=== uart_cmd_ctrl ===
uart_cmd_ctrl, the clock network:
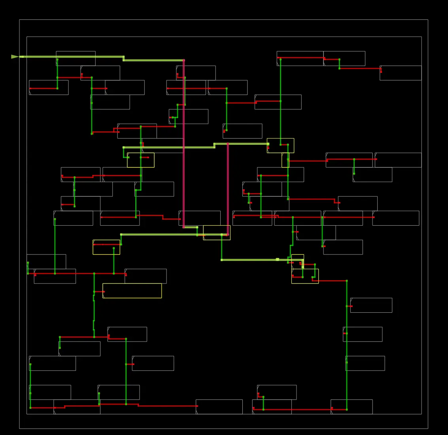

==> src/rtl/uart_cmd_ctrl_pkg.sv <==
// Shared definitions for the UART command controller.
// Holds the FSM state encoding, the err_code values, the default frame
// start marker and the frame checksum helper.
package uart_cmd_ctrl_pkg;

   // FSM state encoding. StCsum is only reachable when UART_CMD_CHECKSUM_EN is defined.
   typedef enum logic [2:0] {
      StIdle  = 3'd0,
      StAddr  = 3'd1,
      StData  = 3'd2,
      StCsum  = 3'd3,
      StIssue = 3'd4
   } state_e;

   // err_code values, reported on err_code together with err_pulse.
   localparam logic [1:0] ERR_NONE    = 2'd0;
   localparam logic [1:0] ERR_TIMEOUT = 2'd1;
   localparam logic [1:0] ERR_CSUM    = 2'd2;
   localparam logic [1:0] ERR_OVERRUN = 2'd3;

   // Frame start marker used when the top is not overridden.
   localparam logic [7:0] DEFAULT_SYNC_BYTE = 8'hA5;

   // A frame is consistent when address, data and checksum byte sum to zero mod 256.
   function automatic logic csum_ok(input logic [7:0] addr,
                                    input logic [7:0] data,
                                    input logic [7:0] csum);
      logic [7:0] sum;
      sum = addr + data + csum;
      return sum == 8'h00;
   endfunction

endpackage

==> src/rtl/uart_cmd_timer.sv <==
// Inter-byte timeout counter for the UART command controller.
// Counts enabled cycles since the last clear and flags expiry once the count
// reaches TIMEOUT_CYCLES-1. The count holds at that value until cleared so it
// never wraps back into a non-expired state.
module uart_cmd_timer #(
   parameter int unsigned TIMEOUT_CYCLES = 2500000
) (
   input  logic clk,
   input  logic rst,
   input  logic clear,
   input  logic enable,
   output logic expired
);

   localparam int unsigned CntW = (TIMEOUT_CYCLES > 1) ? $clog2(TIMEOUT_CYCLES) : 1;
   localparam logic [CntW-1:0] CntLast = CntW'(TIMEOUT_CYCLES - 1);

   logic [CntW-1:0] cnt_q;

   // Count enabled cycles; clear has priority and the count saturates at CntLast.
   always_ff @(posedge clk) begin
      if (rst || clear) begin
         cnt_q <= '0;
      end else if (enable && (cnt_q != CntLast)) begin
         cnt_q <= cnt_q + CntW'(1);
      end
   end

   assign expired = enable && (cnt_q == CntLast);

endmodule

==> src/rtl/uart_cmd_ctrl.sv <==
// UART command controller: turns framed UART bytes into register writes.
// Frame: SYNC_BYTE, ADDR, DATA[, CSUM]. The checksum byte and its check are
// built only when the macro UART_CMD_CHECKSUM_EN is defined; otherwise the
// frame is three bytes and DATA goes straight to the write issue state.
// Errors (timeout, checksum, overrun) pulse err_pulse, latch err_code and
// bump a saturating err_count.
module uart_cmd_ctrl
   import uart_cmd_ctrl_pkg::*;
#(
   parameter logic [7:0]  SYNC_BYTE      = DEFAULT_SYNC_BYTE,
   parameter int unsigned TIMEOUT_CYCLES = 2500000
) (
   input  logic       clk,
   input  logic       rst,
   input  logic       rx_ready,
   input  logic [7:0] rx_data,
   output logic       wr_valid,
   output logic [7:0] wr_addr,
   output logic [7:0] wr_data,
   input  logic       wr_ack,
   output logic       busy,
   output logic       err_pulse,
   output logic [1:0] err_code,
   output logic [7:0] err_count
);

   state_e     state_q;
   logic       rx_prev_q;
   logic [7:0] addr_q;
   logic [7:0] data_q;
   logic       wr_valid_q;
   logic       err_pulse_q;
   logic [1:0] err_code_q;
   logic [7:0] err_count_q;

   logic       accept;
   logic       counting;
   logic       timer_clear;
   logic       expired;
   logic       err_raise;
   logic [1:0] err_kind;

   // One accept per byte: rising edge of the rx_ready level.
   assign accept = rx_ready && !rx_prev_q;

   // The timer runs only while a frame is being collected; outside that it is
   // held at zero so entry to StAddr always starts from a clean count.
   assign counting    = (state_q == StAddr) || (state_q == StData) || (state_q == StCsum);
   assign timer_clear = accept || !counting;

   uart_cmd_timer #(
      .TIMEOUT_CYCLES(TIMEOUT_CYCLES)
   ) u_timer (
      .clk    (clk),
      .rst    (rst),
      .clear  (timer_clear),
      .enable (counting),
      .expired(expired)
   );

   // Decode which error, if any, is reported this cycle; an accepted byte beats a timeout.
   always_comb begin
      err_raise = 1'b0;
      err_kind  = ERR_NONE;
      case (state_q)
         StAddr, StData: begin
            if (!accept && expired) begin
               err_raise = 1'b1;
               err_kind  = ERR_TIMEOUT;
            end
         end
`ifdef UART_CMD_CHECKSUM_EN
         StCsum: begin
            if (accept) begin
               if (!csum_ok(addr_q, data_q, rx_data)) begin
                  err_raise = 1'b1;
                  err_kind  = ERR_CSUM;
               end
            end else if (expired) begin
               err_raise = 1'b1;
               err_kind  = ERR_TIMEOUT;
            end
         end
`endif
         StIssue: begin
            if (accept) begin
               err_raise = 1'b1;
               err_kind  = ERR_OVERRUN;
            end
         end
         default: ;
      endcase
   end

   // Frame FSM with registered outputs and error reporting.
   always_ff @(posedge clk) begin
      if (rst) begin
         state_q     <= StIdle;
         rx_prev_q   <= 1'b1;  // a byte already present at reset is not re-accepted
         addr_q      <= '0;
         data_q      <= '0;
         wr_valid_q  <= 1'b0;
         err_pulse_q <= 1'b0;
         err_code_q  <= ERR_NONE;
         err_count_q <= '0;
      end else begin
         rx_prev_q   <= rx_ready;
         err_pulse_q <= 1'b0;

         if (err_raise) begin
            err_pulse_q <= 1'b1;
            err_code_q  <= err_kind;
            if (err_count_q != 8'hFF) begin
               err_count_q <= err_count_q + 8'd1;
            end
         end

         case (state_q)
            StIdle: begin
               if (accept && (rx_data == SYNC_BYTE)) begin
                  state_q <= StAddr;
               end
            end
            StAddr: begin
               if (accept) begin
                  addr_q  <= rx_data;
                  state_q <= StData;
               end else if (expired) begin
                  state_q <= StIdle;
               end
            end
            StData: begin
               if (accept) begin
                  data_q <= rx_data;
`ifdef UART_CMD_CHECKSUM_EN
                  state_q <= StCsum;
`else
                  wr_valid_q <= 1'b1;
                  state_q    <= StIssue;
`endif
               end else if (expired) begin
                  state_q <= StIdle;
               end
            end
`ifdef UART_CMD_CHECKSUM_EN
            StCsum: begin
               if (accept) begin
                  if (csum_ok(addr_q, data_q, rx_data)) begin
                     wr_valid_q <= 1'b1;
                     state_q    <= StIssue;
                  end else begin
                     state_q <= StIdle;
                  end
               end else if (expired) begin
                  state_q <= StIdle;
               end
            end
`endif
            StIssue: begin
               // Bytes arriving here are dropped (overrun); the write still completes.
               if (wr_ack) begin
                  wr_valid_q <= 1'b0;
                  state_q    <= StIdle;
               end
            end
            default: begin
               wr_valid_q <= 1'b0;
               state_q    <= StIdle;
            end
         endcase
      end
   end

   // addr_q/data_q cannot change while in StIssue, so the write payload is stable.
   assign wr_valid  = wr_valid_q;
   assign wr_addr   = addr_q;
   assign wr_data   = data_q;
   assign busy      = (state_q != StIdle);
   assign err_pulse = err_pulse_q;
   assign err_code  = err_code_q;
   assign err_count = err_count_q;

endmodule

==> config.mk <==
export PLATFORM = sky130hd
export DESIGN_NAME = uart_cmd_ctrl
export DESIGN_NICKNAME = d
export VERILOG_FILES = /design/src/rtl/uart_cmd_ctrl_pkg.sv /design/src/rtl/uart_cmd_timer.sv /design/src/rtl/uart_cmd_ctrl.sv
export SDC_FILE = /design/constraint.sdc
export NUM_CORES = 1
export LEC_CHECK = 0
export ABC_AREA = 1
export CORE_UTILIZATION = 49
export CTS_CLUSTER_SIZE = 24
export DETAILED_ROUTE_END_ITERATION = 8
export GPL_TIMING_DRIVEN = 0
export PLACE_DENSITY = 0.76
export SLEW_MARGIN = 20
export SYNTH_ARGS = -nofsm -noshare
export SYNTH_HDL_FRONTEND = slang
export SYNTH_SLANG_ARGS = --single-unit
==> constraint.sdc <==
create_clock -name clk -period 1.45 [get_ports clk]
set_input_delay 0.29 -clock clk [delete_from_list [all_inputs] [get_ports clk]]
set_output_delay 0.29 -clock clk [all_outputs]
set_load 0.1 [all_outputs]
=== data_memory_arbiter_flat ===
`config.mk`:
```
export PLATFORM = sky130hd
export DESIGN_NAME = data_memory_arbiter_flat
export DESIGN_NICKNAME = d
export VERILOG_FILES = /design/src/rtl/data_memory_arbiter_pkg.sv /design/src/rtl/data_memory_arbiter_if.sv /design/src/rtl/data_memory_arbiter.sv /design/src/flat_wrapper.sv
export SDC_FILE = /design/constraint.sdc
export NUM_CORES = 1
export LEC_CHECK = 0
export CAP_MARGIN = 20
export CORE_AREA = 2 2 121 123
export DETAILED_ROUTE_END_ITERATION = 10
export DIE_AREA = 0 0 123 125
export MAX_ROUTING_LAYER = met4
export PLACE_DENSITY = 0.71
export SLEW_MARGIN = 25
export SYNTH_ARGS = -nofsm -noshare
export SYNTH_HDL_FRONTEND = slang
export SYNTH_SLANG_ARGS = --single-unit
```
`constraint.sdc`:
```
create_clock -name clk -period 2.2 [get_ports clk]
set_input_delay 0.22 -clock clk [delete_from_list [all_inputs] [get_ports clk]]
set_output_delay 0.22 -clock clk [all_outputs]
set_load 0.03 [all_outputs]
```
`src/rtl/data_memory_arbiter_pkg.sv`:
```
// Shared types for the data-memory arbiter.
package data_memory_arbiter_pkg;

  typedef enum logic [1:0] {
    ArbIdle,
    ArbWait,
    ArbAck
  } arb_state_t;

  // Wide enough for the largest legal starvation limit (255).
  localparam int unsigned WaitCntW = 8;

endpackage

```
`src/rtl/data_memory_arbiter_if.sv`:
```
// Loader/debug port handshake: request with a stable command, one-cycle ack with read data.
interface data_memory_arbiter_if #(
  parameter int unsigned ADDR_WIDTH = 32,
  parameter int unsigned DATA_WIDTH = 32
);
  logic                  l_req;
  logic                  l_wr_en;
  logic [ADDR_WIDTH-1:0] l_addr;
  logic [DATA_WIDTH-1:0] l_wr_data;
  logic                  l_ack;
  logic [DATA_WIDTH-1:0] l_rd_data;

  // Loader side.
  modport master (
    output l_req,
    output l_wr_en,
    output l_addr,
    output l_wr_data,
    input  l_ack,
    input  l_rd_data
  );

  // Arbiter side.
  modport slave (
    input  l_req,
    input  l_wr_en,
    input  l_addr,
    input  l_wr_data,
    output l_ack,
    output l_rd_data
  );
endinterface

```
`src/rtl/data_memory_arbiter.sv`:
```
// Shares the single-port data memory between the pipeline M stage and a loader port.
// The pipeline wins by default; a loader that waits STARVE_LIMIT cycles is forced
// through and stalls M for exactly one cycle.
module data_memory_arbiter
  import data_memory_arbiter_pkg::*;
#(
  parameter int unsigned DATA_WIDTH   = 32,
  parameter int unsigned ADDR_WIDTH   = 32,
  parameter int unsigned STARVE_LIMIT = 8,
  parameter int unsigned STALL_CNT_W  = 16
) (
  input  logic                   clk,
  input  logic                   rst,
  // Pipeline memory stage
  input  logic                   i_access_M,
  input  logic                   i_wr_en_M,
  input  logic [ADDR_WIDTH-1:0]  i_addr_M,
  input  logic [DATA_WIDTH-1:0]  i_wr_data_M,
  output logic [DATA_WIDTH-1:0]  o_rd_data_M,
  output logic                   o_stall_M,
  // Loader port
  data_memory_arbiter_if.slave   l_if,
  // Data memory
  output logic                   o_mem_we,
  output logic [ADDR_WIDTH-1:0]  o_mem_addr,
  output logic [DATA_WIDTH-1:0]  o_mem_wd,
  input  logic [DATA_WIDTH-1:0]  i_mem_rd,
  // Status
  output logic [STALL_CNT_W-1:0] o_stall_count
);

  arb_state_t             state_q, state_d;
  logic [WaitCntW-1:0]    cnt_q, cnt_d;
  logic                   ack_q, ack_d;
  logic [DATA_WIDTH-1:0]  rd_data_q, rd_data_d;
  logic [STALL_CNT_W-1:0] stall_cnt_q, stall_cnt_d;
  logic                   grant_l;
  logic                   stall_m;

  // Next-state logic: FSM, wait counter and forced-stall counter.
  always_comb begin
    state_d     = state_q;
    cnt_d       = cnt_q;
    stall_cnt_d = stall_cnt_q;
    grant_l     = 1'b0;
    stall_m     = 1'b0;
    unique case (state_q)
      ArbIdle: begin
        if (l_if.l_req && !i_access_M) begin
          grant_l = 1'b1;
          state_d = ArbAck;
        end else if (l_if.l_req) begin
          state_d = ArbWait;
          cnt_d   = WaitCntW'(1);
        end
      end
      ArbWait: begin
        if (!l_if.l_req) begin
          // Request withdrawn: abandon without touching memory.
          state_d = ArbIdle;
          cnt_d   = '0;
        end else if (!i_access_M) begin
          grant_l = 1'b1;
          state_d = ArbAck;
          cnt_d   = '0;
        end else if (cnt_q == WaitCntW'(STARVE_LIMIT)) begin
          grant_l = 1'b1;
          stall_m = 1'b1;
          state_d = ArbAck;
          cnt_d   = '0;
          if (stall_cnt_q != '1) begin
            stall_cnt_d = stall_cnt_q + STALL_CNT_W'(1);
          end
        end else begin
          cnt_d = cnt_q + WaitCntW'(1);
        end
      end
      ArbAck: begin
        // Request is ignored here so a held req cannot be served twice per ack.
        state_d = ArbIdle;
      end
      default: begin
        state_d = ArbIdle;
        cnt_d   = '0;
      end
    endcase
  end

  // Ack pulse and loader read-data capture on the grant cycle.
  always_comb begin
    ack_d     = grant_l;
    rd_data_d = rd_data_q;
    if (grant_l && !l_if.l_wr_en) begin
      rd_data_d = i_mem_rd;
    end
  end

  // State registers with synchronous reset.
  always_ff @(posedge clk) begin
    if (rst) begin
      state_q     <= ArbIdle;
      cnt_q       <= '0;
      ack_q       <= 1'b0;
      rd_data_q   <= '0;
      stall_cnt_q <= '0;
    end else begin
      state_q     <= state_d;
      cnt_q       <= cnt_d;
      ack_q       <= ack_d;
      rd_data_q   <= rd_data_d;
      stall_cnt_q <= stall_cnt_d;
    end
  end

  // Memory port mux; a stalled M op never writes because the loader owns the port then.
  always_comb begin
    if (grant_l) begin
      o_mem_we   = l_if.l_wr_en;
      o_mem_addr = l_if.l_addr;
      o_mem_wd   = l_if.l_wr_data;
    end else begin
      o_mem_we   = i_access_M & i_wr_en_M;
      o_mem_addr = i_addr_M;
      o_mem_wd   = i_wr_data_M;
    end
  end

  assign o_rd_data_M    = i_mem_rd;
  assign o_stall_M      = stall_m;
  assign l_if.l_ack     = ack_q;
  assign l_if.l_rd_data = rd_data_q;
  assign o_stall_count  = stall_cnt_q;

endmodule

```
`src/flat_wrapper.sv`:
```
// flat-port wrapper written by rule: the top's interface ports become plain ports
module data_memory_arbiter_flat import data_memory_arbiter_pkg::*;
#(
  parameter int unsigned DATA_WIDTH   = 32,
  parameter int unsigned ADDR_WIDTH   = 32,
  parameter int unsigned STARVE_LIMIT = 8,
  parameter int unsigned STALL_CNT_W  = 16
)
  (clk, rst, i_access_M, i_wr_en_M, i_addr_M, i_wr_data_M, o_rd_data_M, o_stall_M, o_mem_we, o_mem_addr, o_mem_wd, i_mem_rd, o_stall_count, l_if_l_req, l_if_l_wr_en, l_if_l_addr, l_if_l_wr_data, l_if_l_ack, l_if_l_rd_data);
  data_memory_arbiter_if #(.ADDR_WIDTH(ADDR_WIDTH), .DATA_WIDTH(DATA_WIDTH)) l_if_i ();
  input  logic clk;
  input  logic rst;
  input  logic i_access_M;
  input  logic i_wr_en_M;
  input  logic [ADDR_WIDTH-1:0] i_addr_M;
  input  logic [DATA_WIDTH-1:0] i_wr_data_M;
  output logic [DATA_WIDTH-1:0] o_rd_data_M;
  output logic o_stall_M;
  output logic o_mem_we;
  output logic [ADDR_WIDTH-1:0] o_mem_addr;
  output logic [DATA_WIDTH-1:0] o_mem_wd;
  input  logic [DATA_WIDTH-1:0] i_mem_rd;
  output logic [STALL_CNT_W-1:0] o_stall_count;
  input wire logic [$bits(l_if_i.l_req)-1:0] l_if_l_req;
  input wire logic [$bits(l_if_i.l_wr_en)-1:0] l_if_l_wr_en;
  input wire logic [$bits(l_if_i.l_addr)-1:0] l_if_l_addr;
  input wire logic [$bits(l_if_i.l_wr_data)-1:0] l_if_l_wr_data;
  output wire logic [$bits(l_if_i.l_ack)-1:0] l_if_l_ack;
  output wire logic [$bits(l_if_i.l_rd_data)-1:0] l_if_l_rd_data;
  assign l_if_i.l_req = l_if_l_req;
  assign l_if_i.l_wr_en = l_if_l_wr_en;
  assign l_if_i.l_addr = l_if_l_addr;
  assign l_if_i.l_wr_data = l_if_l_wr_data;
  assign l_if_l_ack = l_if_i.l_ack;
  assign l_if_l_rd_data = l_if_i.l_rd_data;
  data_memory_arbiter #(.DATA_WIDTH(DATA_WIDTH), .ADDR_WIDTH(ADDR_WIDTH), .STARVE_LIMIT(STARVE_LIMIT), .STALL_CNT_W(STALL_CNT_W)) u_core (.clk(clk), .rst(rst), .i_access_M(i_access_M), .i_wr_en_M(i_wr_en_M), .i_addr_M(i_addr_M), .i_wr_data_M(i_wr_data_M), .o_rd_data_M(o_rd_data_M), .o_stall_M(o_stall_M), .l_if(l_if_i), .o_mem_we(o_mem_we), .o_mem_addr(o_mem_addr), .o_mem_wd(o_mem_wd), .i_mem_rd(i_mem_rd), .o_stall_count(o_stall_count));
endmodule
```
data_memory_arbiter_flat, metal 1:
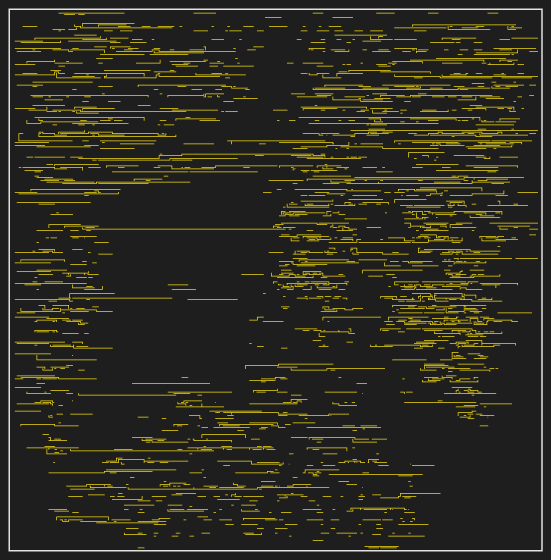
nets with wire on the layer: 786
main direction: horizontal
met1 Usage GRT: 21.5%
sum of routed wire length over all layers: 16.0 mm
vias after detailed routing: 4240

==> run_summary.xml, data_memory_arbiter_flat <==
<?xml version="1.0" encoding="UTF-8"?>
<metrics>
  <group name="timing">
    <metric name="setup_viol_count_final" unit="">65</metric>
    <metric name="post-route-worst-setup-slack" unit="ns">-0.349</metric>
    <metric name="period_needed" unit="ns">2.55</metric>
  </group>
  <group name="grt">
    <metric name="gr-usage-met2" unit="%">35.4</metric>
  </group>
  <group name="run_status">
    <metric name="failed_checks" unit="">setup timing</metric>
    <metric name="run_status" unit="">finished with violations</metric>
  </group>
  <group name="critical_path">
    <metric name="setup.reg_to_reg.worst_slack" unit="ns">0.08</metric>
  </group>
  <group name="synth">
    <metric name="synthAdderAreaFrac" unit="%">0.933</metric>
    <metric name="netlist_logic_family_top" unit="">multiplexers</metric>
    <metric name="synth_simple_gate_area_share" unit="%">21.4</metric>
    <metric name="ys_seq_share" unit="%">29.4</metric>
  </group>
  <group name="detailed_routing">
    <metric name="routed-wl-met3" unit="mm">1.26</metric>
  </group>
  <group name="die">
    <metric name="ioPinCount" unit="">313</metric>
  </group>
  <group name="run">
    <metric name="max-cap-violations" unit="">0</metric>
  </group>
  <group name="finish">
    <metric name="antenna_cells" unit="">0</metric>
  </group>
  <group name="cts">
    <metric name="cts_post_setup_buffers_inserted" unit="">9</metric>
  </group>
</metrics>
## data_memory_arbiter_flat: kinds of logic (layout without fill, tap and decap cells)
family,count (synthesis),after routing
AND/OR/NAND/NOR,137,137
multiplexers,101,101
buffers and inverters,64,380
flip-flops,59,59
AND-OR/OR-AND,39,42
XOR/XNOR,6,6
adder cells (fa/ha/maj),3,3
## data_memory_arbiter_flat: synthesized netlist by cell type (all sizes together) (2+ instances only)
master   number
nor2         13
nor2b         4
or3           3
inv           7
mux2i        33
buf          44
nor3          2
o31ai        10
clkbuf       13
nand4         5
nand2b       64
or4          10
a21oi        14
o2111ai       4
a211o         2
nand2         8
dfxtp        59
nand3b        2
and3          4
and3b         2
ha            3
o21ai         4
nand3         7
nor4          5
xor2          6
mux2         68
## data_memory_arbiter_flat: area by class of cell
class	count	area [sq um]
fill	1183	6050
timing repair buffer	357	3810
multi-input combinational	289	2570
sequential	59	1180
clock buffer	12	256
tap	184	230
clock inverter	4	72.6
inverter	7	28.8
## data_memory_arbiter_flat: state kept, by name, summed over array words and instances (netlist names)
name,flops
u_core.l_if.l_rd_data,32
u_core.o_stall_count,16
u_core.cnt_q,8
u_core.state_q,2
u_core.l_if.l_ack,1
uart_cmd_ctrl, routed metal per tile:
Bar = 20 um. 15 x 15 tiles, from dark blue (low) to red (high), scaled to the fullest tile. Values are wire area over tile area, all layers added.
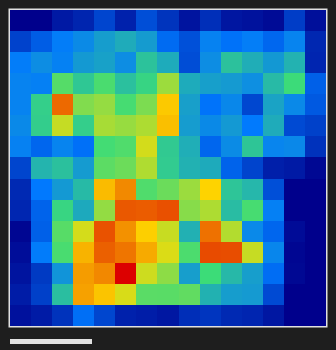
fullest tile: 0.65
nearly empty tiles: 7.6%
mean over tiles: 0.23
vias after detailed routing: 2984
sum of routed wire length over all layers: 8.16 mm
global router's overall resource usage: 24.9%
routed wire length per instance: 15.2 um

## Picture notes: 'the clock network' of uart_cmd_ctrl
clock distribution power: 1020 uW
number of clock buffers in the layout: 6
sequential cell count: 54

==> run_summary.xml, uart_cmd_ctrl <==
<?xml version="1.0" encoding="UTF-8"?>
<metrics>
  <group name="grt">
    <metric name="grt_busiest_layer" unit="">met2</metric>
  </group>
  <group name="power_and_ir_drop">
    <metric name="power_frac_seq" unit="%">57.3</metric>
  </group>
  <group name="run">
    <metric name="log.warning_count" unit="">29</metric>
  </group>
  <group name="synth">
    <metric name="aoi_oai_family_share_of_the_synthesized_area" unit="%">11.8</metric>
    <metric name="ys_seq_share" unit="%">39.6</metric>
    <metric name="xor_area_share" unit="%">4.81</metric>
    <metric name="synthesis.area" unit="sq mm">0.00273</metric>
  </group>
  <group name="timing">
    <metric name="post-route-worst-setup-slack" unit="ns">-0.231</metric>
    <metric name="setup_repair_after_global_routing_missed_its_margin" unit="">true</metric>
    <metric name="setup_viol_count_final" unit="">34</metric>
  </group>
  <group name="cts">
    <metric name="cts_tree" unit="">built</metric>
    <metric name="cts_hold_buf" unit="">0</metric>
  </group>
  <group name="run_status">
    <metric name="failed_checks" unit="">setup timing</metric>
    <metric name="run_status" unit="">finished with violations</metric>
  </group>
  <group name="die">
    <metric name="width_of_the_chip" unit="um">76.6</metric>
  </group>
  <group name="critical_path">
    <metric name="crit_path_cell_count" unit="">6</metric>
    <metric name="critical_path.slowest_cell" unit="">dfxtp_2</metric>
    <metric name="critical_path.endpoint_type" unit="">register</metric>
    <metric name="critical_path_peak_fanout" unit="">6</metric>
  </group>
  <group name="detailed_routing">
    <metric name="routed-wl-met3" unit="um">652</metric>
    <metric name="drt_drc_violations_left" unit="">0</metric>
  </group>
</metrics>
uart_cmd_ctrl: Yosys cell counts, drive strengths merged (2+ instances only):
master and n:
a21oi 38, buf 5, clkbuf 4, clkinv 2, dfxtp 54, ha 2
inv 34, nand2 94, nand3 29, nand3b 4, nand4 8, nor2 77
nor3 7, o21ai 20, xnor2 3, xor2 12
uart_cmd_ctrl: cells in the final DEF, fill, tap and decap left out, types with 4 or more instances in the layout:
master | Yosys | layout
a21oi_1 | 37 | 29
a21oi_2 | 1 | 9
buf_2 | 1 | 26
buf_4 | 1 | 10
buf_6 | 3 | 11
clkbuf_8 | 0 | 5
clkdlybuf4s50_1 | 0 | 11
dfxtp_1 | 54 | 32
dfxtp_2 | 0 | 12
dfxtp_4 | 0 | 10
inv_1 | 32 | 27
inv_2 | 2 | 4
nand2_1 | 91 | 76
nand2_2 | 3 | 13
nand2_4 | 0 | 5
nand3_1 | 26 | 17
nand3_2 | 3 | 11
nand3b_1 | 4 | 4
nand4_1 | 8 | 8
nor2_1 | 71 | 63
nor2_2 | 3 | 8
nor2_4 | 3 | 6
nor3_1 | 7 | 5
o21ai_0 | 20 | 18
xor2_1 | 12 | 12

=== uart_rx_packer ===
uart_rx_packer, metal 1:
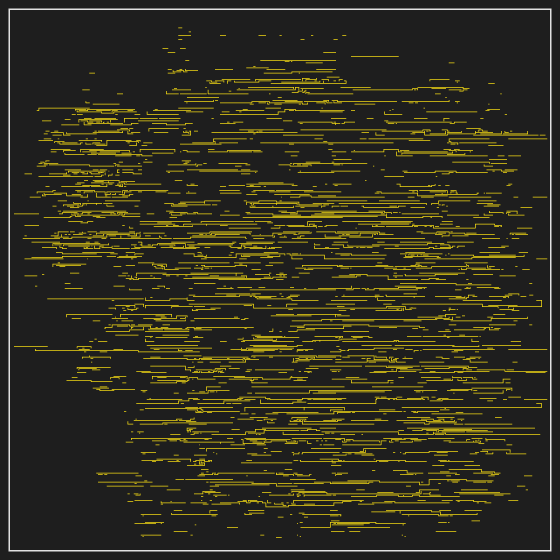

[config.mk]
export PLATFORM = sky130hd
export DESIGN_NAME = uart_rx_packer
export DESIGN_NICKNAME = d
export VERILOG_FILES = /design/src/rtl/uart_pkg.sv /design/src/rtl/uart_word_fifo.sv /design/src/rtl/uart_rx_packer.sv
export SDC_FILE = /design/constraint.sdc
export NUM_CORES = 1
export LEC_CHECK = 0
export CORE_MARGIN = 2
export CORE_UTILIZATION = 45
export CTS_CLUSTER_DIAMETER = 40
export DETAILED_ROUTE_END_ITERATION = 10
export HOLD_SLACK_MARGIN = 0.1
export PLACE_DENSITY = 0.65
export SLEW_MARGIN = 20
export SYNTH_ARGS = -nofsm -noshare
export SYNTH_HDL_FRONTEND = slang
export SYNTH_SLANG_ARGS = --single-unit
[constraint.sdc]
create_clock -name clk -period 3.7 [get_ports clk]
set_input_delay 1.11 -clock clk [delete_from_list [all_inputs] [get_ports clk]]
set_output_delay 1.11 -clock clk [all_outputs]
set_load 0.02 [all_outputs]
[src/rtl/uart_pkg.sv]
// Shared definitions for the UART receive packer: FSM encoding, parameter defaults
// and the byte-count width.
package uart_pkg;

  typedef enum logic [1:0] {
    ST_IDLE = 2'd0,
    ST_ACK  = 2'd1,
    ST_HOLD = 2'd2,
    ST_PUSH = 2'd3
  } state_t;

  localparam int FIFO_DEPTH_DEF = 4;
  localparam int TMO_CYCLES_DEF = 4096;
  localparam int CNT_W          = 3;

endpackage

[src/rtl/uart_word_fifo.sv]
// First-word fall-through FIFO. A write into an empty FIFO is visible on rd_data
// in the same cycle, and a simultaneous read consumes it without storing it.
module uart_word_fifo #(
  parameter int WIDTH = 36,
  parameter int DEPTH = 4
) (
  input  logic             clk,
  input  logic             resetb,
  input  logic             wr_en,
  input  logic [WIDTH-1:0] wr_data,
  output logic             wr_ready,
  input  logic             rd_en,
  output logic [WIDTH-1:0] rd_data,
  output logic             rd_valid
);

  localparam int AW = $clog2(DEPTH);
  localparam int CW = AW + 1;

  logic [WIDTH-1:0] mem_q [DEPTH];
  logic [AW-1:0]    wr_ptr_q, wr_ptr_d, rd_ptr_q, rd_ptr_d;
  logic [CW-1:0]    count_q, count_d;
  logic             empty, full, rd_fire, wr_fire, store, pop;

  always_comb begin
    empty    = (count_q == '0);
    full     = (count_q == CW'(DEPTH));
    rd_valid = !empty || wr_en;
    rd_fire  = rd_en && rd_valid;
    wr_ready = !full || rd_en;
    wr_fire  = wr_en && wr_ready;
    // On an empty FIFO a concurrent read takes the write data straight through.
    store    = wr_fire && !(empty && rd_fire);
    pop      = rd_fire && !empty;
    rd_data  = !empty ? mem_q[rd_ptr_q] : (wr_en ? wr_data : '0);

    wr_ptr_d = store ? wr_ptr_q + AW'(1) : wr_ptr_q;
    rd_ptr_d = pop   ? rd_ptr_q + AW'(1) : rd_ptr_q;
    case ({store, pop})
      2'b10:   count_d = count_q + CW'(1);
      2'b01:   count_d = count_q - CW'(1);
      default: count_d = count_q;
    endcase
  end

  always_ff @(posedge clk or negedge resetb) begin
    if (!resetb) begin
      wr_ptr_q <= '0;
      rd_ptr_q <= '0;
      count_q  <= '0;
    end else begin
      wr_ptr_q <= wr_ptr_d;
      rd_ptr_q <= rd_ptr_d;
      count_q  <= count_d;
    end
  end

  always_ff @(posedge clk) begin
    if (store) mem_q[wr_ptr_q] <= wr_data;
  end

endmodule

[src/rtl/uart_rx_packer.sv]
// Packs bytes from a UART receive core into 1- or 4-byte words with a partial-word
// idle flush, and queues them in a small word FIFO.
//   state   | meaning
//   IDLE    | wait for a byte, or flush a partial word (burst dropped / idle timeout)
//   ACK     | pop pulse to the core, capture byte into lane cnt
//   HOLD    | ignore u_dv for one cycle while the core clears it
//   PUSH    | write the word into the FIFO, stall while it is full
module uart_rx_packer
  import uart_pkg::*;
#(
  parameter int TMO_CYCLES = TMO_CYCLES_DEF,
  parameter int FIFO_DEPTH = FIFO_DEPTH_DEF
) (
  input  logic             clk,
  input  logic             resetb,
  input  logic [7:0]       u_q,
  input  logic             u_dv,
  input  logic             u_fe,
  input  logic             u_ove,
  output logic             u_rd,
  input  logic             burst,
  output logic [31:0]      w_q,
  output logic [CNT_W-1:0] w_nbytes,
  output logic             w_fe,
  output logic             w_valid,
  input  logic             w_rd,
  output logic             ovf,
  input  logic             clr_ovf
);

  localparam int TW = $clog2(TMO_CYCLES + 1);

  state_t           state_q, state_d;
  logic [CNT_W-1:0] cnt_q, cnt_d;
  logic [31:0]      word_q, word_d;
  logic             fe_q, fe_d;
  logic [TW-1:0]    idle_q, idle_d;
  logic             ovf_q, ovf_d;
  logic             u_rd_q, u_rd_d;
  logic             push_ready, push_fire, complete;
  logic [35:0]      head;

  always_comb begin
    state_d   = state_q;
    cnt_d     = cnt_q;
    word_d    = word_q;
    fe_d      = fe_q;
    idle_d    = idle_q;
    push_fire = (state_q == ST_PUSH) && push_ready;
    complete  = burst ? (cnt_q == CNT_W'(4)) : (cnt_q == CNT_W'(1));

    case (state_q)
      ST_IDLE: begin
        if (cnt_q != '0 && (!burst || idle_q == TW'(TMO_CYCLES))) begin
          state_d = ST_PUSH;
          idle_d  = '0;
        end else begin
          if (u_dv) state_d = ST_ACK;
          if (cnt_q != '0) idle_d = idle_q + TW'(1);
        end
      end
      ST_ACK: begin
        word_d[{cnt_q[1:0], 3'b000} +: 8] = u_q;
        fe_d    = fe_q | u_fe;
        cnt_d   = cnt_q + CNT_W'(1);
        idle_d  = '0;
        state_d = ST_HOLD;
      end
      ST_HOLD: state_d = complete ? ST_PUSH : ST_IDLE;
      ST_PUSH: begin
        if (push_fire) begin
          cnt_d   = '0;
          word_d  = '0;
          fe_d    = 1'b0;
          idle_d  = '0;
          state_d = ST_IDLE;
        end
      end
      default: state_d = ST_IDLE;
    endcase

    // Set is applied last so a coinciding clear loses.
    ovf_d = ovf_q;
    if (clr_ovf) ovf_d = 1'b0;
    if (state_q == ST_ACK && u_ove) ovf_d = 1'b1;

    u_rd_d = (state_d == ST_ACK);
  end

  always_ff @(posedge clk or negedge resetb) begin
    if (!resetb) begin
      state_q <= ST_IDLE;
      cnt_q   <= '0;
      word_q  <= '0;
      fe_q    <= 1'b0;
      idle_q  <= '0;
      ovf_q   <= 1'b0;
      u_rd_q  <= 1'b0;
    end else begin
      state_q <= state_d;
      cnt_q   <= cnt_d;
      word_q  <= word_d;
      fe_q    <= fe_d;
      idle_q  <= idle_d;
      ovf_q   <= ovf_d;
      u_rd_q  <= u_rd_d;
    end
  end

  uart_word_fifo #(
    .WIDTH(36),
    .DEPTH(FIFO_DEPTH)
  ) u_fifo (
    .clk     (clk),
    .resetb  (resetb),
    .wr_en   (state_q == ST_PUSH),
    .wr_data ({fe_q, cnt_q, word_q}),
    .wr_ready(push_ready),
    .rd_en   (w_rd),
    .rd_data (head),
    .rd_valid(w_valid)
  );

  assign u_rd     = u_rd_q;
  assign ovf      = ovf_q;
  assign w_fe     = head[35];
  assign w_nbytes = head[34:32];
  assign w_q      = head[31:0];

endmodule

=== irq_ctrl ===
[src/rtl/mips32_pkg.sv]
// Shared constants for the mips32 interrupt path: line count and interrupt-id encoding.
package mips32_pkg;

   localparam int unsigned NUM_IRQ  = 5;
   localparam int unsigned IRQ_ID_W = 3;

   typedef logic [IRQ_ID_W-1:0] irq_id_t;

   localparam irq_id_t NO_IRQ_ID = '0;

endpackage

[src/rtl/irq_sync.sv]
// Single-line synchronizer chain followed by a previous-value flop for rising-edge detection.
module irq_sync #(
   parameter int unsigned SYNC_STAGES = 2
) (
   input  logic clk,
   input  logic rst,
   input  logic d,
   output logic sync,
   output logic rise_c
);

   logic [SYNC_STAGES-1:0] stage_q;
   logic                   prev_q;

   // Reset empties the chain so any edge in flight is dropped.
   always_ff @(posedge clk) begin
      if (!rst) begin
         stage_q <= '0;
         prev_q  <= 1'b0;
      end else begin
         stage_q <= {stage_q[SYNC_STAGES-2:0], d};
         prev_q  <= stage_q[SYNC_STAGES-1];
      end
   end

   assign sync   = stage_q[SYNC_STAGES-1];
   assign rise_c = sync & ~prev_q;

endmodule

[src/rtl/irq_ctrl.sv]
// Interrupt controller feeding mips32 interrupts: sync, mask, pending/overrun, priority encode.
// Define IRQ_CTRL_EDGE_EN for edge-latched pending with ack/overrun; default build is level mode.
module irq_ctrl
   import mips32_pkg::IRQ_ID_W;
   import mips32_pkg::NO_IRQ_ID;
#(
   parameter int unsigned NUM_IRQ     = mips32_pkg::NUM_IRQ,
   parameter int unsigned SYNC_STAGES = 2
) (
   input  logic                clk,
   input  logic                rst,
   input  logic [NUM_IRQ-1:0]  irq_src,
   input  logic                mask_we,
   input  logic [NUM_IRQ-1:0]  mask_wdata,
   input  logic                ack,
   input  logic [IRQ_ID_W-1:0] ack_id,
   output logic [NUM_IRQ-1:0]  interrupts,
   output logic                irq_valid,
   output logic [IRQ_ID_W-1:0] irq_id,
   output logic [NUM_IRQ-1:0]  pending,
   output logic [NUM_IRQ-1:0]  overrun
);

   logic [NUM_IRQ-1:0] sync_lvl;
   logic [NUM_IRQ-1:0] rise_c;
   logic [NUM_IRQ-1:0] mask_q;
   logic [NUM_IRQ-1:0] pending_r;
   logic [NUM_IRQ-1:0] overrun_r;

   for (genvar g = 0; g < NUM_IRQ; g++) begin : g_line
      irq_sync #(
         .SYNC_STAGES (SYNC_STAGES)
      ) u_sync (
         .clk    (clk),
         .rst    (rst),
         .d      (irq_src[g]),
         .sync   (sync_lvl[g]),
         .rise_c (rise_c[g])
      );
   end

   // Mask resets to all-enabled; writes are blocked while in reset.
   always_ff @(posedge clk) begin
      if (!rst) begin
         mask_q <= '1;
      end else if (mask_we) begin
         mask_q <= mask_wdata;
      end
   end

`ifdef IRQ_CTRL_EDGE_EN

   logic [NUM_IRQ-1:0] ack_hit_c;
   logic [NUM_IRQ-1:0] pending_d;
   logic [NUM_IRQ-1:0] overrun_d;
   logic               unused_lvl_c;

   // Out-of-range ack_id never matches a line, so it leaves all state alone.
   always_comb begin
      ack_hit_c = '0;
      for (int unsigned i = 0; i < NUM_IRQ; i++) begin
         ack_hit_c[i] = ack && (ack_id == IRQ_ID_W'(i));
      end
   end

   // A new edge always wins over an ack on the same line so the edge is not lost.
   always_comb begin
      pending_d = pending_r;
      overrun_d = overrun_r;
      for (int unsigned i = 0; i < NUM_IRQ; i++) begin
         if (rise_c[i]) begin
            pending_d[i] = 1'b1;
            overrun_d[i] = ack_hit_c[i] ? 1'b0 : (overrun_r[i] | pending_r[i]);
         end else if (ack_hit_c[i]) begin
            pending_d[i] = 1'b0;
            overrun_d[i] = 1'b0;
         end
      end
   end

   always_ff @(posedge clk) begin
      if (!rst) begin
         pending_r <= '0;
         overrun_r <= '0;
      end else begin
         pending_r <= pending_d;
         overrun_r <= overrun_d;
      end
   end

   assign unused_lvl_c = ^sync_lvl;

`else

   logic unused_edge_c;

   // Level mode: pending simply tracks the synchronized request lines.
   assign pending_r     = sync_lvl;
   assign overrun_r     = '0;
   assign unused_edge_c = ^{rise_c, ack, ack_id};

`endif

   assign pending    = pending_r;
   assign overrun    = overrun_r;
   assign interrupts = pending_r & mask_q;
   assign irq_valid  = |interrupts;

   // Lowest index wins: scan downward so the last hit is the lowest set bit.
   always_comb begin
      irq_id = NO_IRQ_ID;
      for (int i = int'(NUM_IRQ) - 1; i >= 0; i--) begin
         if (interrupts[i]) begin
            irq_id = IRQ_ID_W'(i);
         end
      end
   end

endmodule

[config.mk]
export PLATFORM = sky130hd
export DESIGN_NAME = irq_ctrl
export DESIGN_NICKNAME = d
export VERILOG_FILES = /design/src/rtl/mips32_pkg.sv /design/src/rtl/irq_sync.sv /design/src/rtl/irq_ctrl.sv
export SDC_FILE = /design/constraint.sdc
export NUM_CORES = 1
export LEC_CHECK = 0
export CAP_MARGIN = 15
export CORE_MARGIN = 5
export CORE_UTILIZATION = 35
export DETAILED_ROUTE_END_ITERATION = 8
export GPL_TIMING_DRIVEN = 0
export PLACE_DENSITY_LB_ADDON = 0.3
export SYNTH_ARGS = -nofsm -noshare
export SYNTH_HDL_FRONTEND = slang
export SYNTH_SLANG_ARGS = --single-unit
[constraint.sdc]
create_clock -name clk -period 1.9 [get_ports clk]
set_input_delay 0.57 -clock clk [delete_from_list [all_inputs] [get_ports clk]]
set_output_delay 0.57 -clock clk [all_outputs]
set_load 0.01 [all_outputs]
=== tl_controller_param ===
==> config.mk <==
export PLATFORM = sky130hd
export DESIGN_NAME = tl_controller_param
export DESIGN_NICKNAME = d
export VERILOG_FILES = /design/src/rtl/tl_controller_param.sv
export SDC_FILE = /design/constraint.sdc
export NUM_CORES = 1
export LEC_CHECK = 0
export CORE_ASPECT_RATIO = 2
export CORE_MARGIN = 4
export CORE_UTILIZATION = 35
export DETAILED_ROUTE_END_ITERATION = 8
export PLACE_DENSITY = 0.63
export SKIP_CTS_REPAIR_TIMING = 1
export SLEW_MARGIN = 40
export SYNTH_ARGS = -nofsm -noshare
export SYNTH_HDL_FRONTEND = slang
export SYNTH_SLANG_ARGS = --single-unit
==> constraint.sdc <==
create_clock -name clk -period 3.13 [get_ports clk]
set_input_delay 0.7825 -clock clk [delete_from_list [all_inputs] [get_ports clk]]
set_output_delay 0.7825 -clock clk [all_outputs]
set_load 0.005 [all_outputs]
==> src/rtl/tl_controller_param.sv <==
// Two-road (NS/EW) traffic-light controller with parametrised phase timing,
// latched pedestrian service with walk/clearance, and a night flashing mode.
module tl_controller_param #(
   parameter int GREEN_T  = 8,
   parameter int YELLOW_T = 3,
   parameter int ALLRED_T = 1,
   parameter int WALK_T   = 4,
   parameter int CW       = 8
) (
   input  logic       clk,
   input  logic       res,
   input  logic       ped_ns_req,
   input  logic       ped_ew_req,
   input  logic       night,
   output logic [2:0] NS,
   output logic [2:0] EW,
   output logic [2:0] P_NS,
   output logic [2:0] P_EW,
   output logic       ped_ns_ack,
   output logic       ped_ew_ack
);

   typedef enum logic [2:0] {
      NS_G  = 3'd0,
      NS_Y  = 3'd1,
      AR_EW = 3'd2,
      EW_G  = 3'd3,
      EW_Y  = 3'd4,
      AR_NS = 3'd5,
      FLASH = 3'd6
   } state_t;

   localparam logic [CW-1:0] G_LAST = CW'(GREEN_T - 1);
   localparam logic [CW-1:0] Y_LAST = CW'(YELLOW_T - 1);
   localparam logic [CW-1:0] A_LAST = CW'(ALLRED_T - 1);
   localparam logic [CW-1:0] WALK_C = CW'(WALK_T);
   localparam logic [CW-1:0] T_ONE  = CW'(1);

   localparam logic [2:0] LAMP_R   = 3'b100;
   localparam logic [2:0] LAMP_Y   = 3'b010;
   localparam logic [2:0] LAMP_G   = 3'b001;
   localparam logic [2:0] LAMP_OFF = 3'b000;
   localparam logic [2:0] PED_STOP = 3'b100;
   localparam logic [2:0] PED_CLR  = 3'b010;
   localparam logic [2:0] PED_WALK = 3'b001;

   state_t        state;
   state_t        next_state;
   logic [CW-1:0] timer;
   logic          last;
   logic          enter_ns;
   logic          enter_ew;
   logic          pend_ns;
   logic          pend_ew;
   logic          served_ns;
   logic          served_ew;
   logic          flash_tgl;
   logic [2:0]    ns_d;
   logic [2:0]    ew_d;
   logic [2:0]    p_ns_d;
   logic [2:0]    p_ew_d;
   logic          ack_ns_d;
   logic          ack_ew_d;

   // night is only looked at on the final all-red cycle, so a green is never cut short
   always_comb begin
      last       = 1'b0;
      next_state = state;
      case (state)
         NS_G:  begin last = (timer == G_LAST); if (last) next_state = NS_Y;  end
         NS_Y:  begin last = (timer == Y_LAST); if (last) next_state = AR_EW; end
         AR_EW: begin
            last = (timer == A_LAST);
            if (last) next_state = night ? FLASH : EW_G;
         end
         EW_G:  begin last = (timer == G_LAST); if (last) next_state = EW_Y;  end
         EW_Y:  begin last = (timer == Y_LAST); if (last) next_state = AR_NS; end
         AR_NS: begin
            last = (timer == A_LAST);
            if (last) next_state = night ? FLASH : NS_G;
         end
         FLASH: if (!night) next_state = AR_NS;
         default: next_state = AR_NS;
      endcase
      enter_ns = (next_state == NS_G) && (state != NS_G);
      enter_ew = (next_state == EW_G) && (state != EW_G);
   end

   always_comb begin
      ns_d     = LAMP_R;
      ew_d     = LAMP_R;
      p_ns_d   = PED_STOP;
      p_ew_d   = PED_STOP;
      ack_ns_d = 1'b0;
      ack_ew_d = 1'b0;
      case (state)
         NS_G: begin
            ns_d = LAMP_G;
            if (served_ns) begin
               p_ns_d   = (timer < WALK_C) ? PED_WALK : PED_CLR;
               ack_ns_d = (timer == '0);
            end
         end
         NS_Y: ns_d = LAMP_Y;
         EW_G: begin
            ew_d = LAMP_G;
            if (served_ew) begin
               p_ew_d   = (timer < WALK_C) ? PED_WALK : PED_CLR;
               ack_ew_d = (timer == '0);
            end
         end
         EW_Y: ew_d = LAMP_Y;
         FLASH: begin
            ns_d = flash_tgl ? LAMP_OFF : LAMP_Y;
            ew_d = flash_tgl ? LAMP_OFF : LAMP_Y;
         end
         default: ;
      endcase
   end

   always_ff @(posedge clk or posedge res) begin
      if (res) begin
         state      <= AR_NS;
         timer      <= '0;
         pend_ns    <= 1'b0;
         pend_ew    <= 1'b0;
         served_ns  <= 1'b0;
         served_ew  <= 1'b0;
         flash_tgl  <= 1'b0;
         NS         <= LAMP_R;
         EW         <= LAMP_R;
         P_NS       <= PED_STOP;
         P_EW       <= PED_STOP;
         ped_ns_ack <= 1'b0;
         ped_ew_ack <= 1'b0;
      end else begin
         state     <= next_state;
         timer     <= (next_state != state) ? '0 : timer + T_ONE;
         flash_tgl <= (state == FLASH && next_state == FLASH) ? ~flash_tgl : 1'b0;
         // a request on the entry cycle itself is kept for the following green
         pend_ns   <= ped_ns_req | (pend_ns & ~enter_ns);
         pend_ew   <= ped_ew_req | (pend_ew & ~enter_ew);
         if (enter_ns) served_ns <= pend_ns;
         if (enter_ew) served_ew <= pend_ew;
         NS         <= ns_d;
         EW         <= ew_d;
         P_NS       <= p_ns_d;
         P_EW       <= p_ew_d;
         ped_ns_ack <= ack_ns_d;
         ped_ew_ack <= ack_ew_d;
      end
   end

endmodule

tl_controller_param, the clock network:
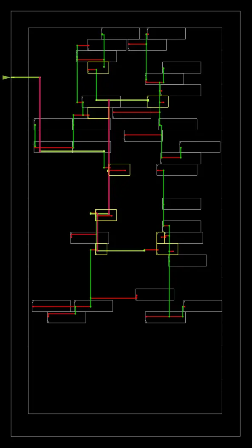
number of buffers created by CTS: 5
number of clock buffers in the layout: 6
sequential cell count: 30
final setup skew: 0.00530 ns
total number of clock tree sinks: 30

tl_controller_param, signal wires on met3:
Bar = 20 um.
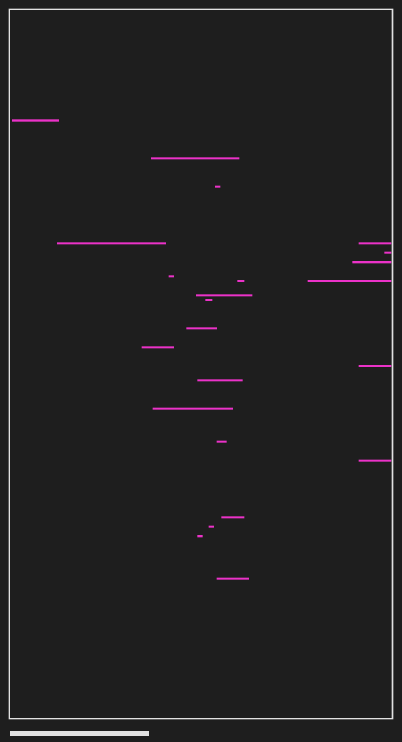
nets with wire on the layer: 14
wire length on this layer: 110 um
main direction: horizontal
share of all routed wire: 3.0%
longest straight run: 15.4 um
vias after detailed routing: 1209
sum of routed wire length over all layers: 3.67 mm
met3 Use GR: 3.65%

==> run_summary.xml, tl_controller_param <==
<?xml version="1.0" encoding="UTF-8"?>
<metrics>
  <group name="run_status">
    <metric name="run_status" unit="">complete, no violations</metric>
  </group>
  <group name="critical_path">
    <metric name="required" unit="ns">3.30</metric>
    <metric name="critical_path_peak_fanout" unit="">4</metric>
    <metric name="critical_path.endpoint" unit="">served_ns$_DFFE_PP0P_</metric>
    <metric name="critical_path.endpoint_type" unit="">register</metric>
  </group>
  <group name="synth">
    <metric name="synthDistinctLibCells" unit="">49</metric>
    <metric name="aoi_oai_family_share_of_the_synthesized_area" unit="%">14.6</metric>
    <metric name="post_synthesis_register_bit_count" unit="">30</metric>
  </group>
  <group name="power_and_ir_drop">
    <metric name="switching_share" unit="%">37.4</metric>
    <metric name="power_switching" unit="uW">607</metric>
    <metric name="total_power" unit="uW">1620</metric>
    <metric name="power_group_with_the_largest_share" unit="">registers</metric>
  </group>
  <group name="timing">
    <metric name="tightestPinTransition" unit="ns">0.575</metric>
  </group>
  <group name="placed_design">
    <metric name="gpl.final_weighted_congestion" unit="">0.919</metric>
  </group>
  <group name="run">
    <metric name="log.warning_count" unit="">28</metric>
  </group>
  <group name="grt">
    <metric name="global_router_s_overall_resource_usage" unit="%">15.2</metric>
    <metric name="grt_overflow" unit="">0</metric>
    <metric name="grt_max_degree" unit="">31</metric>
  </group>
</metrics>
tl_controller_param: sequential cells by signal, indices dropped and copies added, names as in the netlist, 3 cells and up:
signal / cells
timer: 8
state: 3
P_EW: 3
EW: 3
P_NS: 3
NS: 3
tl_controller_param: worst max-delay path, stage by stage:
cell             delay [ns]
clkdlybuf4s50_1        0.51
nor3b_1                0.07
o221a_1                0.24
or4_4                  0.51
or4_4                  0.53
mux2_4                 0.30
tl_controller_param: worst min-delay path by stage:
stage / start / to / slack (ns) / cells after the start
final: flash_tgl$_DFF_PP0_ / EW[1]$_DFF_PP0_ / 0.45 / 1
after global routing: flash_tgl$_DFF_PP0_ / EW[1]$_DFF_PP0_ / 0.47 / 1
after CTS: flash_tgl$_DFF_PP0_ / EW[1]$_DFF_PP0_ / 0.46 / 1
after detailed placement: flash_tgl$_DFF_PP0_ / EW[1]$_DFF_PP0_ / 0.45 / 1
after global placement: flash_tgl$_DFF_PP0_ / EW[1]$_DFF_PP0_ / 0.44 / 1
after floorplan: served_ew$_DFFE_PP0P_ / P_EW[2]$_DFF_PP1_ / 0.41 / 1
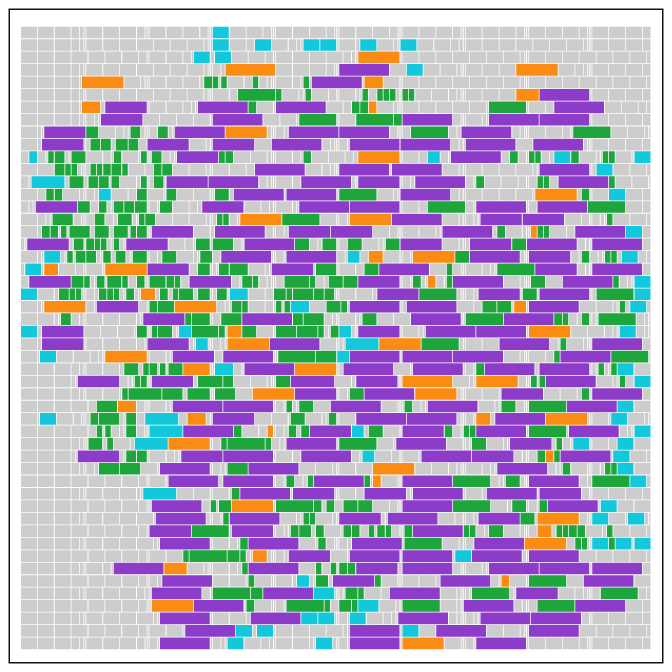
uart_rx_packer: placement by cell class
Fill, decap, tap and diode cells in grey.
| colour | class | cells |
|---|---|---|
| purple | flip-flops | 204 |
| orange | clock drivers and dummy loads | 52 |
| cyan | other buffers and delay cells | 73 |
| green | all other logic | 343 |
flip-flop and latch share of the layout cell area: 55.5%
placeable core region: 0.0187 sq mm
# rows: 50

## Picture notes: 'metal 1' of uart_rx_packer
nets with wire on the layer: 618
share of all routed wire: 44%
longest straight run: 36.8 um
main direction: horizontal
sum of routed wire length over all layers: 19.2 mm
met1 Usage GRT: 27.6%
vias after detailed routing: 5279

==> run_summary.xml, uart_rx_packer <==
<?xml version="1.0" encoding="UTF-8"?>
<metrics>
  <group name="run_status">
    <metric name="run_status" unit="">complete, no violations</metric>
  </group>
  <group name="detailed_routing">
    <metric name="viasPerCell" unit="">5.83</metric>
  </group>
  <group name="placed_design">
    <metric name="gpl.final_weighted_congestion" unit="">0.759</metric>
  </group>
  <group name="synth">
    <metric name="post_synthesis_chip_area_from_yosys" unit="sq mm">0.00860</metric>
    <metric name="muxShareOfSynthArea" unit="%">9.42</metric>
    <metric name="synth_warnings" unit="">0</metric>
    <metric name="xor_area_share" unit="%">0.916</metric>
  </group>
  <group name="power_and_ir_drop">
    <metric name="seq_power" unit="uW">3140</metric>
    <metric name="power_switching" unit="uW">3110</metric>
    <metric name="power_group_with_the_largest_share" unit="">combinational cells</metric>
    <metric name="power.share.clock" unit="%">29.7</metric>
    <metric name="power_frac_seq" unit="%">34.9</metric>
  </group>
  <group name="finish">
    <metric name="flop-count" unit="">204</metric>
    <metric name="clockBufferCount" unit="">31</metric>
    <metric name="fillerInstances" unit="">1463</metric>
  </group>
  <group name="grt">
    <metric name="grt_overflow" unit="">0</metric>
    <metric name="global_router_s_overall_resource_usage" unit="%">19.4</metric>
  </group>
  <group name="worst_hold_path">
    <metric name="hold_path_depth" unit="">1</metric>
  </group>
  <group name="run">
    <metric name="max-cap-violations" unit="">0</metric>
  </group>
  <group name="die">
    <metric name="well_tap_count" unit="">234</metric>
  </group>
  <group name="timing">
    <metric name="hold_viol" unit="">0</metric>
    <metric name="setup_viol_count_final" unit="">0</metric>
    <metric name="period_needed" unit="ns">3.62</metric>
  </group>
  <group name="cts">
    <metric name="cts_tree" unit="">built</metric>
    <metric name="worst_skew_pair.late_latency" unit="ns">0.54</metric>
  </group>
</metrics>
uart_rx_packer: flip-flops by register name (all words and copies together), names as in the netlist:
name             cells
u_fifo.mem_q       144
cnt_q                3
state_q              2
fe_q                 1
u_rd                 1
u_fifo.wr_ptr_q      2
word_q              32
u_fifo.count_q       3
ovf                  1
idle_q              13
u_fifo.rd_ptr_q      2
uart_rx_packer: critical path: cells and delay by family, from the launching register on:
kind                   cells  cell delay, ns
and+or+nand+nor            1            0.48
DFF                        1            0.45
buffers and inverters      2            0.84
AOI/OAI and AO/OA          1            0.21
uart_rx_packer: per-stage QoR:
| stage | hold slack, ns | total power, uW |
|---|---|---|
| floorplan | 0.442 | 5090 |
| global placement | 0.487 | 6270 |
| detailed placement | 0.506 | 6350 |
| CTS | 0.513 | 9050 |
| global route | 0.535 | 9410 |
| finish | 0.508 | 8990 |
uart_rx_packer: routing by layer:
metal	GRT usage, %	wire length, um	vias up
li1	-	-	2361
met4	6.00	491	0
met1	27.6	8410	2717
met2	31.2	9300	164
met5	0	0	-
met3	3.03	1020	37
uart_rx_packer: repair_timing:
action | CTS | global route
setup buffers | 1 | 0
setup endpoints to repair | 36 | 6
pin swaps | 0 | 0
resized | 5 | 4
irq_ctrl, routed metal per tile:
Bar = 20 um. 10 x 10 tiles, from dark blue (low) to red (high), scaled to the fullest tile. Values are wire area over tile area, all layers added.
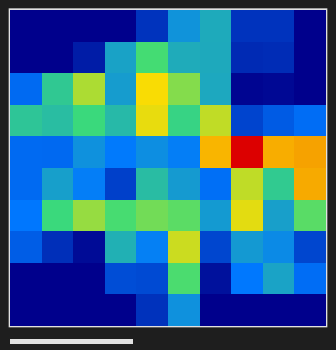
mean over tiles: 0.072
densest ninth of the die: right middle
fullest tile: 0.25
nearly empty tiles: 22%
tiles over half the peak: 20%
vias after detailed routing: 472
routed wire length per instance: 10.0 um
sum of routed wire length over all layers: 1.14 mm
global router's overall resource usage: 7.72%

==> run_summary.xml, irq_ctrl <==
<?xml version="1.0" encoding="UTF-8"?>
<metrics>
  <group name="timing">
    <metric name="post-route-worst-setup-slack" unit="ns">-0.205</metric>
    <metric name="period_needed" unit="ns">2.10</metric>
    <metric name="final-max-slew-violation-count" unit="">0</metric>
    <metric name="setup_viol_count_final" unit="">2</metric>
  </group>
  <group name="synth">
    <metric name="post_synthesis_chip_area_from_yosys" unit="sq um">599</metric>
    <metric name="synth_warnings" unit="">0</metric>
  </group>
  <group name="die">
    <metric name="core-area" unit="sq mm">0.00167</metric>
    <metric name="chipArea" unit="sq mm">0.00264</metric>
    <metric name="init_core_util" unit="%">35.9</metric>
  </group>
  <group name="finish">
    <metric name="postLayoutCellArea" unit="sq um">926</metric>
    <metric name="syn2layout_area_growth" unit="%">54.5</metric>
  </group>
  <group name="critical_path">
    <metric name="critical_path.endpoint" unit="">irq_valid</metric>
    <metric name="startpoint_type" unit="">register</metric>
    <metric name="critical_path.top_delay_family" unit="">simple AND/OR/NAND/NOR gates</metric>
  </group>
  <group name="placed_design">
    <metric name="detailed_place.area" unit="sq um">886</metric>
  </group>
  <group name="cts">
    <metric name="cts-buffers-inserted" unit="">3</metric>
  </group>
  <group name="run_status">
    <metric name="failed_checks" unit="">setup timing</metric>
    <metric name="run_status" unit="">finished with violations</metric>
  </group>
</metrics>
irq_ctrl: cells by family after synthesis:
group	count (synthesis)	share of synthesized area, %
flip-flops	15	50.1
AND-OR/OR-AND	2	1.88
other	1	0.626
AND/OR/NAND/NOR	24	23.4
buffers and inverters	15	15.7
multiplexers	5	8.35
irq_ctrl: sequential cells by signal (all words and copies together) (netlist names):
signal	flops
mask_q	5
g_line.u_sync.stage_q	10
irq_ctrl: what timing repair did:
item                                    in CTS  in global routing
endpoints found under the setup margin       6                  3
pin swaps                                    3                  1
resized                                     21                  2
buffers inserted                             1                  1
irq_ctrl: power breakdown:
part	internal (uW)	switching, uW
clock	81.2	87.8
combinational	74.7	42.9
sequential	331	6.39
irq_ctrl: layout make-up:
| cell class | instances | area (sq um) |
|---|---|---|
| buffer | 12 | 82.6 |
| clock buffer | 4 | 26.3 |
| fill | 169 | 744 |
| inverter | 3 | 11.3 |
| multi-input combinational | 36 | 226 |
| sequential | 15 | 304 |
| tap | 17 | 21.3 |
| timing repair buffer | 27 | 254 |
irq_ctrl: metal layers:
metal	vias to the layer above	global-route usage (%)	wire length (um)
li1	248	-	-
met1	205	7.87	392
met2	19	13.3	623
met3	0	2.33	127
met4	0	5.24	0
met5	-	0	0

=== uart_tx_flat ===
uart_tx_flat, signal wires on met3:
Bar = 20 um.
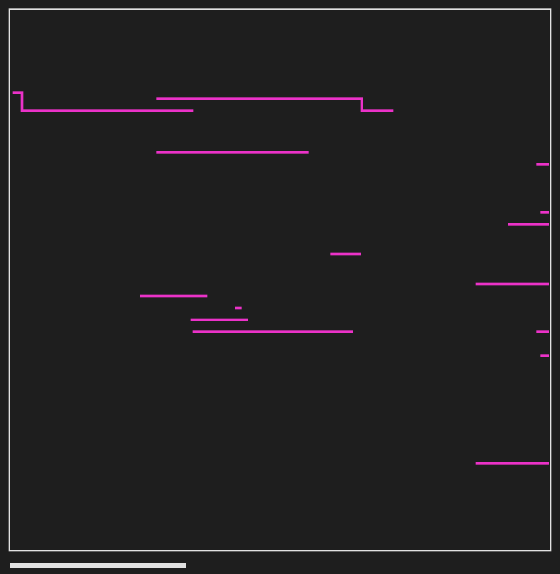

`src/rtl/uart_pkg.sv`:
```
// Shared definitions for the DE2-115 serial port transmitter and receiver.
// Holds the transmitter state encoding, the default bit period for
// 9600 baud from a 50 MHz clock, and the data width of a frame.
package uart_pkg;

  // Transmitter frame phases; PARITY is only reachable when the parity
  // option is compiled into uart_tx.
  typedef enum logic [2:0] {
    IDLE   = 3'd0,
    START  = 3'd1,
    DATA   = 3'd2,
    PARITY = 3'd3,
    STOP   = 3'd4
  } tx_state_t;

  // 50 MHz / 9600 baud, rounded: 9600.6 baud actual.
  localparam int DEFAULT_CLKS_PER_BIT = 5208;
  localparam int DATA_BITS            = 8;

  // Parity bit that makes the frame's one-count even (odd = 0) or odd (odd = 1).
  function automatic logic calc_parity(input logic [DATA_BITS-1:0] byte_in,
                                       input logic                 odd);
    return (^byte_in) ^ odd;
  endfunction

endpackage

```
`src/rtl/uart_tx_if.sv`:
```
// Byte handshake between a producer and uart_tx.
// A byte moves on a rising edge where VALID and READY are both high.
interface uart_tx_if;

  logic [uart_pkg::DATA_BITS-1:0] DATA;
  logic                           VALID;
  logic                           READY;

  // Producer side drives the byte and the request.
  modport master (
    output DATA,
    output VALID,
    input  READY
  );

  // Transmitter side accepts the byte and reports availability.
  modport slave (
    input  DATA,
    input  VALID,
    output READY
  );

endinterface

```
`src/rtl/uart_baud_gen.sv`:
```
// Bit-period timer for the UART transmitter.
// Counts 0..CLKS_PER_BIT-1 and pulses bit_done for one cycle on the
// terminal count, after which it wraps to 0. A synchronous clear holds
// it at 0 so the first bit period starts exactly on the acceptance edge.
module uart_baud_gen
  import uart_pkg::*;
#(
  parameter int CLKS_PER_BIT = DEFAULT_CLKS_PER_BIT
) (
  input  logic clk,
  input  logic rst_n,
  input  logic clr,
  output logic bit_done
);

  localparam int            CNT_W = (CLKS_PER_BIT > 1) ? $clog2(CLKS_PER_BIT) : 1;
  localparam logic [CNT_W-1:0] TERM  = CNT_W'(CLKS_PER_BIT - 1);

  logic [CNT_W-1:0] cnt_q;
  logic [CNT_W-1:0] cnt_d;

  // Next count: clear wins, terminal count wraps, otherwise increment.
  always_comb begin
    cnt_d = cnt_q;
    if (clr || (cnt_q == TERM)) begin
      cnt_d = '0;
    end else begin
      cnt_d = cnt_q + 1'b1;
    end
  end

  // Count register.
  always_ff @(posedge clk or negedge rst_n) begin
    if (!rst_n) begin
      cnt_q <= '0;
    end else begin
      cnt_q <= cnt_d;
    end
  end

  assign bit_done = (cnt_q == TERM);

endmodule

```
`src/rtl/uart_tx.sv`:
```
// Asynchronous serial transmitter, LSB first, idle-high line.
// Frame: start bit, 8 data bits, optional parity bit, stop bit.
// Optional feature macro: UART_TX_PARITY_EN (adds the parity bit; sense
// chosen by PARITY_ODD). Without it the frame is 8N1.
//
// state  | meaning
// -------+------------------------------------------------------------
// IDLE   | line high, READY high, waiting for VALID
// START  | line low for one bit period
// DATA   | line = shift_q[0], shift right at each bit boundary, 8 bits
// PARITY | line = parity of the accepted byte (parity build only)
// STOP   | line high for one bit period, READY rises on its last edge
module uart_tx
  import uart_pkg::*;
#(
  parameter int CLKS_PER_BIT = DEFAULT_CLKS_PER_BIT,
  parameter bit PARITY_ODD   = 1'b0
) (
  input  logic       CLK50MHz,
  input  logic       RESET_N,
  uart_tx_if.slave   bus,
  output logic       TX
);

  tx_state_t              state_q;
  tx_state_t              state_d;
  logic [DATA_BITS-1:0]   shift_q;
  logic [DATA_BITS-1:0]   shift_d;
  logic [2:0]             bit_idx_q;
  logic [2:0]             bit_idx_d;
  logic                   tx_q;
  logic                   tx_d;
  logic                   ready_q;
  logic                   ready_d;
  logic                   accept;
  logic                   baud_clr;
  logic                   bit_done;
`ifdef UART_TX_PARITY_EN
  logic                   parity_q;
  logic                   parity_d;
`else
  logic                   unused_parity_odd;
  assign unused_parity_odd = PARITY_ODD;
`endif

  // Holding the timer clear while idle makes the acceptance edge the
  // start of the first bit period.
  assign baud_clr = (state_q == IDLE);
  assign accept   = bus.VALID && ready_q;

  uart_baud_gen #(
    .CLKS_PER_BIT (CLKS_PER_BIT)
  ) u_baud_gen (
    .clk      (CLK50MHz),
    .rst_n    (RESET_N),
    .clr      (baud_clr),
    .bit_done (bit_done)
  );

  // Next state, shift register, bit index and registered line level.
  // tx_d is the level for the phase being entered so TX comes straight
  // off a flop.
  always_comb begin
    state_d   = state_q;
    shift_d   = shift_q;
    bit_idx_d = bit_idx_q;
    tx_d      = tx_q;
    ready_d   = ready_q;
`ifdef UART_TX_PARITY_EN
    parity_d  = parity_q;
`endif
    case (state_q)
      IDLE: begin
        tx_d    = 1'b1;
        ready_d = 1'b1;
        if (accept) begin
          state_d = START;
          shift_d = bus.DATA;
          tx_d    = 1'b0;
          ready_d = 1'b0;
`ifdef UART_TX_PARITY_EN
          parity_d = calc_parity(bus.DATA, PARITY_ODD);
`endif
        end
      end
      START: begin
        if (bit_done) begin
          state_d   = DATA;
          bit_idx_d = 3'd0;
          tx_d      = shift_q[0];
        end
      end
      DATA: begin
        if (bit_done) begin
          shift_d = shift_q >> 1;
          if (bit_idx_q == 3'd7) begin
`ifdef UART_TX_PARITY_EN
            state_d = PARITY;
            tx_d    = parity_q;
`else
            state_d = STOP;
            tx_d    = 1'b1;
`endif
          end else begin
            bit_idx_d = bit_idx_q + 3'd1;
            tx_d      = shift_q[1];
          end
        end
      end
`ifdef UART_TX_PARITY_EN
      PARITY: begin
        if (bit_done) begin
          state_d = STOP;
          tx_d    = 1'b1;
        end
      end
`endif
      STOP: begin
        if (bit_done) begin
          state_d = IDLE;
          tx_d    = 1'b1;
          ready_d = 1'b1;
        end
      end
      default: begin
        state_d = IDLE;
        tx_d    = 1'b1;
        ready_d = 1'b1;
      end
    endcase
  end

  // State and datapath registers; reset drops any frame in flight.
  always_ff @(posedge CLK50MHz or negedge RESET_N) begin
    if (!RESET_N) begin
      state_q   <= IDLE;
      shift_q   <= '0;
      bit_idx_q <= 3'd0;
      tx_q      <= 1'b1;
      ready_q   <= 1'b1;
`ifdef UART_TX_PARITY_EN
      parity_q  <= 1'b0;
`endif
    end else begin
      state_q   <= state_d;
      shift_q   <= shift_d;
      bit_idx_q <= bit_idx_d;
      tx_q      <= tx_d;
      ready_q   <= ready_d;
`ifdef UART_TX_PARITY_EN
      parity_q  <= parity_d;
`endif
    end
  end

  assign TX        = tx_q;
  assign bus.READY = ready_q;

endmodule

```
`src/flat_wrapper.sv`:
```
// flat-port wrapper written by rule: the top's interface ports become plain ports
module uart_tx_flat import uart_pkg::*;
#(
  parameter int CLKS_PER_BIT = DEFAULT_CLKS_PER_BIT,
  parameter bit PARITY_ODD   = 1'b0
)
  (CLK50MHz, RESET_N, TX, bus_DATA, bus_VALID, bus_READY);
  uart_tx_if bus_i ();
  input  logic CLK50MHz;
  input  logic RESET_N;
  output logic TX;
  input wire logic [$bits(bus_i.DATA)-1:0] bus_DATA;
  input wire logic [$bits(bus_i.VALID)-1:0] bus_VALID;
  output wire logic [$bits(bus_i.READY)-1:0] bus_READY;
  assign bus_i.DATA = bus_DATA;
  assign bus_i.VALID = bus_VALID;
  assign bus_READY = bus_i.READY;
  uart_tx #(.CLKS_PER_BIT(CLKS_PER_BIT), .PARITY_ODD(PARITY_ODD)) u_core (.CLK50MHz(CLK50MHz), .RESET_N(RESET_N), .bus(bus_i), .TX(TX));
endmodule
```
`config.mk`:
```
export PLATFORM = sky130hd
export DESIGN_NAME = uart_tx_flat
export DESIGN_NICKNAME = d
export VERILOG_FILES = /design/src/rtl/uart_pkg.sv /design/src/rtl/uart_tx_if.sv /design/src/rtl/uart_baud_gen.sv /design/src/rtl/uart_tx.sv /design/src/flat_wrapper.sv
export SDC_FILE = /design/constraint.sdc
export NUM_CORES = 1
export LEC_CHECK = 0
export CAP_MARGIN = 20
export CORE_MARGIN = 1
export CORE_UTILIZATION = 45
export CTS_BUF_LIST = sky130_fd_sc_hd__clkbuf_4
export CTS_CLUSTER_SIZE = 14
export DETAILED_ROUTE_END_ITERATION = 8
export HOLD_SLACK_MARGIN = 0.08
export MAX_ROUTING_LAYER = met4
export PLACE_DENSITY_LB_ADDON = 0.3
export SKIP_LAST_GASP = 1
export SLEW_MARGIN = 5
export SYNTH_ARGS = -nofsm -noshare
export SYNTH_HDL_FRONTEND = slang
export SYNTH_HIERARCHICAL = 1
export SYNTH_SLANG_ARGS = --single-unit
```
`constraint.sdc`:
```
create_clock -name CLK50MHz -period 2.12 [get_ports CLK50MHz]
set_clock_uncertainty 0.15 [all_clocks]
set_input_delay 0.424 -clock CLK50MHz [delete_from_list [all_inputs] [get_ports CLK50MHz]]
set_output_delay 0.424 -clock CLK50MHz [all_outputs]
set_load 0.02 [all_outputs]
```
=== display_sequencer ===
[config.mk]
export PLATFORM = sky130hd
export DESIGN_NAME = display_sequencer
export DESIGN_NICKNAME = d
export VERILOG_FILES = /design/src/rtl/display_pkg.sv /design/src/rtl/display_seq_arb.sv /design/src/rtl/display_sequencer.sv
export SDC_FILE = /design/constraint.sdc
export NUM_CORES = 1
export LEC_CHECK = 0
export CORE_MARGIN = 2
export CORE_UTILIZATION = 62
export DETAILED_ROUTE_END_ITERATION = 10
export DONT_BUFFER_PORTS = 1
export PLACE_DENSITY = 0.78
export SETUP_SLACK_MARGIN = 0.2
export SYNTH_ARGS = -nofsm -noshare
export SYNTH_HDL_FRONTEND = slang
export SYNTH_SLANG_ARGS = --single-unit
[constraint.sdc]
create_clock -name i_clk -period 2.6 [get_ports i_clk]
set_clock_uncertainty 0.15 [all_clocks]
set_input_delay 0.39 -clock i_clk [delete_from_list [all_inputs] [get_ports i_clk]]
set_output_delay 0.39 -clock i_clk [all_outputs]
set_load 0.02 [all_outputs]
[src/rtl/display_pkg.sv]
// Shared command-field constants, init ROM and FSM state encoding for the display sequencer.
package display_pkg;

  localparam int CMD_W       = 11;
  localparam int CMD_SEL     = 10;
  localparam int CMD_RS      = 9;
  localparam int CMD_RW      = 8;
  localparam int CMD_BYTE_HI = 7;
  localparam int CMD_BYTE_LO = 0;

  localparam logic [7:0] CLEAR = 8'h01;
  localparam logic [7:0] HOME  = 8'h02;

  localparam int INIT_LEN  = 5;
  localparam int ROM_IDX_W = 3;

  typedef enum logic [2:0] {
    S_PWRUP,
    S_INIT,
    S_HOLD,
    S_IDLE,
    S_ISSUE
  } state_e;

  function automatic logic [CMD_W-1:0] init_rom(input logic [ROM_IDX_W-1:0] idx);
    case (idx)
      3'd0, 3'd1: init_rom = 11'h038;
      3'd2:       init_rom = 11'h00C;
      3'd3:       init_rom = 11'h001;
      3'd4:       init_rom = 11'h006;
      default:    init_rom = '0;
    endcase
  endfunction

  // Only instruction-register writes of clear/home need the long display settle time.
  function automatic logic is_clr_home(input logic [CMD_W-1:0] cmd);
    return !cmd[CMD_SEL] && !cmd[CMD_RS] && !cmd[CMD_RW] &&
           (cmd[CMD_BYTE_HI:CMD_BYTE_LO] == CLEAR || cmd[CMD_BYTE_HI:CMD_BYTE_LO] == HOME);
  endfunction

endpackage

[src/rtl/display_seq_arb.sv]
// Combinational NREQ-way picker: round-robin from ptr, or lowest-index-wins when
// DISPLAY_SEQ_FIXED_PRIO_EN is defined (the ptr port then disappears).
module display_seq_arb #(
  parameter int NREQ = 2,
  parameter int PW   = (NREQ > 1) ? $clog2(NREQ) : 1
) (
  input  logic [NREQ-1:0] req,
`ifndef DISPLAY_SEQ_FIXED_PRIO_EN
  input  logic [PW-1:0]   ptr,
`endif
  output logic [NREQ-1:0] grant,
  output logic [PW-1:0]   idx
);

  logic          found;
  logic [PW-1:0] k;

  // NOTE: every output and temporary gets a default before the loop so no latch is inferred.
  always_comb begin
    grant = '0;
    idx   = '0;
    found = 1'b0;
    k     = '0;
    for (int i = 0; i < NREQ; i++) begin
`ifdef DISPLAY_SEQ_FIXED_PRIO_EN
      k = PW'(i);
`else
      k = PW'((int'(ptr) + i) % NREQ);
`endif
      if (!found && req[k]) begin
        found    = 1'b1;
        grant[k] = 1'b1;
        idx      = k;
      end
    end
  end

endmodule

[src/rtl/display_sequencer.sv]
// Init-ROM player and requester arbiter feeding the LCD command port, one word in flight.
// Build option: DISPLAY_SEQ_FIXED_PRIO_EN selects fixed priority instead of round-robin.
module display_sequencer
  import display_pkg::*;
#(
  parameter int CLOCK    = 25000,
  parameter int NREQ     = 2,
  parameter int PWRUP_MS = 40,
  parameter int CLR_MS   = 2
) (
  input  logic                   i_clk,
  input  logic                   i_rst,
  input  logic [NREQ-1:0]        i_req,
  input  logic [NREQ*CMD_W-1:0]  i_req_cmd,
  output logic [NREQ-1:0]        o_grant,
  output logic [CMD_W-1:0]       o_command,
  output logic                   o_valid,
  input  logic                   i_ready,
  output logic                   o_init_done
);

  localparam int PW        = (NREQ > 1) ? $clog2(NREQ) : 1;
  localparam int PWRUP_CYC = CLOCK * PWRUP_MS / 1000;
  localparam int CLR_CYC   = CLOCK * CLR_MS / 1000;
  localparam int MAX_CYC   = (PWRUP_CYC > CLR_CYC) ? PWRUP_CYC : CLR_CYC;
  localparam int TW        = (MAX_CYC > 0) ? $clog2(MAX_CYC + 1) : 1;

  localparam logic [TW-1:0]        PWRUP_LAST = TW'((PWRUP_CYC > 0) ? PWRUP_CYC - 1 : 0);
  localparam logic [TW-1:0]        CLR_LAST   = TW'((CLR_CYC > 0) ? CLR_CYC - 1 : 0);
  localparam logic [ROM_IDX_W-1:0] ROM_LAST   = ROM_IDX_W'(INIT_LEN - 1);

  state_e                 state_q, state_d, ret_q, ret_d;
  logic [TW-1:0]          timer_q, timer_d;
  logic [ROM_IDX_W-1:0]   rom_idx_q, rom_idx_d;
  logic [CMD_W-1:0]       cmd_q, cmd_d;
  logic                   valid_q, valid_d;
  logic [NREQ-1:0]        grant_q, grant_d;
  logic                   done_q, done_d;

  logic [NREQ-1:0]        win_grant;
  logic [PW-1:0]          win_idx;
  logic [CMD_W-1:0]       req_cmd [NREQ];

  for (genvar g = 0; g < NREQ; g++) begin : g_cmd
    assign req_cmd[g] = i_req_cmd[g*CMD_W +: CMD_W];
  end

`ifdef DISPLAY_SEQ_FIXED_PRIO_EN
  display_seq_arb #(.NREQ(NREQ), .PW(PW)) u_arb (
    .req   (i_req),
    .grant (win_grant),
    .idx   (win_idx)
  );
`else
  logic [PW-1:0] ptr_q, ptr_d;

  display_seq_arb #(.NREQ(NREQ), .PW(PW)) u_arb (
    .req   (i_req),
    .ptr   (ptr_q),
    .grant (win_grant),
    .idx   (win_idx)
  );
`endif

  always_comb begin
    state_d   = state_q;
    ret_d     = ret_q;
    timer_d   = '0;
    rom_idx_d = rom_idx_q;
    cmd_d     = cmd_q;
    valid_d   = valid_q;
    grant_d   = '0;
    done_d    = done_q;
`ifndef DISPLAY_SEQ_FIXED_PRIO_EN
    ptr_d     = ptr_q;
`endif
    // The timer idles at zero outside the wait states, so every wait starts from a fresh count.
    case (state_q)
      S_PWRUP: begin
        if (timer_q == PWRUP_LAST) begin
          state_d   = S_INIT;
          rom_idx_d = '0;
        end else begin
          timer_d = timer_q + 1'b1;
        end
      end
      S_INIT: begin
        if (!valid_q) begin
          valid_d = 1'b1;
          cmd_d   = init_rom(rom_idx_q);
        end else if (i_ready) begin
          valid_d   = 1'b0;
          rom_idx_d = rom_idx_q + 1'b1;
          ret_d     = S_INIT;
          if (rom_idx_q == ROM_LAST) begin
            done_d  = 1'b1;
            state_d = S_IDLE;
            ret_d   = S_IDLE;
          end
          if (is_clr_home(cmd_q)) state_d = S_HOLD;
        end
      end
      S_HOLD: begin
        if (timer_q == CLR_LAST) state_d = ret_q;
        else                     timer_d = timer_q + 1'b1;
      end
      S_IDLE: begin
        if (|i_req) begin
          cmd_d   = req_cmd[win_idx];
          valid_d = 1'b1;
          grant_d = win_grant;
          state_d = S_ISSUE;
`ifndef DISPLAY_SEQ_FIXED_PRIO_EN
          ptr_d   = (int'(win_idx) == NREQ - 1) ? '0 : win_idx + 1'b1;
`endif
        end
      end
      S_ISSUE: begin
        if (valid_q && i_ready) begin
          valid_d = 1'b0;
          ret_d   = S_IDLE;
          state_d = is_clr_home(cmd_q) ? S_HOLD : S_IDLE;
        end
      end
      default: state_d = S_PWRUP;
    endcase
  end

  // NOTE: state registers use non-blocking assignments so every flop samples pre-edge values.
  always_ff @(posedge i_clk) begin
    if (i_rst) begin
      state_q   <= S_PWRUP;
      ret_q     <= S_INIT;
      timer_q   <= '0;
      rom_idx_q <= '0;
      cmd_q     <= '0;
      valid_q   <= 1'b0;
      grant_q   <= '0;
      done_q    <= 1'b0;
`ifndef DISPLAY_SEQ_FIXED_PRIO_EN
      ptr_q     <= '0;
`endif
    end else begin
      state_q   <= state_d;
      ret_q     <= ret_d;
      timer_q   <= timer_d;
      rom_idx_q <= rom_idx_d;
      cmd_q     <= cmd_d;
      valid_q   <= valid_d;
      grant_q   <= grant_d;
      done_q    <= done_d;
`ifndef DISPLAY_SEQ_FIXED_PRIO_EN
      ptr_q     <= ptr_d;
`endif
    end
  end

  assign o_command   = cmd_q;
  assign o_valid     = valid_q;
  assign o_grant     = grant_q;
  assign o_init_done = done_q;

endmodule

=== i2c_bus_conditioner ===
**src/rtl/i2c_pkg.sv**
```systemverilog
// Shared I2C definitions: idle bus level, default conditioner depths and the
// strobe bundle passed from the bus conditioner to the target.
package i2c_pkg;

   localparam logic I2C_IDLE_LEVEL        = 1'b1;
   localparam int   I2C_SYNC_STAGES_DEF   = 2;
   localparam int   I2C_FILTER_CYCLES_DEF = 3;

   typedef struct packed {
      logic scl_rise;
      logic scl_fall;
      logic start;
      logic stop;
   } i2c_bus_ev_t;

endpackage

```
**src/rtl/i2c_line_filter.sv**
```systemverilog
// One I2C line: pad synchroniser followed by a stability filter. The next
// filtered level is exported so the parent can register edge strobes in step.
module i2c_line_filter
   import i2c_pkg::*;
#(
   parameter int SYNC_STAGES   = I2C_SYNC_STAGES_DEF,
   parameter int FILTER_CYCLES = I2C_FILTER_CYCLES_DEF
) (
   input  logic clk_i,
   input  logic rst_ni,
   input  logic line_i,
   output logic level_next_o
);

   localparam int              CNT_W    = $clog2(FILTER_CYCLES + 1);
   localparam logic [CNT_W-1:0] CNT_LAST = CNT_W'(FILTER_CYCLES - 1);
   localparam logic [CNT_W-1:0] CNT_ZERO = CNT_W'(0);
   localparam logic [CNT_W-1:0] CNT_ONE  = CNT_W'(1);

   logic [SYNC_STAGES-1:0] sync_q;
   logic [SYNC_STAGES-1:0] sync_d;
   logic                   sync_line_s;
   logic                   filt_q;
   logic                   filt_d;
   logic [CNT_W-1:0]       cnt_q;
   logic [CNT_W-1:0]       cnt_d;

   assign sync_line_s  = sync_q[SYNC_STAGES-1];
   assign level_next_o = filt_d;

   // Shift the raw pad level into the synchroniser chain.
   always_comb begin
      sync_d = {sync_q[SYNC_STAGES-2:0], line_i};
   end

   // Count consecutive disagreeing samples; commit the new level on the last one.
   always_comb begin
      filt_d = filt_q;
      cnt_d  = CNT_ZERO;
      if (sync_line_s == filt_q) begin
         cnt_d = CNT_ZERO;
      end else if (cnt_q >= CNT_LAST) begin
         filt_d = sync_line_s;
         cnt_d  = CNT_ZERO;
      end else begin
         cnt_d = cnt_q + CNT_ONE;
      end
   end

   // State registers; the bus is idle-high out of reset.
   always_ff @(posedge clk_i or negedge rst_ni) begin
      if (!rst_ni) begin
         sync_q <= {SYNC_STAGES{I2C_IDLE_LEVEL}};
         filt_q <= I2C_IDLE_LEVEL;
         cnt_q  <= CNT_ZERO;
      end else begin
         sync_q <= sync_d;
         filt_q <= filt_d;
         cnt_q  <= cnt_d;
      end
   end

endmodule

```
**src/rtl/i2c_bus_conditioner.sv**
```systemverilog
// Pad front-end for i2c_target: filtered SCL/SDA levels, SCL edge strobes,
// START/STOP strobes and a bus-busy flag, all driven from flops.
module i2c_bus_conditioner
   import i2c_pkg::*;
#(
   parameter int SYNC_STAGES   = I2C_SYNC_STAGES_DEF,
   parameter int FILTER_CYCLES = I2C_FILTER_CYCLES_DEF
) (
   input  logic clk_i,
   input  logic rst_ni,
   input  logic scl_i,
   input  logic sda_i,
   output logic scl_o,
   output logic sda_o,
   output logic scl_rise_o,
   output logic scl_fall_o,
   output logic start_o,
   output logic stop_o,
   output logic busy_o
);

   logic        scl_next_s;
   logic        sda_next_s;
   logic        scl_q;
   logic        sda_q;
   logic        scl_d;
   logic        sda_d;
   i2c_bus_ev_t ev_q;
   i2c_bus_ev_t ev_d;
   logic        busy_q;
   logic        busy_d;

   i2c_line_filter #(
      .SYNC_STAGES   (SYNC_STAGES),
      .FILTER_CYCLES (FILTER_CYCLES)
   ) u_scl_filter (
      .clk_i        (clk_i),
      .rst_ni       (rst_ni),
      .line_i       (scl_i),
      .level_next_o (scl_next_s)
   );

   i2c_line_filter #(
      .SYNC_STAGES   (SYNC_STAGES),
      .FILTER_CYCLES (FILTER_CYCLES)
   ) u_sda_filter (
      .clk_i        (clk_i),
      .rst_ni       (rst_ni),
      .line_i       (sda_i),
      .level_next_o (sda_next_s)
   );

   // Strobes compare the committed level with the level about to be committed,
   // so they land in the same cycle the filtered output changes.
   always_comb begin
      scl_d          = scl_next_s;
      sda_d          = sda_next_s;
      ev_d.scl_rise  = scl_next_s & ~scl_q;
      ev_d.scl_fall  = ~scl_next_s & scl_q;
      ev_d.start     = sda_q & ~sda_next_s & scl_q & scl_next_s;
      ev_d.stop      = ~sda_q & sda_next_s & scl_q & scl_next_s;
   end

   // Busy follows the registered START/STOP strobes one cycle later.
   always_comb begin
      busy_d = busy_q;
      if (ev_q.start) begin
         busy_d = 1'b1;
      end else if (ev_q.stop) begin
         busy_d = 1'b0;
      end else begin
         busy_d = busy_q;
      end
   end

   // Output and event registers.
   always_ff @(posedge clk_i or negedge rst_ni) begin
      if (!rst_ni) begin
         scl_q  <= I2C_IDLE_LEVEL;
         sda_q  <= I2C_IDLE_LEVEL;
         ev_q   <= '{scl_rise: 1'b0, scl_fall: 1'b0, start: 1'b0, stop: 1'b0};
         busy_q <= 1'b0;
      end else begin
         scl_q  <= scl_d;
         sda_q  <= sda_d;
         ev_q   <= ev_d;
         busy_q <= busy_d;
      end
   end

   assign scl_o      = scl_q;
   assign sda_o      = sda_q;
   assign scl_rise_o = ev_q.scl_rise;
   assign scl_fall_o = ev_q.scl_fall;
   assign start_o    = ev_q.start;
   assign stop_o     = ev_q.stop;
   assign busy_o     = busy_q;

endmodule

```
**config.mk**
```make
export PLATFORM = sky130hd
export DESIGN_NAME = i2c_bus_conditioner
export DESIGN_NICKNAME = d
export VERILOG_FILES = /design/src/rtl/i2c_pkg.sv /design/src/rtl/i2c_line_filter.sv /design/src/rtl/i2c_bus_conditioner.sv
export SDC_FILE = /design/constraint.sdc
export NUM_CORES = 1
export LEC_CHECK = 0
export CAP_MARGIN = 15
export CORE_AREA = 2 2 39 41
export CTS_CLUSTER_DIAMETER = 40
export DETAILED_ROUTE_END_ITERATION = 10
export DIE_AREA = 0 0 41 43
export DONT_BUFFER_PORTS = 1
export MAX_ROUTING_LAYER = met4
export PLACE_DENSITY_LB_ADDON = 0.2
export SLEW_MARGIN = 30
export SYNTH_ARGS = -nofsm -noshare
export SYNTH_HDL_FRONTEND = slang
export SYNTH_HIERARCHICAL = 1
export SYNTH_SLANG_ARGS = --single-unit
```
**constraint.sdc**
```tcl
create_clock -name clk_i -period 2.29 [get_ports clk_i]
set_input_delay 0.687 -clock clk_i [delete_from_list [all_inputs] [get_ports clk_i]]
set_output_delay 0.687 -clock clk_i [all_outputs]
set_load 0.01 [all_outputs]
```
=== sonic_tx_st_packer ===
<file path="src/rtl/sonic_tx_st_packer.sv">
// sonic_tx_st_packer: packs a 64-bit TX TLP qword stream into 128-bit Avalon-ST beats
//
// Purpose
//   Sits between the streaming-port TX output and the PCIe hard IP tx_st_* inputs.
//   Qwords pair up into 128-bit beats and are buffered in a small FIFO.
//   Beats are released under the hard IP ready-latency rule.
//   SOP/EOP framing violations on the input stream are repaired and counted.
//
// Ports
//   clk_in         in   1    application clock, rising edge
//   rstn           in   1    synchronous reset, active low
//   in_data        in   64   qword payload
//   in_sop         in   1    first qword of TLP
//   in_eop         in   1    last qword of TLP
//   in_err         in   1    poison/abort for this TLP
//   in_valid       in   1    qword present
//   in_ready       out  1    qword accepted this cycle (registered)
//   tx_st_data     out  128  lane0=[63:0], lane1=[127:64]
//   tx_st_sop      out  1    TLP start (lane0)
//   tx_st_eop      out  1    TLP end
//   tx_st_empty    out  1    lane1 unused (EOP beat only)
//   tx_st_err      out  1    TLP error
//   tx_st_valid    out  1    beat valid
//   tx_st_ready    in   1    hard IP ready, READY_LATENCY semantics
//   proto_err_cnt  out  16   saturating framing-violation count
//   fifo_level     out  AW+1 FIFO occupancy
module sonic_tx_st_packer #(
    parameter int READY_LATENCY = 2,
    parameter int FIFO_DEPTH    = 8
) (
    input  logic                          clk_in,
    input  logic                          rstn,
    input  logic [63:0]                   in_data,
    input  logic                          in_sop,
    input  logic                          in_eop,
    input  logic                          in_err,
    input  logic                          in_valid,
    output logic                          in_ready,
    output logic [127:0]                  tx_st_data,
    output logic                          tx_st_sop,
    output logic                          tx_st_eop,
    output logic                          tx_st_empty,
    output logic                          tx_st_err,
    output logic                          tx_st_valid,
    input  logic                          tx_st_ready,
    output logic [15:0]                   proto_err_cnt,
    output logic [$clog2(FIFO_DEPTH):0]   fifo_level
);

    localparam int AW = $clog2(FIFO_DEPTH);
    localparam int HW = (READY_LATENCY > 1) ? READY_LATENCY - 1 : 1;
    localparam logic [AW:0] LVL_LIMIT = (AW+1)'(FIFO_DEPTH - 2);
    localparam logic [AW:0] LVL_FULL  = (AW+1)'(FIFO_DEPTH);

    // assembly state
    logic [63:0]  lane0_q, lane0_d;
    logic         sop0_q, sop0_d;
    logic         half_q, half_d;
    logic         err_acc_q, err_acc_d;
    logic         in_pkt_q, in_pkt_d;
    logic         pend_q, pend_d;
    logic         in_ready_q, in_ready_d;
    logic [15:0]  cnt_q, cnt_d;

    // FIFO
    logic [127:0]          fifo_data_q [FIFO_DEPTH];
    logic [FIFO_DEPTH-1:0] fifo_sop_q, fifo_eop_q, fifo_empty_q;
    logic [FIFO_DEPTH-1:0] ent_err_q, ent_err_d;
    logic [FIFO_DEPTH-1:0] ent_open_q, ent_open_d;
    logic [AW-1:0]         wr_ptr_q, wr_ptr_d, rd_ptr_q, rd_ptr_d;
    logic [AW:0]           level_q, level_d;

    // ready history and output registers
    logic [HW-1:0] rdy_hist_q, rdy_hist_d;
    logic [HW:0]   rdy_vec;
    logic [127:0]  data_q, data_d;
    logic          tx_sop_q, tx_sop_d, tx_eop_q, tx_eop_d;
    logic          tx_empty_q, tx_empty_d, tx_err_q, tx_err_d;
    logic          valid_q, valid_d;

    // write port
    logic         wr_en, wr_sop, wr_eop, wr_empty, wr_err;
    logic [127:0] wr_data;

    logic xfer, viol, stray, take, acc, patch, pop;

    assign xfer  = in_valid & in_ready_q;
    assign viol  = xfer & in_sop & in_pkt_q;
    assign stray = xfer & ~in_sop & ~in_pkt_q;
    assign take  = xfer & ~stray;
    assign acc   = (in_sop ? 1'b0 : err_acc_q) | in_err;
    // late in_err poisons beats of the same TLP still waiting in the FIFO
    assign patch = xfer & in_err & in_pkt_q & ~in_sop;

    // rdy_vec[k] = tx_st_ready k cycles ago (k=0 is the current cycle)
    assign rdy_vec = {rdy_hist_q, tx_st_ready};
    assign pop     = rdy_vec[READY_LATENCY-1] && (level_q != '0);

    always_comb begin
        wr_en     = 1'b0;
        wr_data   = '0;
        wr_sop    = 1'b0;
        wr_eop    = 1'b0;
        wr_empty  = 1'b0;
        wr_err    = 1'b0;
        lane0_d   = lane0_q;
        sop0_d    = sop0_q;
        half_d    = half_q;
        err_acc_d = err_acc_q;
        in_pkt_d  = in_pkt_q;
        pend_d    = 1'b0;
        if (pend_q) begin
            // single-qword TLP parked behind a flush beat
            wr_en    = 1'b1;
            wr_data  = {64'h0, lane0_q};
            wr_sop   = sop0_q;
            wr_eop   = 1'b1;
            wr_empty = 1'b1;
            wr_err   = err_acc_q;
            half_d   = 1'b0;
        end else if (viol && half_q) begin
            // close the broken TLP, the new sop qword takes lane0
            wr_en     = 1'b1;
            wr_data   = {64'h0, lane0_q};
            wr_sop    = sop0_q;
            wr_eop    = 1'b1;
            wr_empty  = 1'b1;
            wr_err    = 1'b1;
            lane0_d   = in_data;
            sop0_d    = 1'b1;
            err_acc_d = in_err;
            half_d    = 1'b1;
            pend_d    = in_eop;
            in_pkt_d  = ~in_eop;
        end else if (take) begin
            err_acc_d = acc;
            in_pkt_d  = ~in_eop;
            if (half_q) begin
                wr_en    = 1'b1;
                wr_data  = {in_data, lane0_q};
                wr_sop   = sop0_q;
                wr_eop   = in_eop;
                wr_err   = acc;
                half_d   = 1'b0;
            end else if (in_eop) begin
                wr_en    = 1'b1;
                wr_data  = {64'h0, in_data};
                wr_sop   = in_sop;
                wr_eop   = 1'b1;
                wr_empty = 1'b1;
                wr_err   = acc;
                half_d   = 1'b0;
            end else begin
                lane0_d = in_data;
                sop0_d  = in_sop;
                half_d  = 1'b1;
            end
        end
    end

    always_comb begin
        cnt_d      = ((viol | stray) && cnt_q != 16'hFFFF) ? cnt_q + 16'd1 : cnt_q;
        ent_err_d  = ent_err_q | ({FIFO_DEPTH{patch}} & ent_open_q);
        ent_open_d = (wr_en && wr_eop) ? '0 : ent_open_q;
        if (wr_en) begin
            ent_err_d[wr_ptr_q]  = wr_err;
            ent_open_d[wr_ptr_q] = ~wr_eop;
        end
        wr_ptr_d   = wr_ptr_q + AW'(wr_en);
        rd_ptr_d   = rd_ptr_q + AW'(pop);
        level_d    = level_q + (AW+1)'(wr_en) - (AW+1)'(pop);
        in_ready_d = (level_d <= LVL_LIMIT) && !pend_d;
        rdy_hist_d = rdy_vec[HW-1:0];
        valid_d    = pop;
        data_d     = pop ? fifo_data_q[rd_ptr_q] : data_q;
        tx_sop_d   = pop ? fifo_sop_q[rd_ptr_q] : tx_sop_q;
        tx_eop_d   = pop ? fifo_eop_q[rd_ptr_q] : tx_eop_q;
        tx_empty_d = pop ? fifo_empty_q[rd_ptr_q] : tx_empty_q;
        tx_err_d   = pop ? (ent_err_q[rd_ptr_q] | (patch & ent_open_q[rd_ptr_q])) : tx_err_q;
    end

    always_ff @(posedge clk_in) begin
        if (wr_en) begin
            fifo_data_q[wr_ptr_q]  <= wr_data;
            fifo_sop_q[wr_ptr_q]   <= wr_sop;
            fifo_eop_q[wr_ptr_q]   <= wr_eop;
            fifo_empty_q[wr_ptr_q] <= wr_empty;
        end
    end

    always_ff @(posedge clk_in) begin
        if (!rstn) begin
            lane0_q    <= '0;
            sop0_q     <= 1'b0;
            half_q     <= 1'b0;
            err_acc_q  <= 1'b0;
            in_pkt_q   <= 1'b0;
            pend_q     <= 1'b0;
            in_ready_q <= 1'b0;
            cnt_q      <= '0;
            ent_err_q  <= '0;
            ent_open_q <= '0;
            wr_ptr_q   <= '0;
            rd_ptr_q   <= '0;
            level_q    <= '0;
            rdy_hist_q <= '0;
            data_q     <= '0;
            tx_sop_q   <= 1'b0;
            tx_eop_q   <= 1'b0;
            tx_empty_q <= 1'b0;
            tx_err_q   <= 1'b0;
            valid_q    <= 1'b0;
        end else begin
            lane0_q    <= lane0_d;
            sop0_q     <= sop0_d;
            half_q     <= half_d;
            err_acc_q  <= err_acc_d;
            in_pkt_q   <= in_pkt_d;
            pend_q     <= pend_d;
            in_ready_q <= in_ready_d;
            cnt_q      <= cnt_d;
            ent_err_q  <= ent_err_d;
            ent_open_q <= ent_open_d;
            wr_ptr_q   <= wr_ptr_d;
            rd_ptr_q   <= rd_ptr_d;
            level_q    <= level_d;
            rdy_hist_q <= rdy_hist_d;
            data_q     <= data_d;
            tx_sop_q   <= tx_sop_d;
            tx_eop_q   <= tx_eop_d;
            tx_empty_q <= tx_empty_d;
            tx_err_q   <= tx_err_d;
            valid_q    <= valid_d;
        end
    end

    always_ff @(posedge clk_in) begin
        if (rstn) assert (!(wr_en && level_q == LVL_FULL));
    end

    assign in_ready      = in_ready_q;
    assign tx_st_data    = data_q;
    assign tx_st_sop     = tx_sop_q;
    assign tx_st_eop     = tx_eop_q;
    assign tx_st_empty   = tx_empty_q;
    assign tx_st_err     = tx_err_q;
    assign tx_st_valid   = valid_q;
    assign proto_err_cnt = cnt_q;
    assign fifo_level    = level_q;

endmodule

</file>
<file path="config.mk">
export PLATFORM = sky130hd
export DESIGN_NAME = sonic_tx_st_packer
export DESIGN_NICKNAME = d
export VERILOG_FILES = /design/src/rtl/sonic_tx_st_packer.sv
export SDC_FILE = /design/constraint.sdc
export NUM_CORES = 1
export LEC_CHECK = 0
export CAP_MARGIN = 20
export CORE_AREA = 4 4 341 276
export CTS_BUF_LIST = sky130_fd_sc_hd__clkbuf_4 sky130_fd_sc_hd__clkbuf_8
export DETAILED_ROUTE_END_ITERATION = 8
export DIE_AREA = 0 0 345 280
export MAX_ROUTING_LAYER = met4
export PLACE_DENSITY = 0.84
export SYNTH_ARGS = -nofsm -noshare
export SYNTH_HDL_FRONTEND = slang
export SYNTH_SLANG_ARGS = --single-unit
</file>
<file path="constraint.sdc">
create_clock -name clk_in -period 10.57 [get_ports clk_in]
set_input_delay 2.6425 -clock clk_in [delete_from_list [all_inputs] [get_ports clk_in]]
set_output_delay 2.6425 -clock clk_in [all_outputs]
set_load 0.05 [all_outputs]
</file>

## Gallery

Routed metal per tile.
image #1
Bar = 10 um. 8 x 9 tiles, from dark blue (low) to red (high), scaled to the fullest tile. Values are wire area over tile area, all layers added.
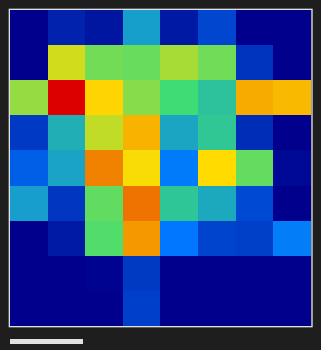
image #2
Bar = 20 um. 11 x 11 tiles, from dark blue (low) to red (high), scaled to the fullest tile. Values are wire area over tile area, all layers added.
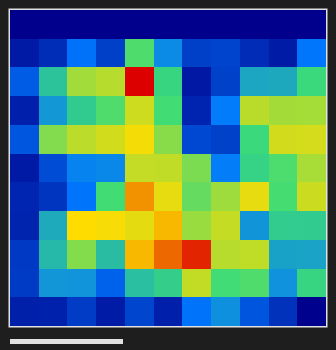
image #3
Bar = 20 um. 12 x 12 tiles, from dark blue (low) to red (high), scaled to the fullest tile. Values are wire area over tile area, all layers added.
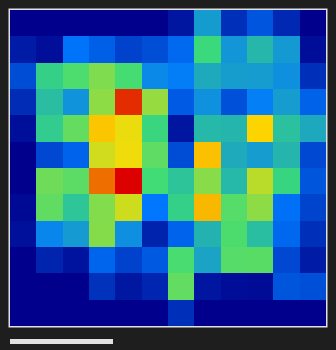
image #4
Bar = 100 um. 34 x 28 tiles, from dark blue (low) to red (high), scaled to the fullest tile. Values are wire area over tile area, all layers added.
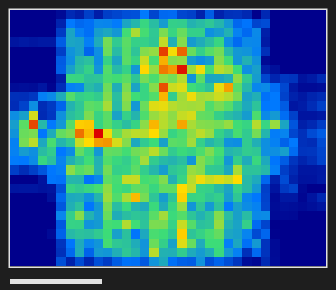
Of these, largest die: image #4
Of these, smallest die: image #1
| picture | from |
|---|---|
| image #2 | display_sequencer |
| image #3 | uart_tx_flat |
| image #4 | sonic_tx_st_packer |
| image #1 | i2c_bus_conditioner |

uart_tx_flat, the clock network:
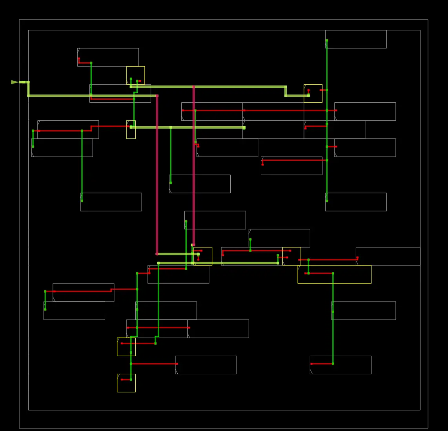
clock distribution power: 453 uW
clock latency of the later-clocked register in the worst-skew pair: 0.33 ns
sequential cell count: 29
number of buffers created by CTS: 5

uart_tx_flat, metal 1:
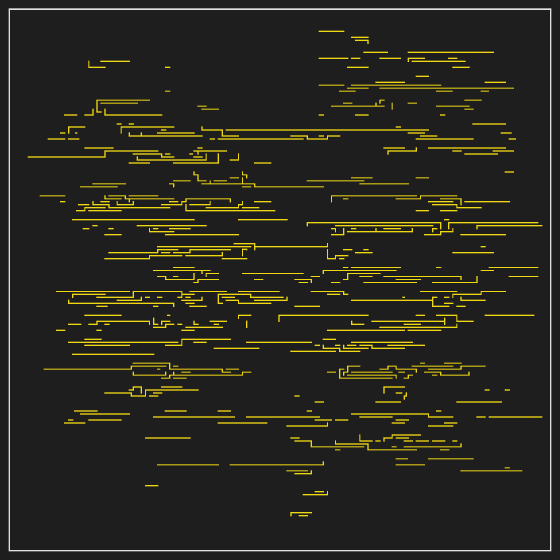
nets with wire on the layer: 166
longest straight run: 23.0 um
vias after detailed routing: 1179
sum of routed wire length over all layers: 2.95 mm
met1 Usage GRT: 21.0%

Notes on 'signal wires on met3' of uart_tx_flat above:
longest straight run: 23.2 um
share of all routed wire: 4.3%
main direction: horizontal
wire length on this layer: 127 um
met3 Use GR: 6.30%

==> run_summary.xml, uart_tx_flat <==
<?xml version="1.0" encoding="UTF-8"?>
<metrics>
  <group name="run_status">
    <metric name="run_status" unit="">complete, no violations</metric>
  </group>
  <group name="critical_path">
    <metric name="crit_path_cell_count" unit="">1</metric>
    <metric name="startpoint_type" unit="">register</metric>
  </group>
  <group name="placed_design">
    <metric name="hpwl" unit="mm">2.10</metric>
  </group>
  <group name="die">
    <metric name="ioPinCount" unit="">13</metric>
  </group>
  <group name="timing">
    <metric name="final-max-slew-violation-count" unit="">0</metric>
    <metric name="period_needed" unit="ns">2.02</metric>
  </group>
  <group name="synth">
    <metric name="flop_cell" unit="">dfrtp_1</metric>
    <metric name="synthDistinctLibCells" unit="">48</metric>
  </group>
  <group name="detailed_routing">
    <metric name="dr.pass1.iters" unit="">4</metric>
  </group>
  <group name="power_and_ir_drop">
    <metric name="power_switching" unit="uW">438</metric>
  </group>
</metrics>
-- uart_tx_flat: registers in the layout, summed over array words and instances, names as in the netlist --
| name | cells |
|---|---|
| u_core/TX | 1 |
| u_core/bit_idx_q | 3 |
| u_core/bus.READY | 1 |
| u_core/shift_q | 8 |
| u_core/state_q | 3 |
| u_core/u_baud_gen/cnt_q | 13 |
-- uart_tx_flat: final cells by class --
class | instances | area share (%)
clock buffers | 6 | 2.39
inverters | 3 | 0.597
clock inverters | 2 | 1.79
repair buffers | 24 | 11.3
well taps | 46 | 3.05
flip-flops and latches | 29 | 38.6
multi-input cells | 104 | 42.3
-- uart_tx_flat: per-layer routing --
metal	share of wire [%]	GRT usage (%)	up-vias
met1	44	21.0	577
met5	0	-	-
met4	1.6	9.52	0
met2	50	31.5	21
li1	-	-	577
met3	4.3	6.30	4
-- uart_tx_flat: per-stage QoR --
step	cells	util [%]
after floorplan	142	-
after global placement	206	53.5
after detailed placement	206	53.5
after CTS	214	55.8
after global routing	214	56.1
final	214	56.1
i2c_bus_conditioner, the clock network:
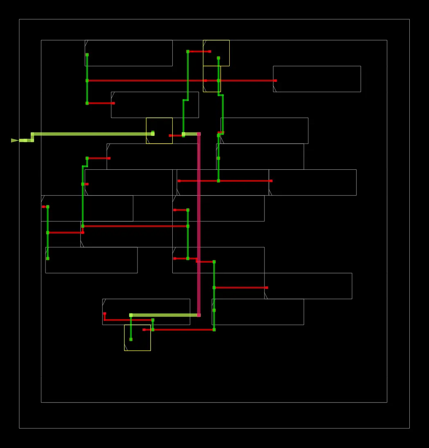
sequential cell count: 17
clock distribution power: 157 uW
total number of clock tree sinks: 17
final setup skew: 0.00662 ns
number of buffers created by CTS: 3

==> run_summary.xml, i2c_bus_conditioner <==
<?xml version="1.0" encoding="UTF-8"?>
<metrics>
  <group name="synth">
    <metric name="synth.yosys.num_cells" unit="">32</metric>
    <metric name="post_synthesis_chip_area_from_yosys" unit="sq um">571</metric>
    <metric name="cell_with_the_most_instances_after_synthesis" unit="">dfrtp_1</metric>
    <metric name="synthDistinctLibCells" unit="">10</metric>
  </group>
  <group name="detailed_routing">
    <metric name="routed_wire_length_per_instance" unit="um">13.5</metric>
    <metric name="dr.pass1.iters" unit="">2</metric>
    <metric name="detail-route-antenna-nets" unit="">0</metric>
  </group>
  <group name="placed_design">
    <metric name="detailed_place.area" unit="sq um">591</metric>
    <metric name="placedCellCount" unit="">48</metric>
  </group>
  <group name="finish">
    <metric name="post_layout_nonfiller_instances" unit="">52</metric>
    <metric name="fillerInstances" unit="">122</metric>
  </group>
  <group name="run_status">
    <metric name="run_status" unit="">complete, no violations</metric>
  </group>
  <group name="timing">
    <metric name="timing.fmax" unit="MHz">635</metric>
  </group>
  <group name="cts">
    <metric name="cts_post_setup_buffers_inserted" unit="">0</metric>
    <metric name="cts_buffer_depth" unit="">2</metric>
  </group>
  <group name="run">
    <metric name="log.warning_count" unit="">26</metric>
  </group>
  <group name="grt">
    <metric name="vias_in_the_first_global_route" unit="">271</metric>
    <metric name="wire_length_of_the_first_global_routing_pass" unit="mm">1.10</metric>
  </group>
</metrics>
## i2c_bus_conditioner: layer usage
| metal | GRT usage (%) | vias to the layer above | share of wire [%] |
|---|---|---|---|
| met5 | - | - | 0 |
| met4 | 8.00 | 0 | 2.7 |
| met3 | 5.24 | 2 | 9.3 |
| met2 | 14.7 | 9 | 49 |
| met1 | 10.2 | 123 | 39 |
| li1 | - | 111 | - |
## i2c_bus_conditioner: sequential cells by signal (all words and copies together), names as in the netlist, 2 cells and up
signal	cells
u_scl_filter/sync_q	2
u_sda_filter/sync_q	2
u_scl_filter/cnt_q	2
u_sda_filter/cnt_q	2
## i2c_bus_conditioner: logic make-up after synthesis
logic type / synth area share, %
xor gates and xnor gates: 3.07
AOI/OAI and AO/OA: 1.32
and+or+nand+nor: 14.7
buffers and inverters: 0.657
DFF: 76.3
muxes: 3.95
## i2c_bus_conditioner: area by class of cell
cell class	instances	area (sq um)	share of cell area, %
flip-flops and latches	17	435	70.4
multi-input cells	14	131	21.3
clock buffers	3	22.5	3.64
well taps	16	20.0	3.24
clock inverters	1	5.00	0.810
inverters	1	3.75	0.607
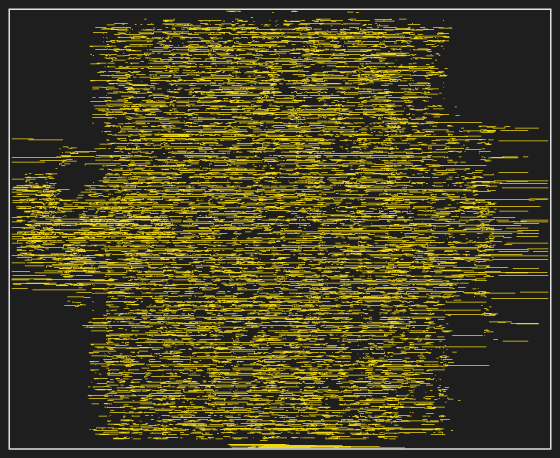
sonic_tx_st_packer: metal 1
longest straight run: 110 um
main direction: horizontal
nets with wire on the layer: 2987
wire length on this layer: 45.1 mm
met1 Usage GRT: 34.0%
vias after detailed routing: 27700
sum of routed wire length over all layers: 120 mm

sonic_tx_st_packer, the clock network:
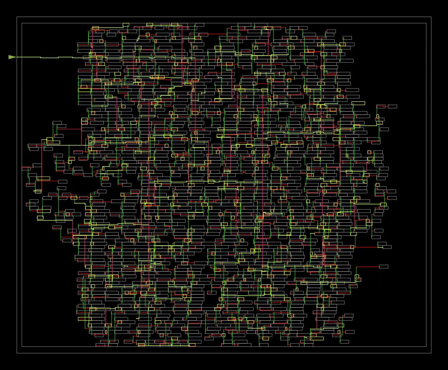
number of buffers created by CTS: 187
clock distribution power: 4230 uW
final setup skew: 0.0664 ns
clock latency of the later-clocked register in the worst-skew pair: 0.87 ns
sequential cell count: 1294

==> run_summary.xml, sonic_tx_st_packer <==
<?xml version="1.0" encoding="UTF-8"?>
<metrics>
  <group name="synth">
    <metric name="synth.yosys.num_cells" unit="">2724</metric>
    <metric name="synth_warnings" unit="">0</metric>
    <metric name="netlist_top_cells_area" unit="">edfxtp_1 (63%), mux4_2 (12%), dfxtp_1 (9.9%), mux2i_1 (2.9%), a21oi_1 (2.1%)</metric>
  </group>
  <group name="timing">
    <metric name="slew-limit-headroom" unit="%">18.2</metric>
    <metric name="setup_viol_count_final" unit="">0</metric>
    <metric name="timing.fmax" unit="MHz">168</metric>
  </group>
  <group name="detailed_routing">
    <metric name="detail-route-antenna-nets" unit="">0</metric>
  </group>
  <group name="finish">
    <metric name="buffer_area_share" unit="%">4.79</metric>
    <metric name="finish.utilization" unit="%">63.1</metric>
  </group>
  <group name="critical_path">
    <metric name="startpoint_type" unit="">primary input</metric>
    <metric name="crit-reg2reg-launch" unit="">in_ready$_SDFF_PN0_</metric>
    <metric name="critical_path_peak_fanout" unit="">47</metric>
  </group>
  <group name="placed_design">
    <metric name="numPortBuffers" unit="">224</metric>
  </group>
  <group name="worst_hold_path">
    <metric name="hold_path_depth" unit="">2</metric>
  </group>
  <group name="run_status">
    <metric name="run_status" unit="">complete, no violations</metric>
  </group>
</metrics>
## sonic_tx_st_packer: stage by stage
stage | hold slack (ns) | area, sq um | worst slack, ns | power, uW
floorplan | 0.450 | 49600 | 0.711 | 6970
global placement | 0.461 | 52900 | 3.99 | 7450
detailed placement | 0.472 | 53000 | 3.93 | 7490
CTS | 0.480 | 57100 | 4.83 | 11700
global route | 0.496 | 57200 | 4.60 | 12100
finish | 0.477 | 57200 | 4.63 | 11600
## sonic_tx_st_packer: metal layers
metal	wire (um)	up-vias
met5	0	-
met4	3240	0
met3	15100	248
met2	56100	1843
met1	45100	14000
li1	-	11500
## sonic_tx_st_packer: logic make-up after synthesis
| kind of cell | synth area share, % |
|---|---|
| AOI/OAI and AO/OA | 6.02 |
| xor gates and xnor gates | 0.103 |
| adders and majority gates | 0.293 |
| buffers and inverters | 1.97 |
| DFF | 73.4 |
| muxes | 14.9 |
| and+or+nand+nor | 3.29 |
## sonic_tx_st_packer: power groups by stage
stage	Clock, uW	Sequential (uW)	Combinational [uW]
CTS	4290	5740	1660
floorplan	0	6160	804
global placement	0	5830	1620
detailed placement	0	5840	1650
finish	4230	5730	1670
global route	4540	5750	1770
display_sequencer, metal 1:
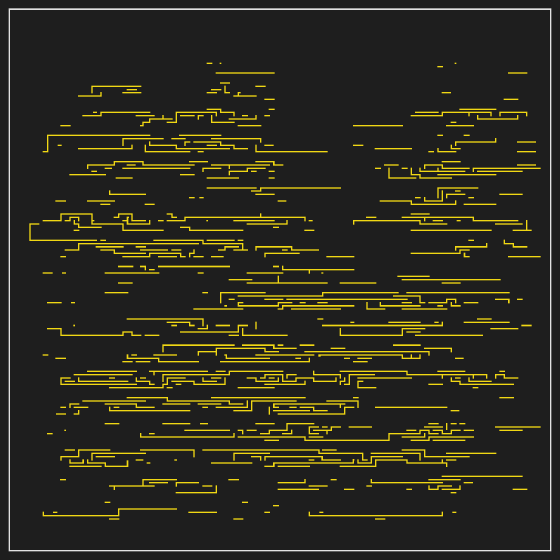
wire length on this layer: 1440 um
share of all routed wire: 44%
met1 Usage GRT: 27.3%
sum of routed wire length over all layers: 3.25 mm
vias after detailed routing: 1401

==> run_summary.xml, display_sequencer <==
<?xml version="1.0" encoding="UTF-8"?>
<metrics>
  <group name="cts">
    <metric name="worst_skew_pair.late_latency" unit="ns">0.34</metric>
    <metric name="clk_transition_reported_paths" unit="ns">0.10</metric>
    <metric name="cts_root_buffer" unit="">clkbuf_4</metric>
    <metric name="cts_tree" unit="">built</metric>
  </group>
  <group name="grt">
    <metric name="grt_overflow" unit="">0</metric>
  </group>
  <group name="placed_design">
    <metric name="dp_slack" unit="ns">0.615</metric>
  </group>
  <group name="power_and_ir_drop">
    <metric name="power_combinational" unit="uW">39.6</metric>
    <metric name="power_frac_seq" unit="%">58.5</metric>
    <metric name="switching_share" unit="%">21.8</metric>
  </group>
  <group name="synth">
    <metric name="synth_warnings" unit="">0</metric>
    <metric name="post_synthesis_register_bit_count" unit="">33</metric>
    <metric name="ys_seq_share" unit="%">39.4</metric>
    <metric name="async_flop_share" unit="%">0</metric>
  </group>
  <group name="die">
    <metric name="width_of_the_chip" unit="um">56.0</metric>
  </group>
  <group name="critical_path">
    <metric name="worst-r2r-cell-count" unit="">6</metric>
    <metric name="critical_path.slowest_cell" unit="">or4_4</metric>
    <metric name="critical_path.endpoint_type" unit="">register</metric>
  </group>
  <group name="finish">
    <metric name="design.final.nets" unit="">231</metric>
  </group>
  <group name="run_status">
    <metric name="run_status" unit="">complete, no violations</metric>
  </group>
</metrics>
display_sequencer: critical path: cells and delay by family, from the launching register on:
family	cells	cell delay, ns
compound gates	2	0.44
simple gates	3	0.66
fa+ha+maj	1	0.24
flops	1	0.41
display_sequencer: worst max-delay path by stage:
| stage | startpoint | to | slack [ns] | depth (start not counted) |
|---|---|---|---|---|
| 2_1_floorplan | timer_q[0]$_SDFF_PP0_ | state_q[1]$_SDFFE_PP0P_ | 0.73 | 6 |
| 3_3_place_gp | timer_q[0]$_SDFF_PP0_ | state_q[1]$_SDFFE_PP0P_ | 0.70 | 6 |
| 3_5_place_dp | timer_q[0]$_SDFF_PP0_ | state_q[1]$_SDFFE_PP0P_ | 0.61 | 6 |
| 4_1_cts | timer_q[0]$_SDFF_PP0_ | state_q[1]$_SDFFE_PP0P_ | 0.60 | 6 |
| 5_1_grt | timer_q[0]$_SDFF_PP0_ | state_q[1]$_SDFFE_PP0P_ | 0.47 | 6 |
| 6_report | timer_q[0]$_SDFF_PP0_ | state_q[1]$_SDFFE_PP0P_ | 0.61 | 6 |


## Gallery

Routed metal per tile.
picture 1
Bar = 50 um. 28 x 28 tiles, from dark blue (low) to red (high), scaled to the fullest tile. Values are wire area over tile area, all layers added.
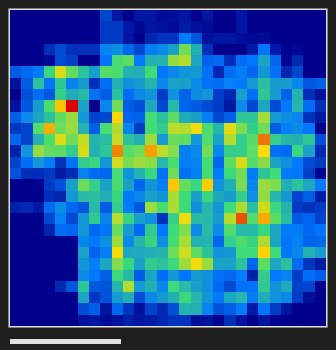
picture 2
Bar = 20 um. 25 x 25 tiles, from dark blue (low) to red (high), scaled to the fullest tile. Values are wire area over tile area, all layers added.
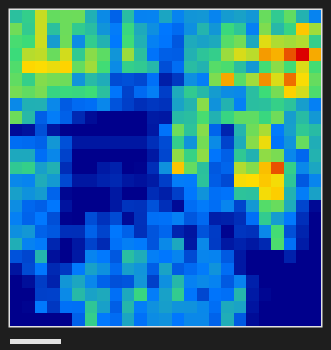
picture 3
Bar = 20 um. 11 x 20 tiles, from dark blue (low) to red (high), scaled to the fullest tile. Values are wire area over tile area, all layers added.
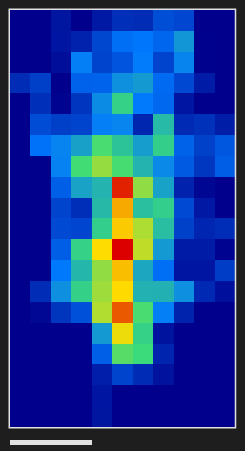
data_memory_arbiter_flat is picture 2.
uart_rx_packer is picture 1.
tl_controller_param is picture 3.
- largest die: picture 1


==> gallery <==
Signal wires on met3.
Plate I
Bar = 20 um.
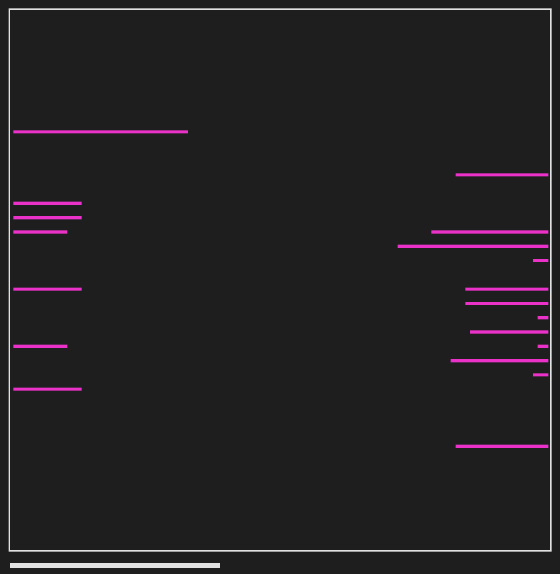
Plate II
Bar = 100 um.
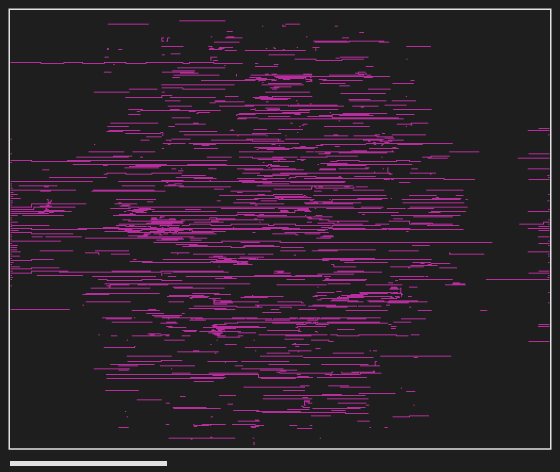
Plate III
Bar = 20 um.
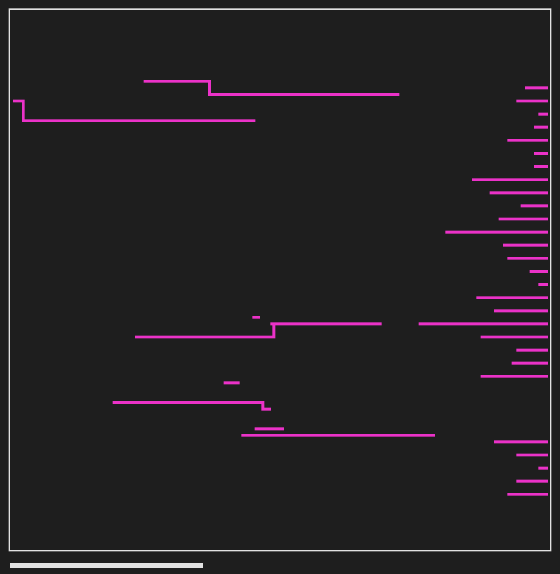
Plate IV
Bar = 50 um.
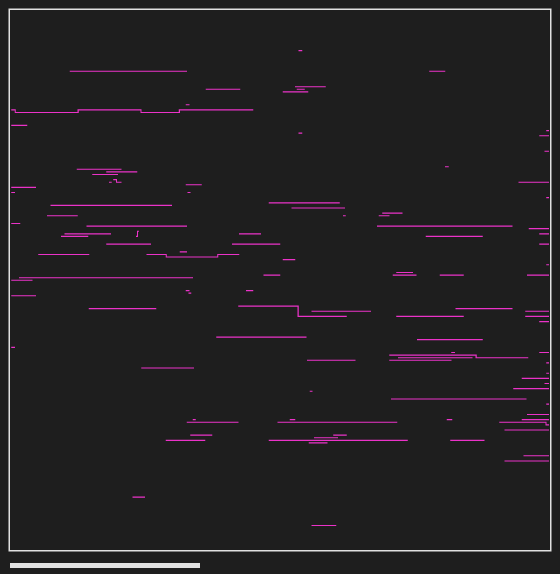
Plate V
Bar = 20 um.
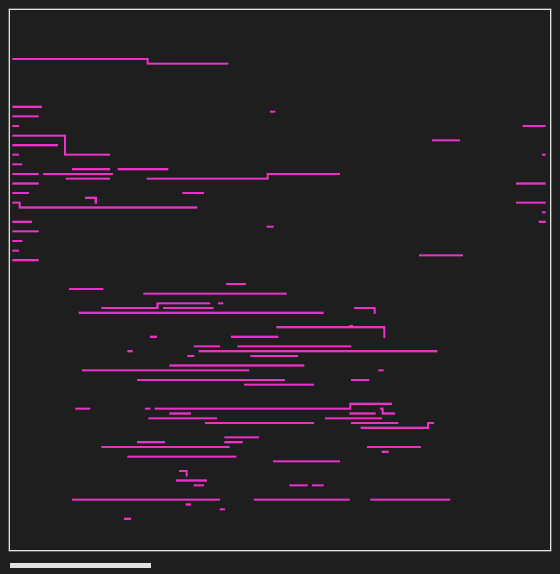
Plate VI
Bar = 20 um.
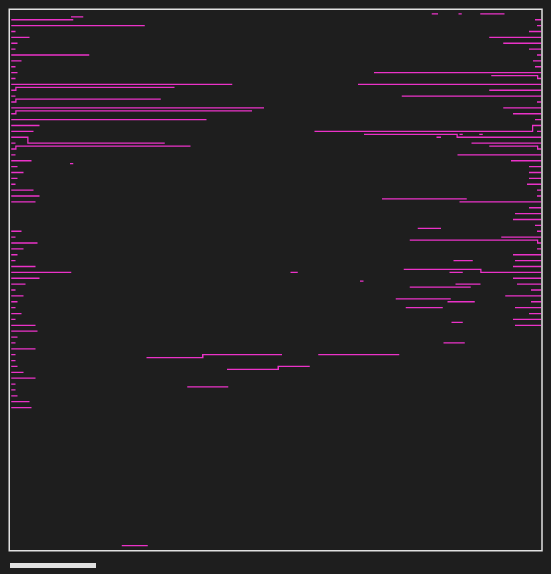
Of these, smallest die: Plate I
Of these, largest die: Plate II
Plate IV -> uart_rx_packer
Plate II -> sonic_tx_st_packer
Plate I -> irq_ctrl
Plate V -> uart_cmd_ctrl
Plate III -> display_sequencer
Plate VI -> data_memory_arbiter_flat

No activity file was given, so power comes from the tool's default toggle rates.
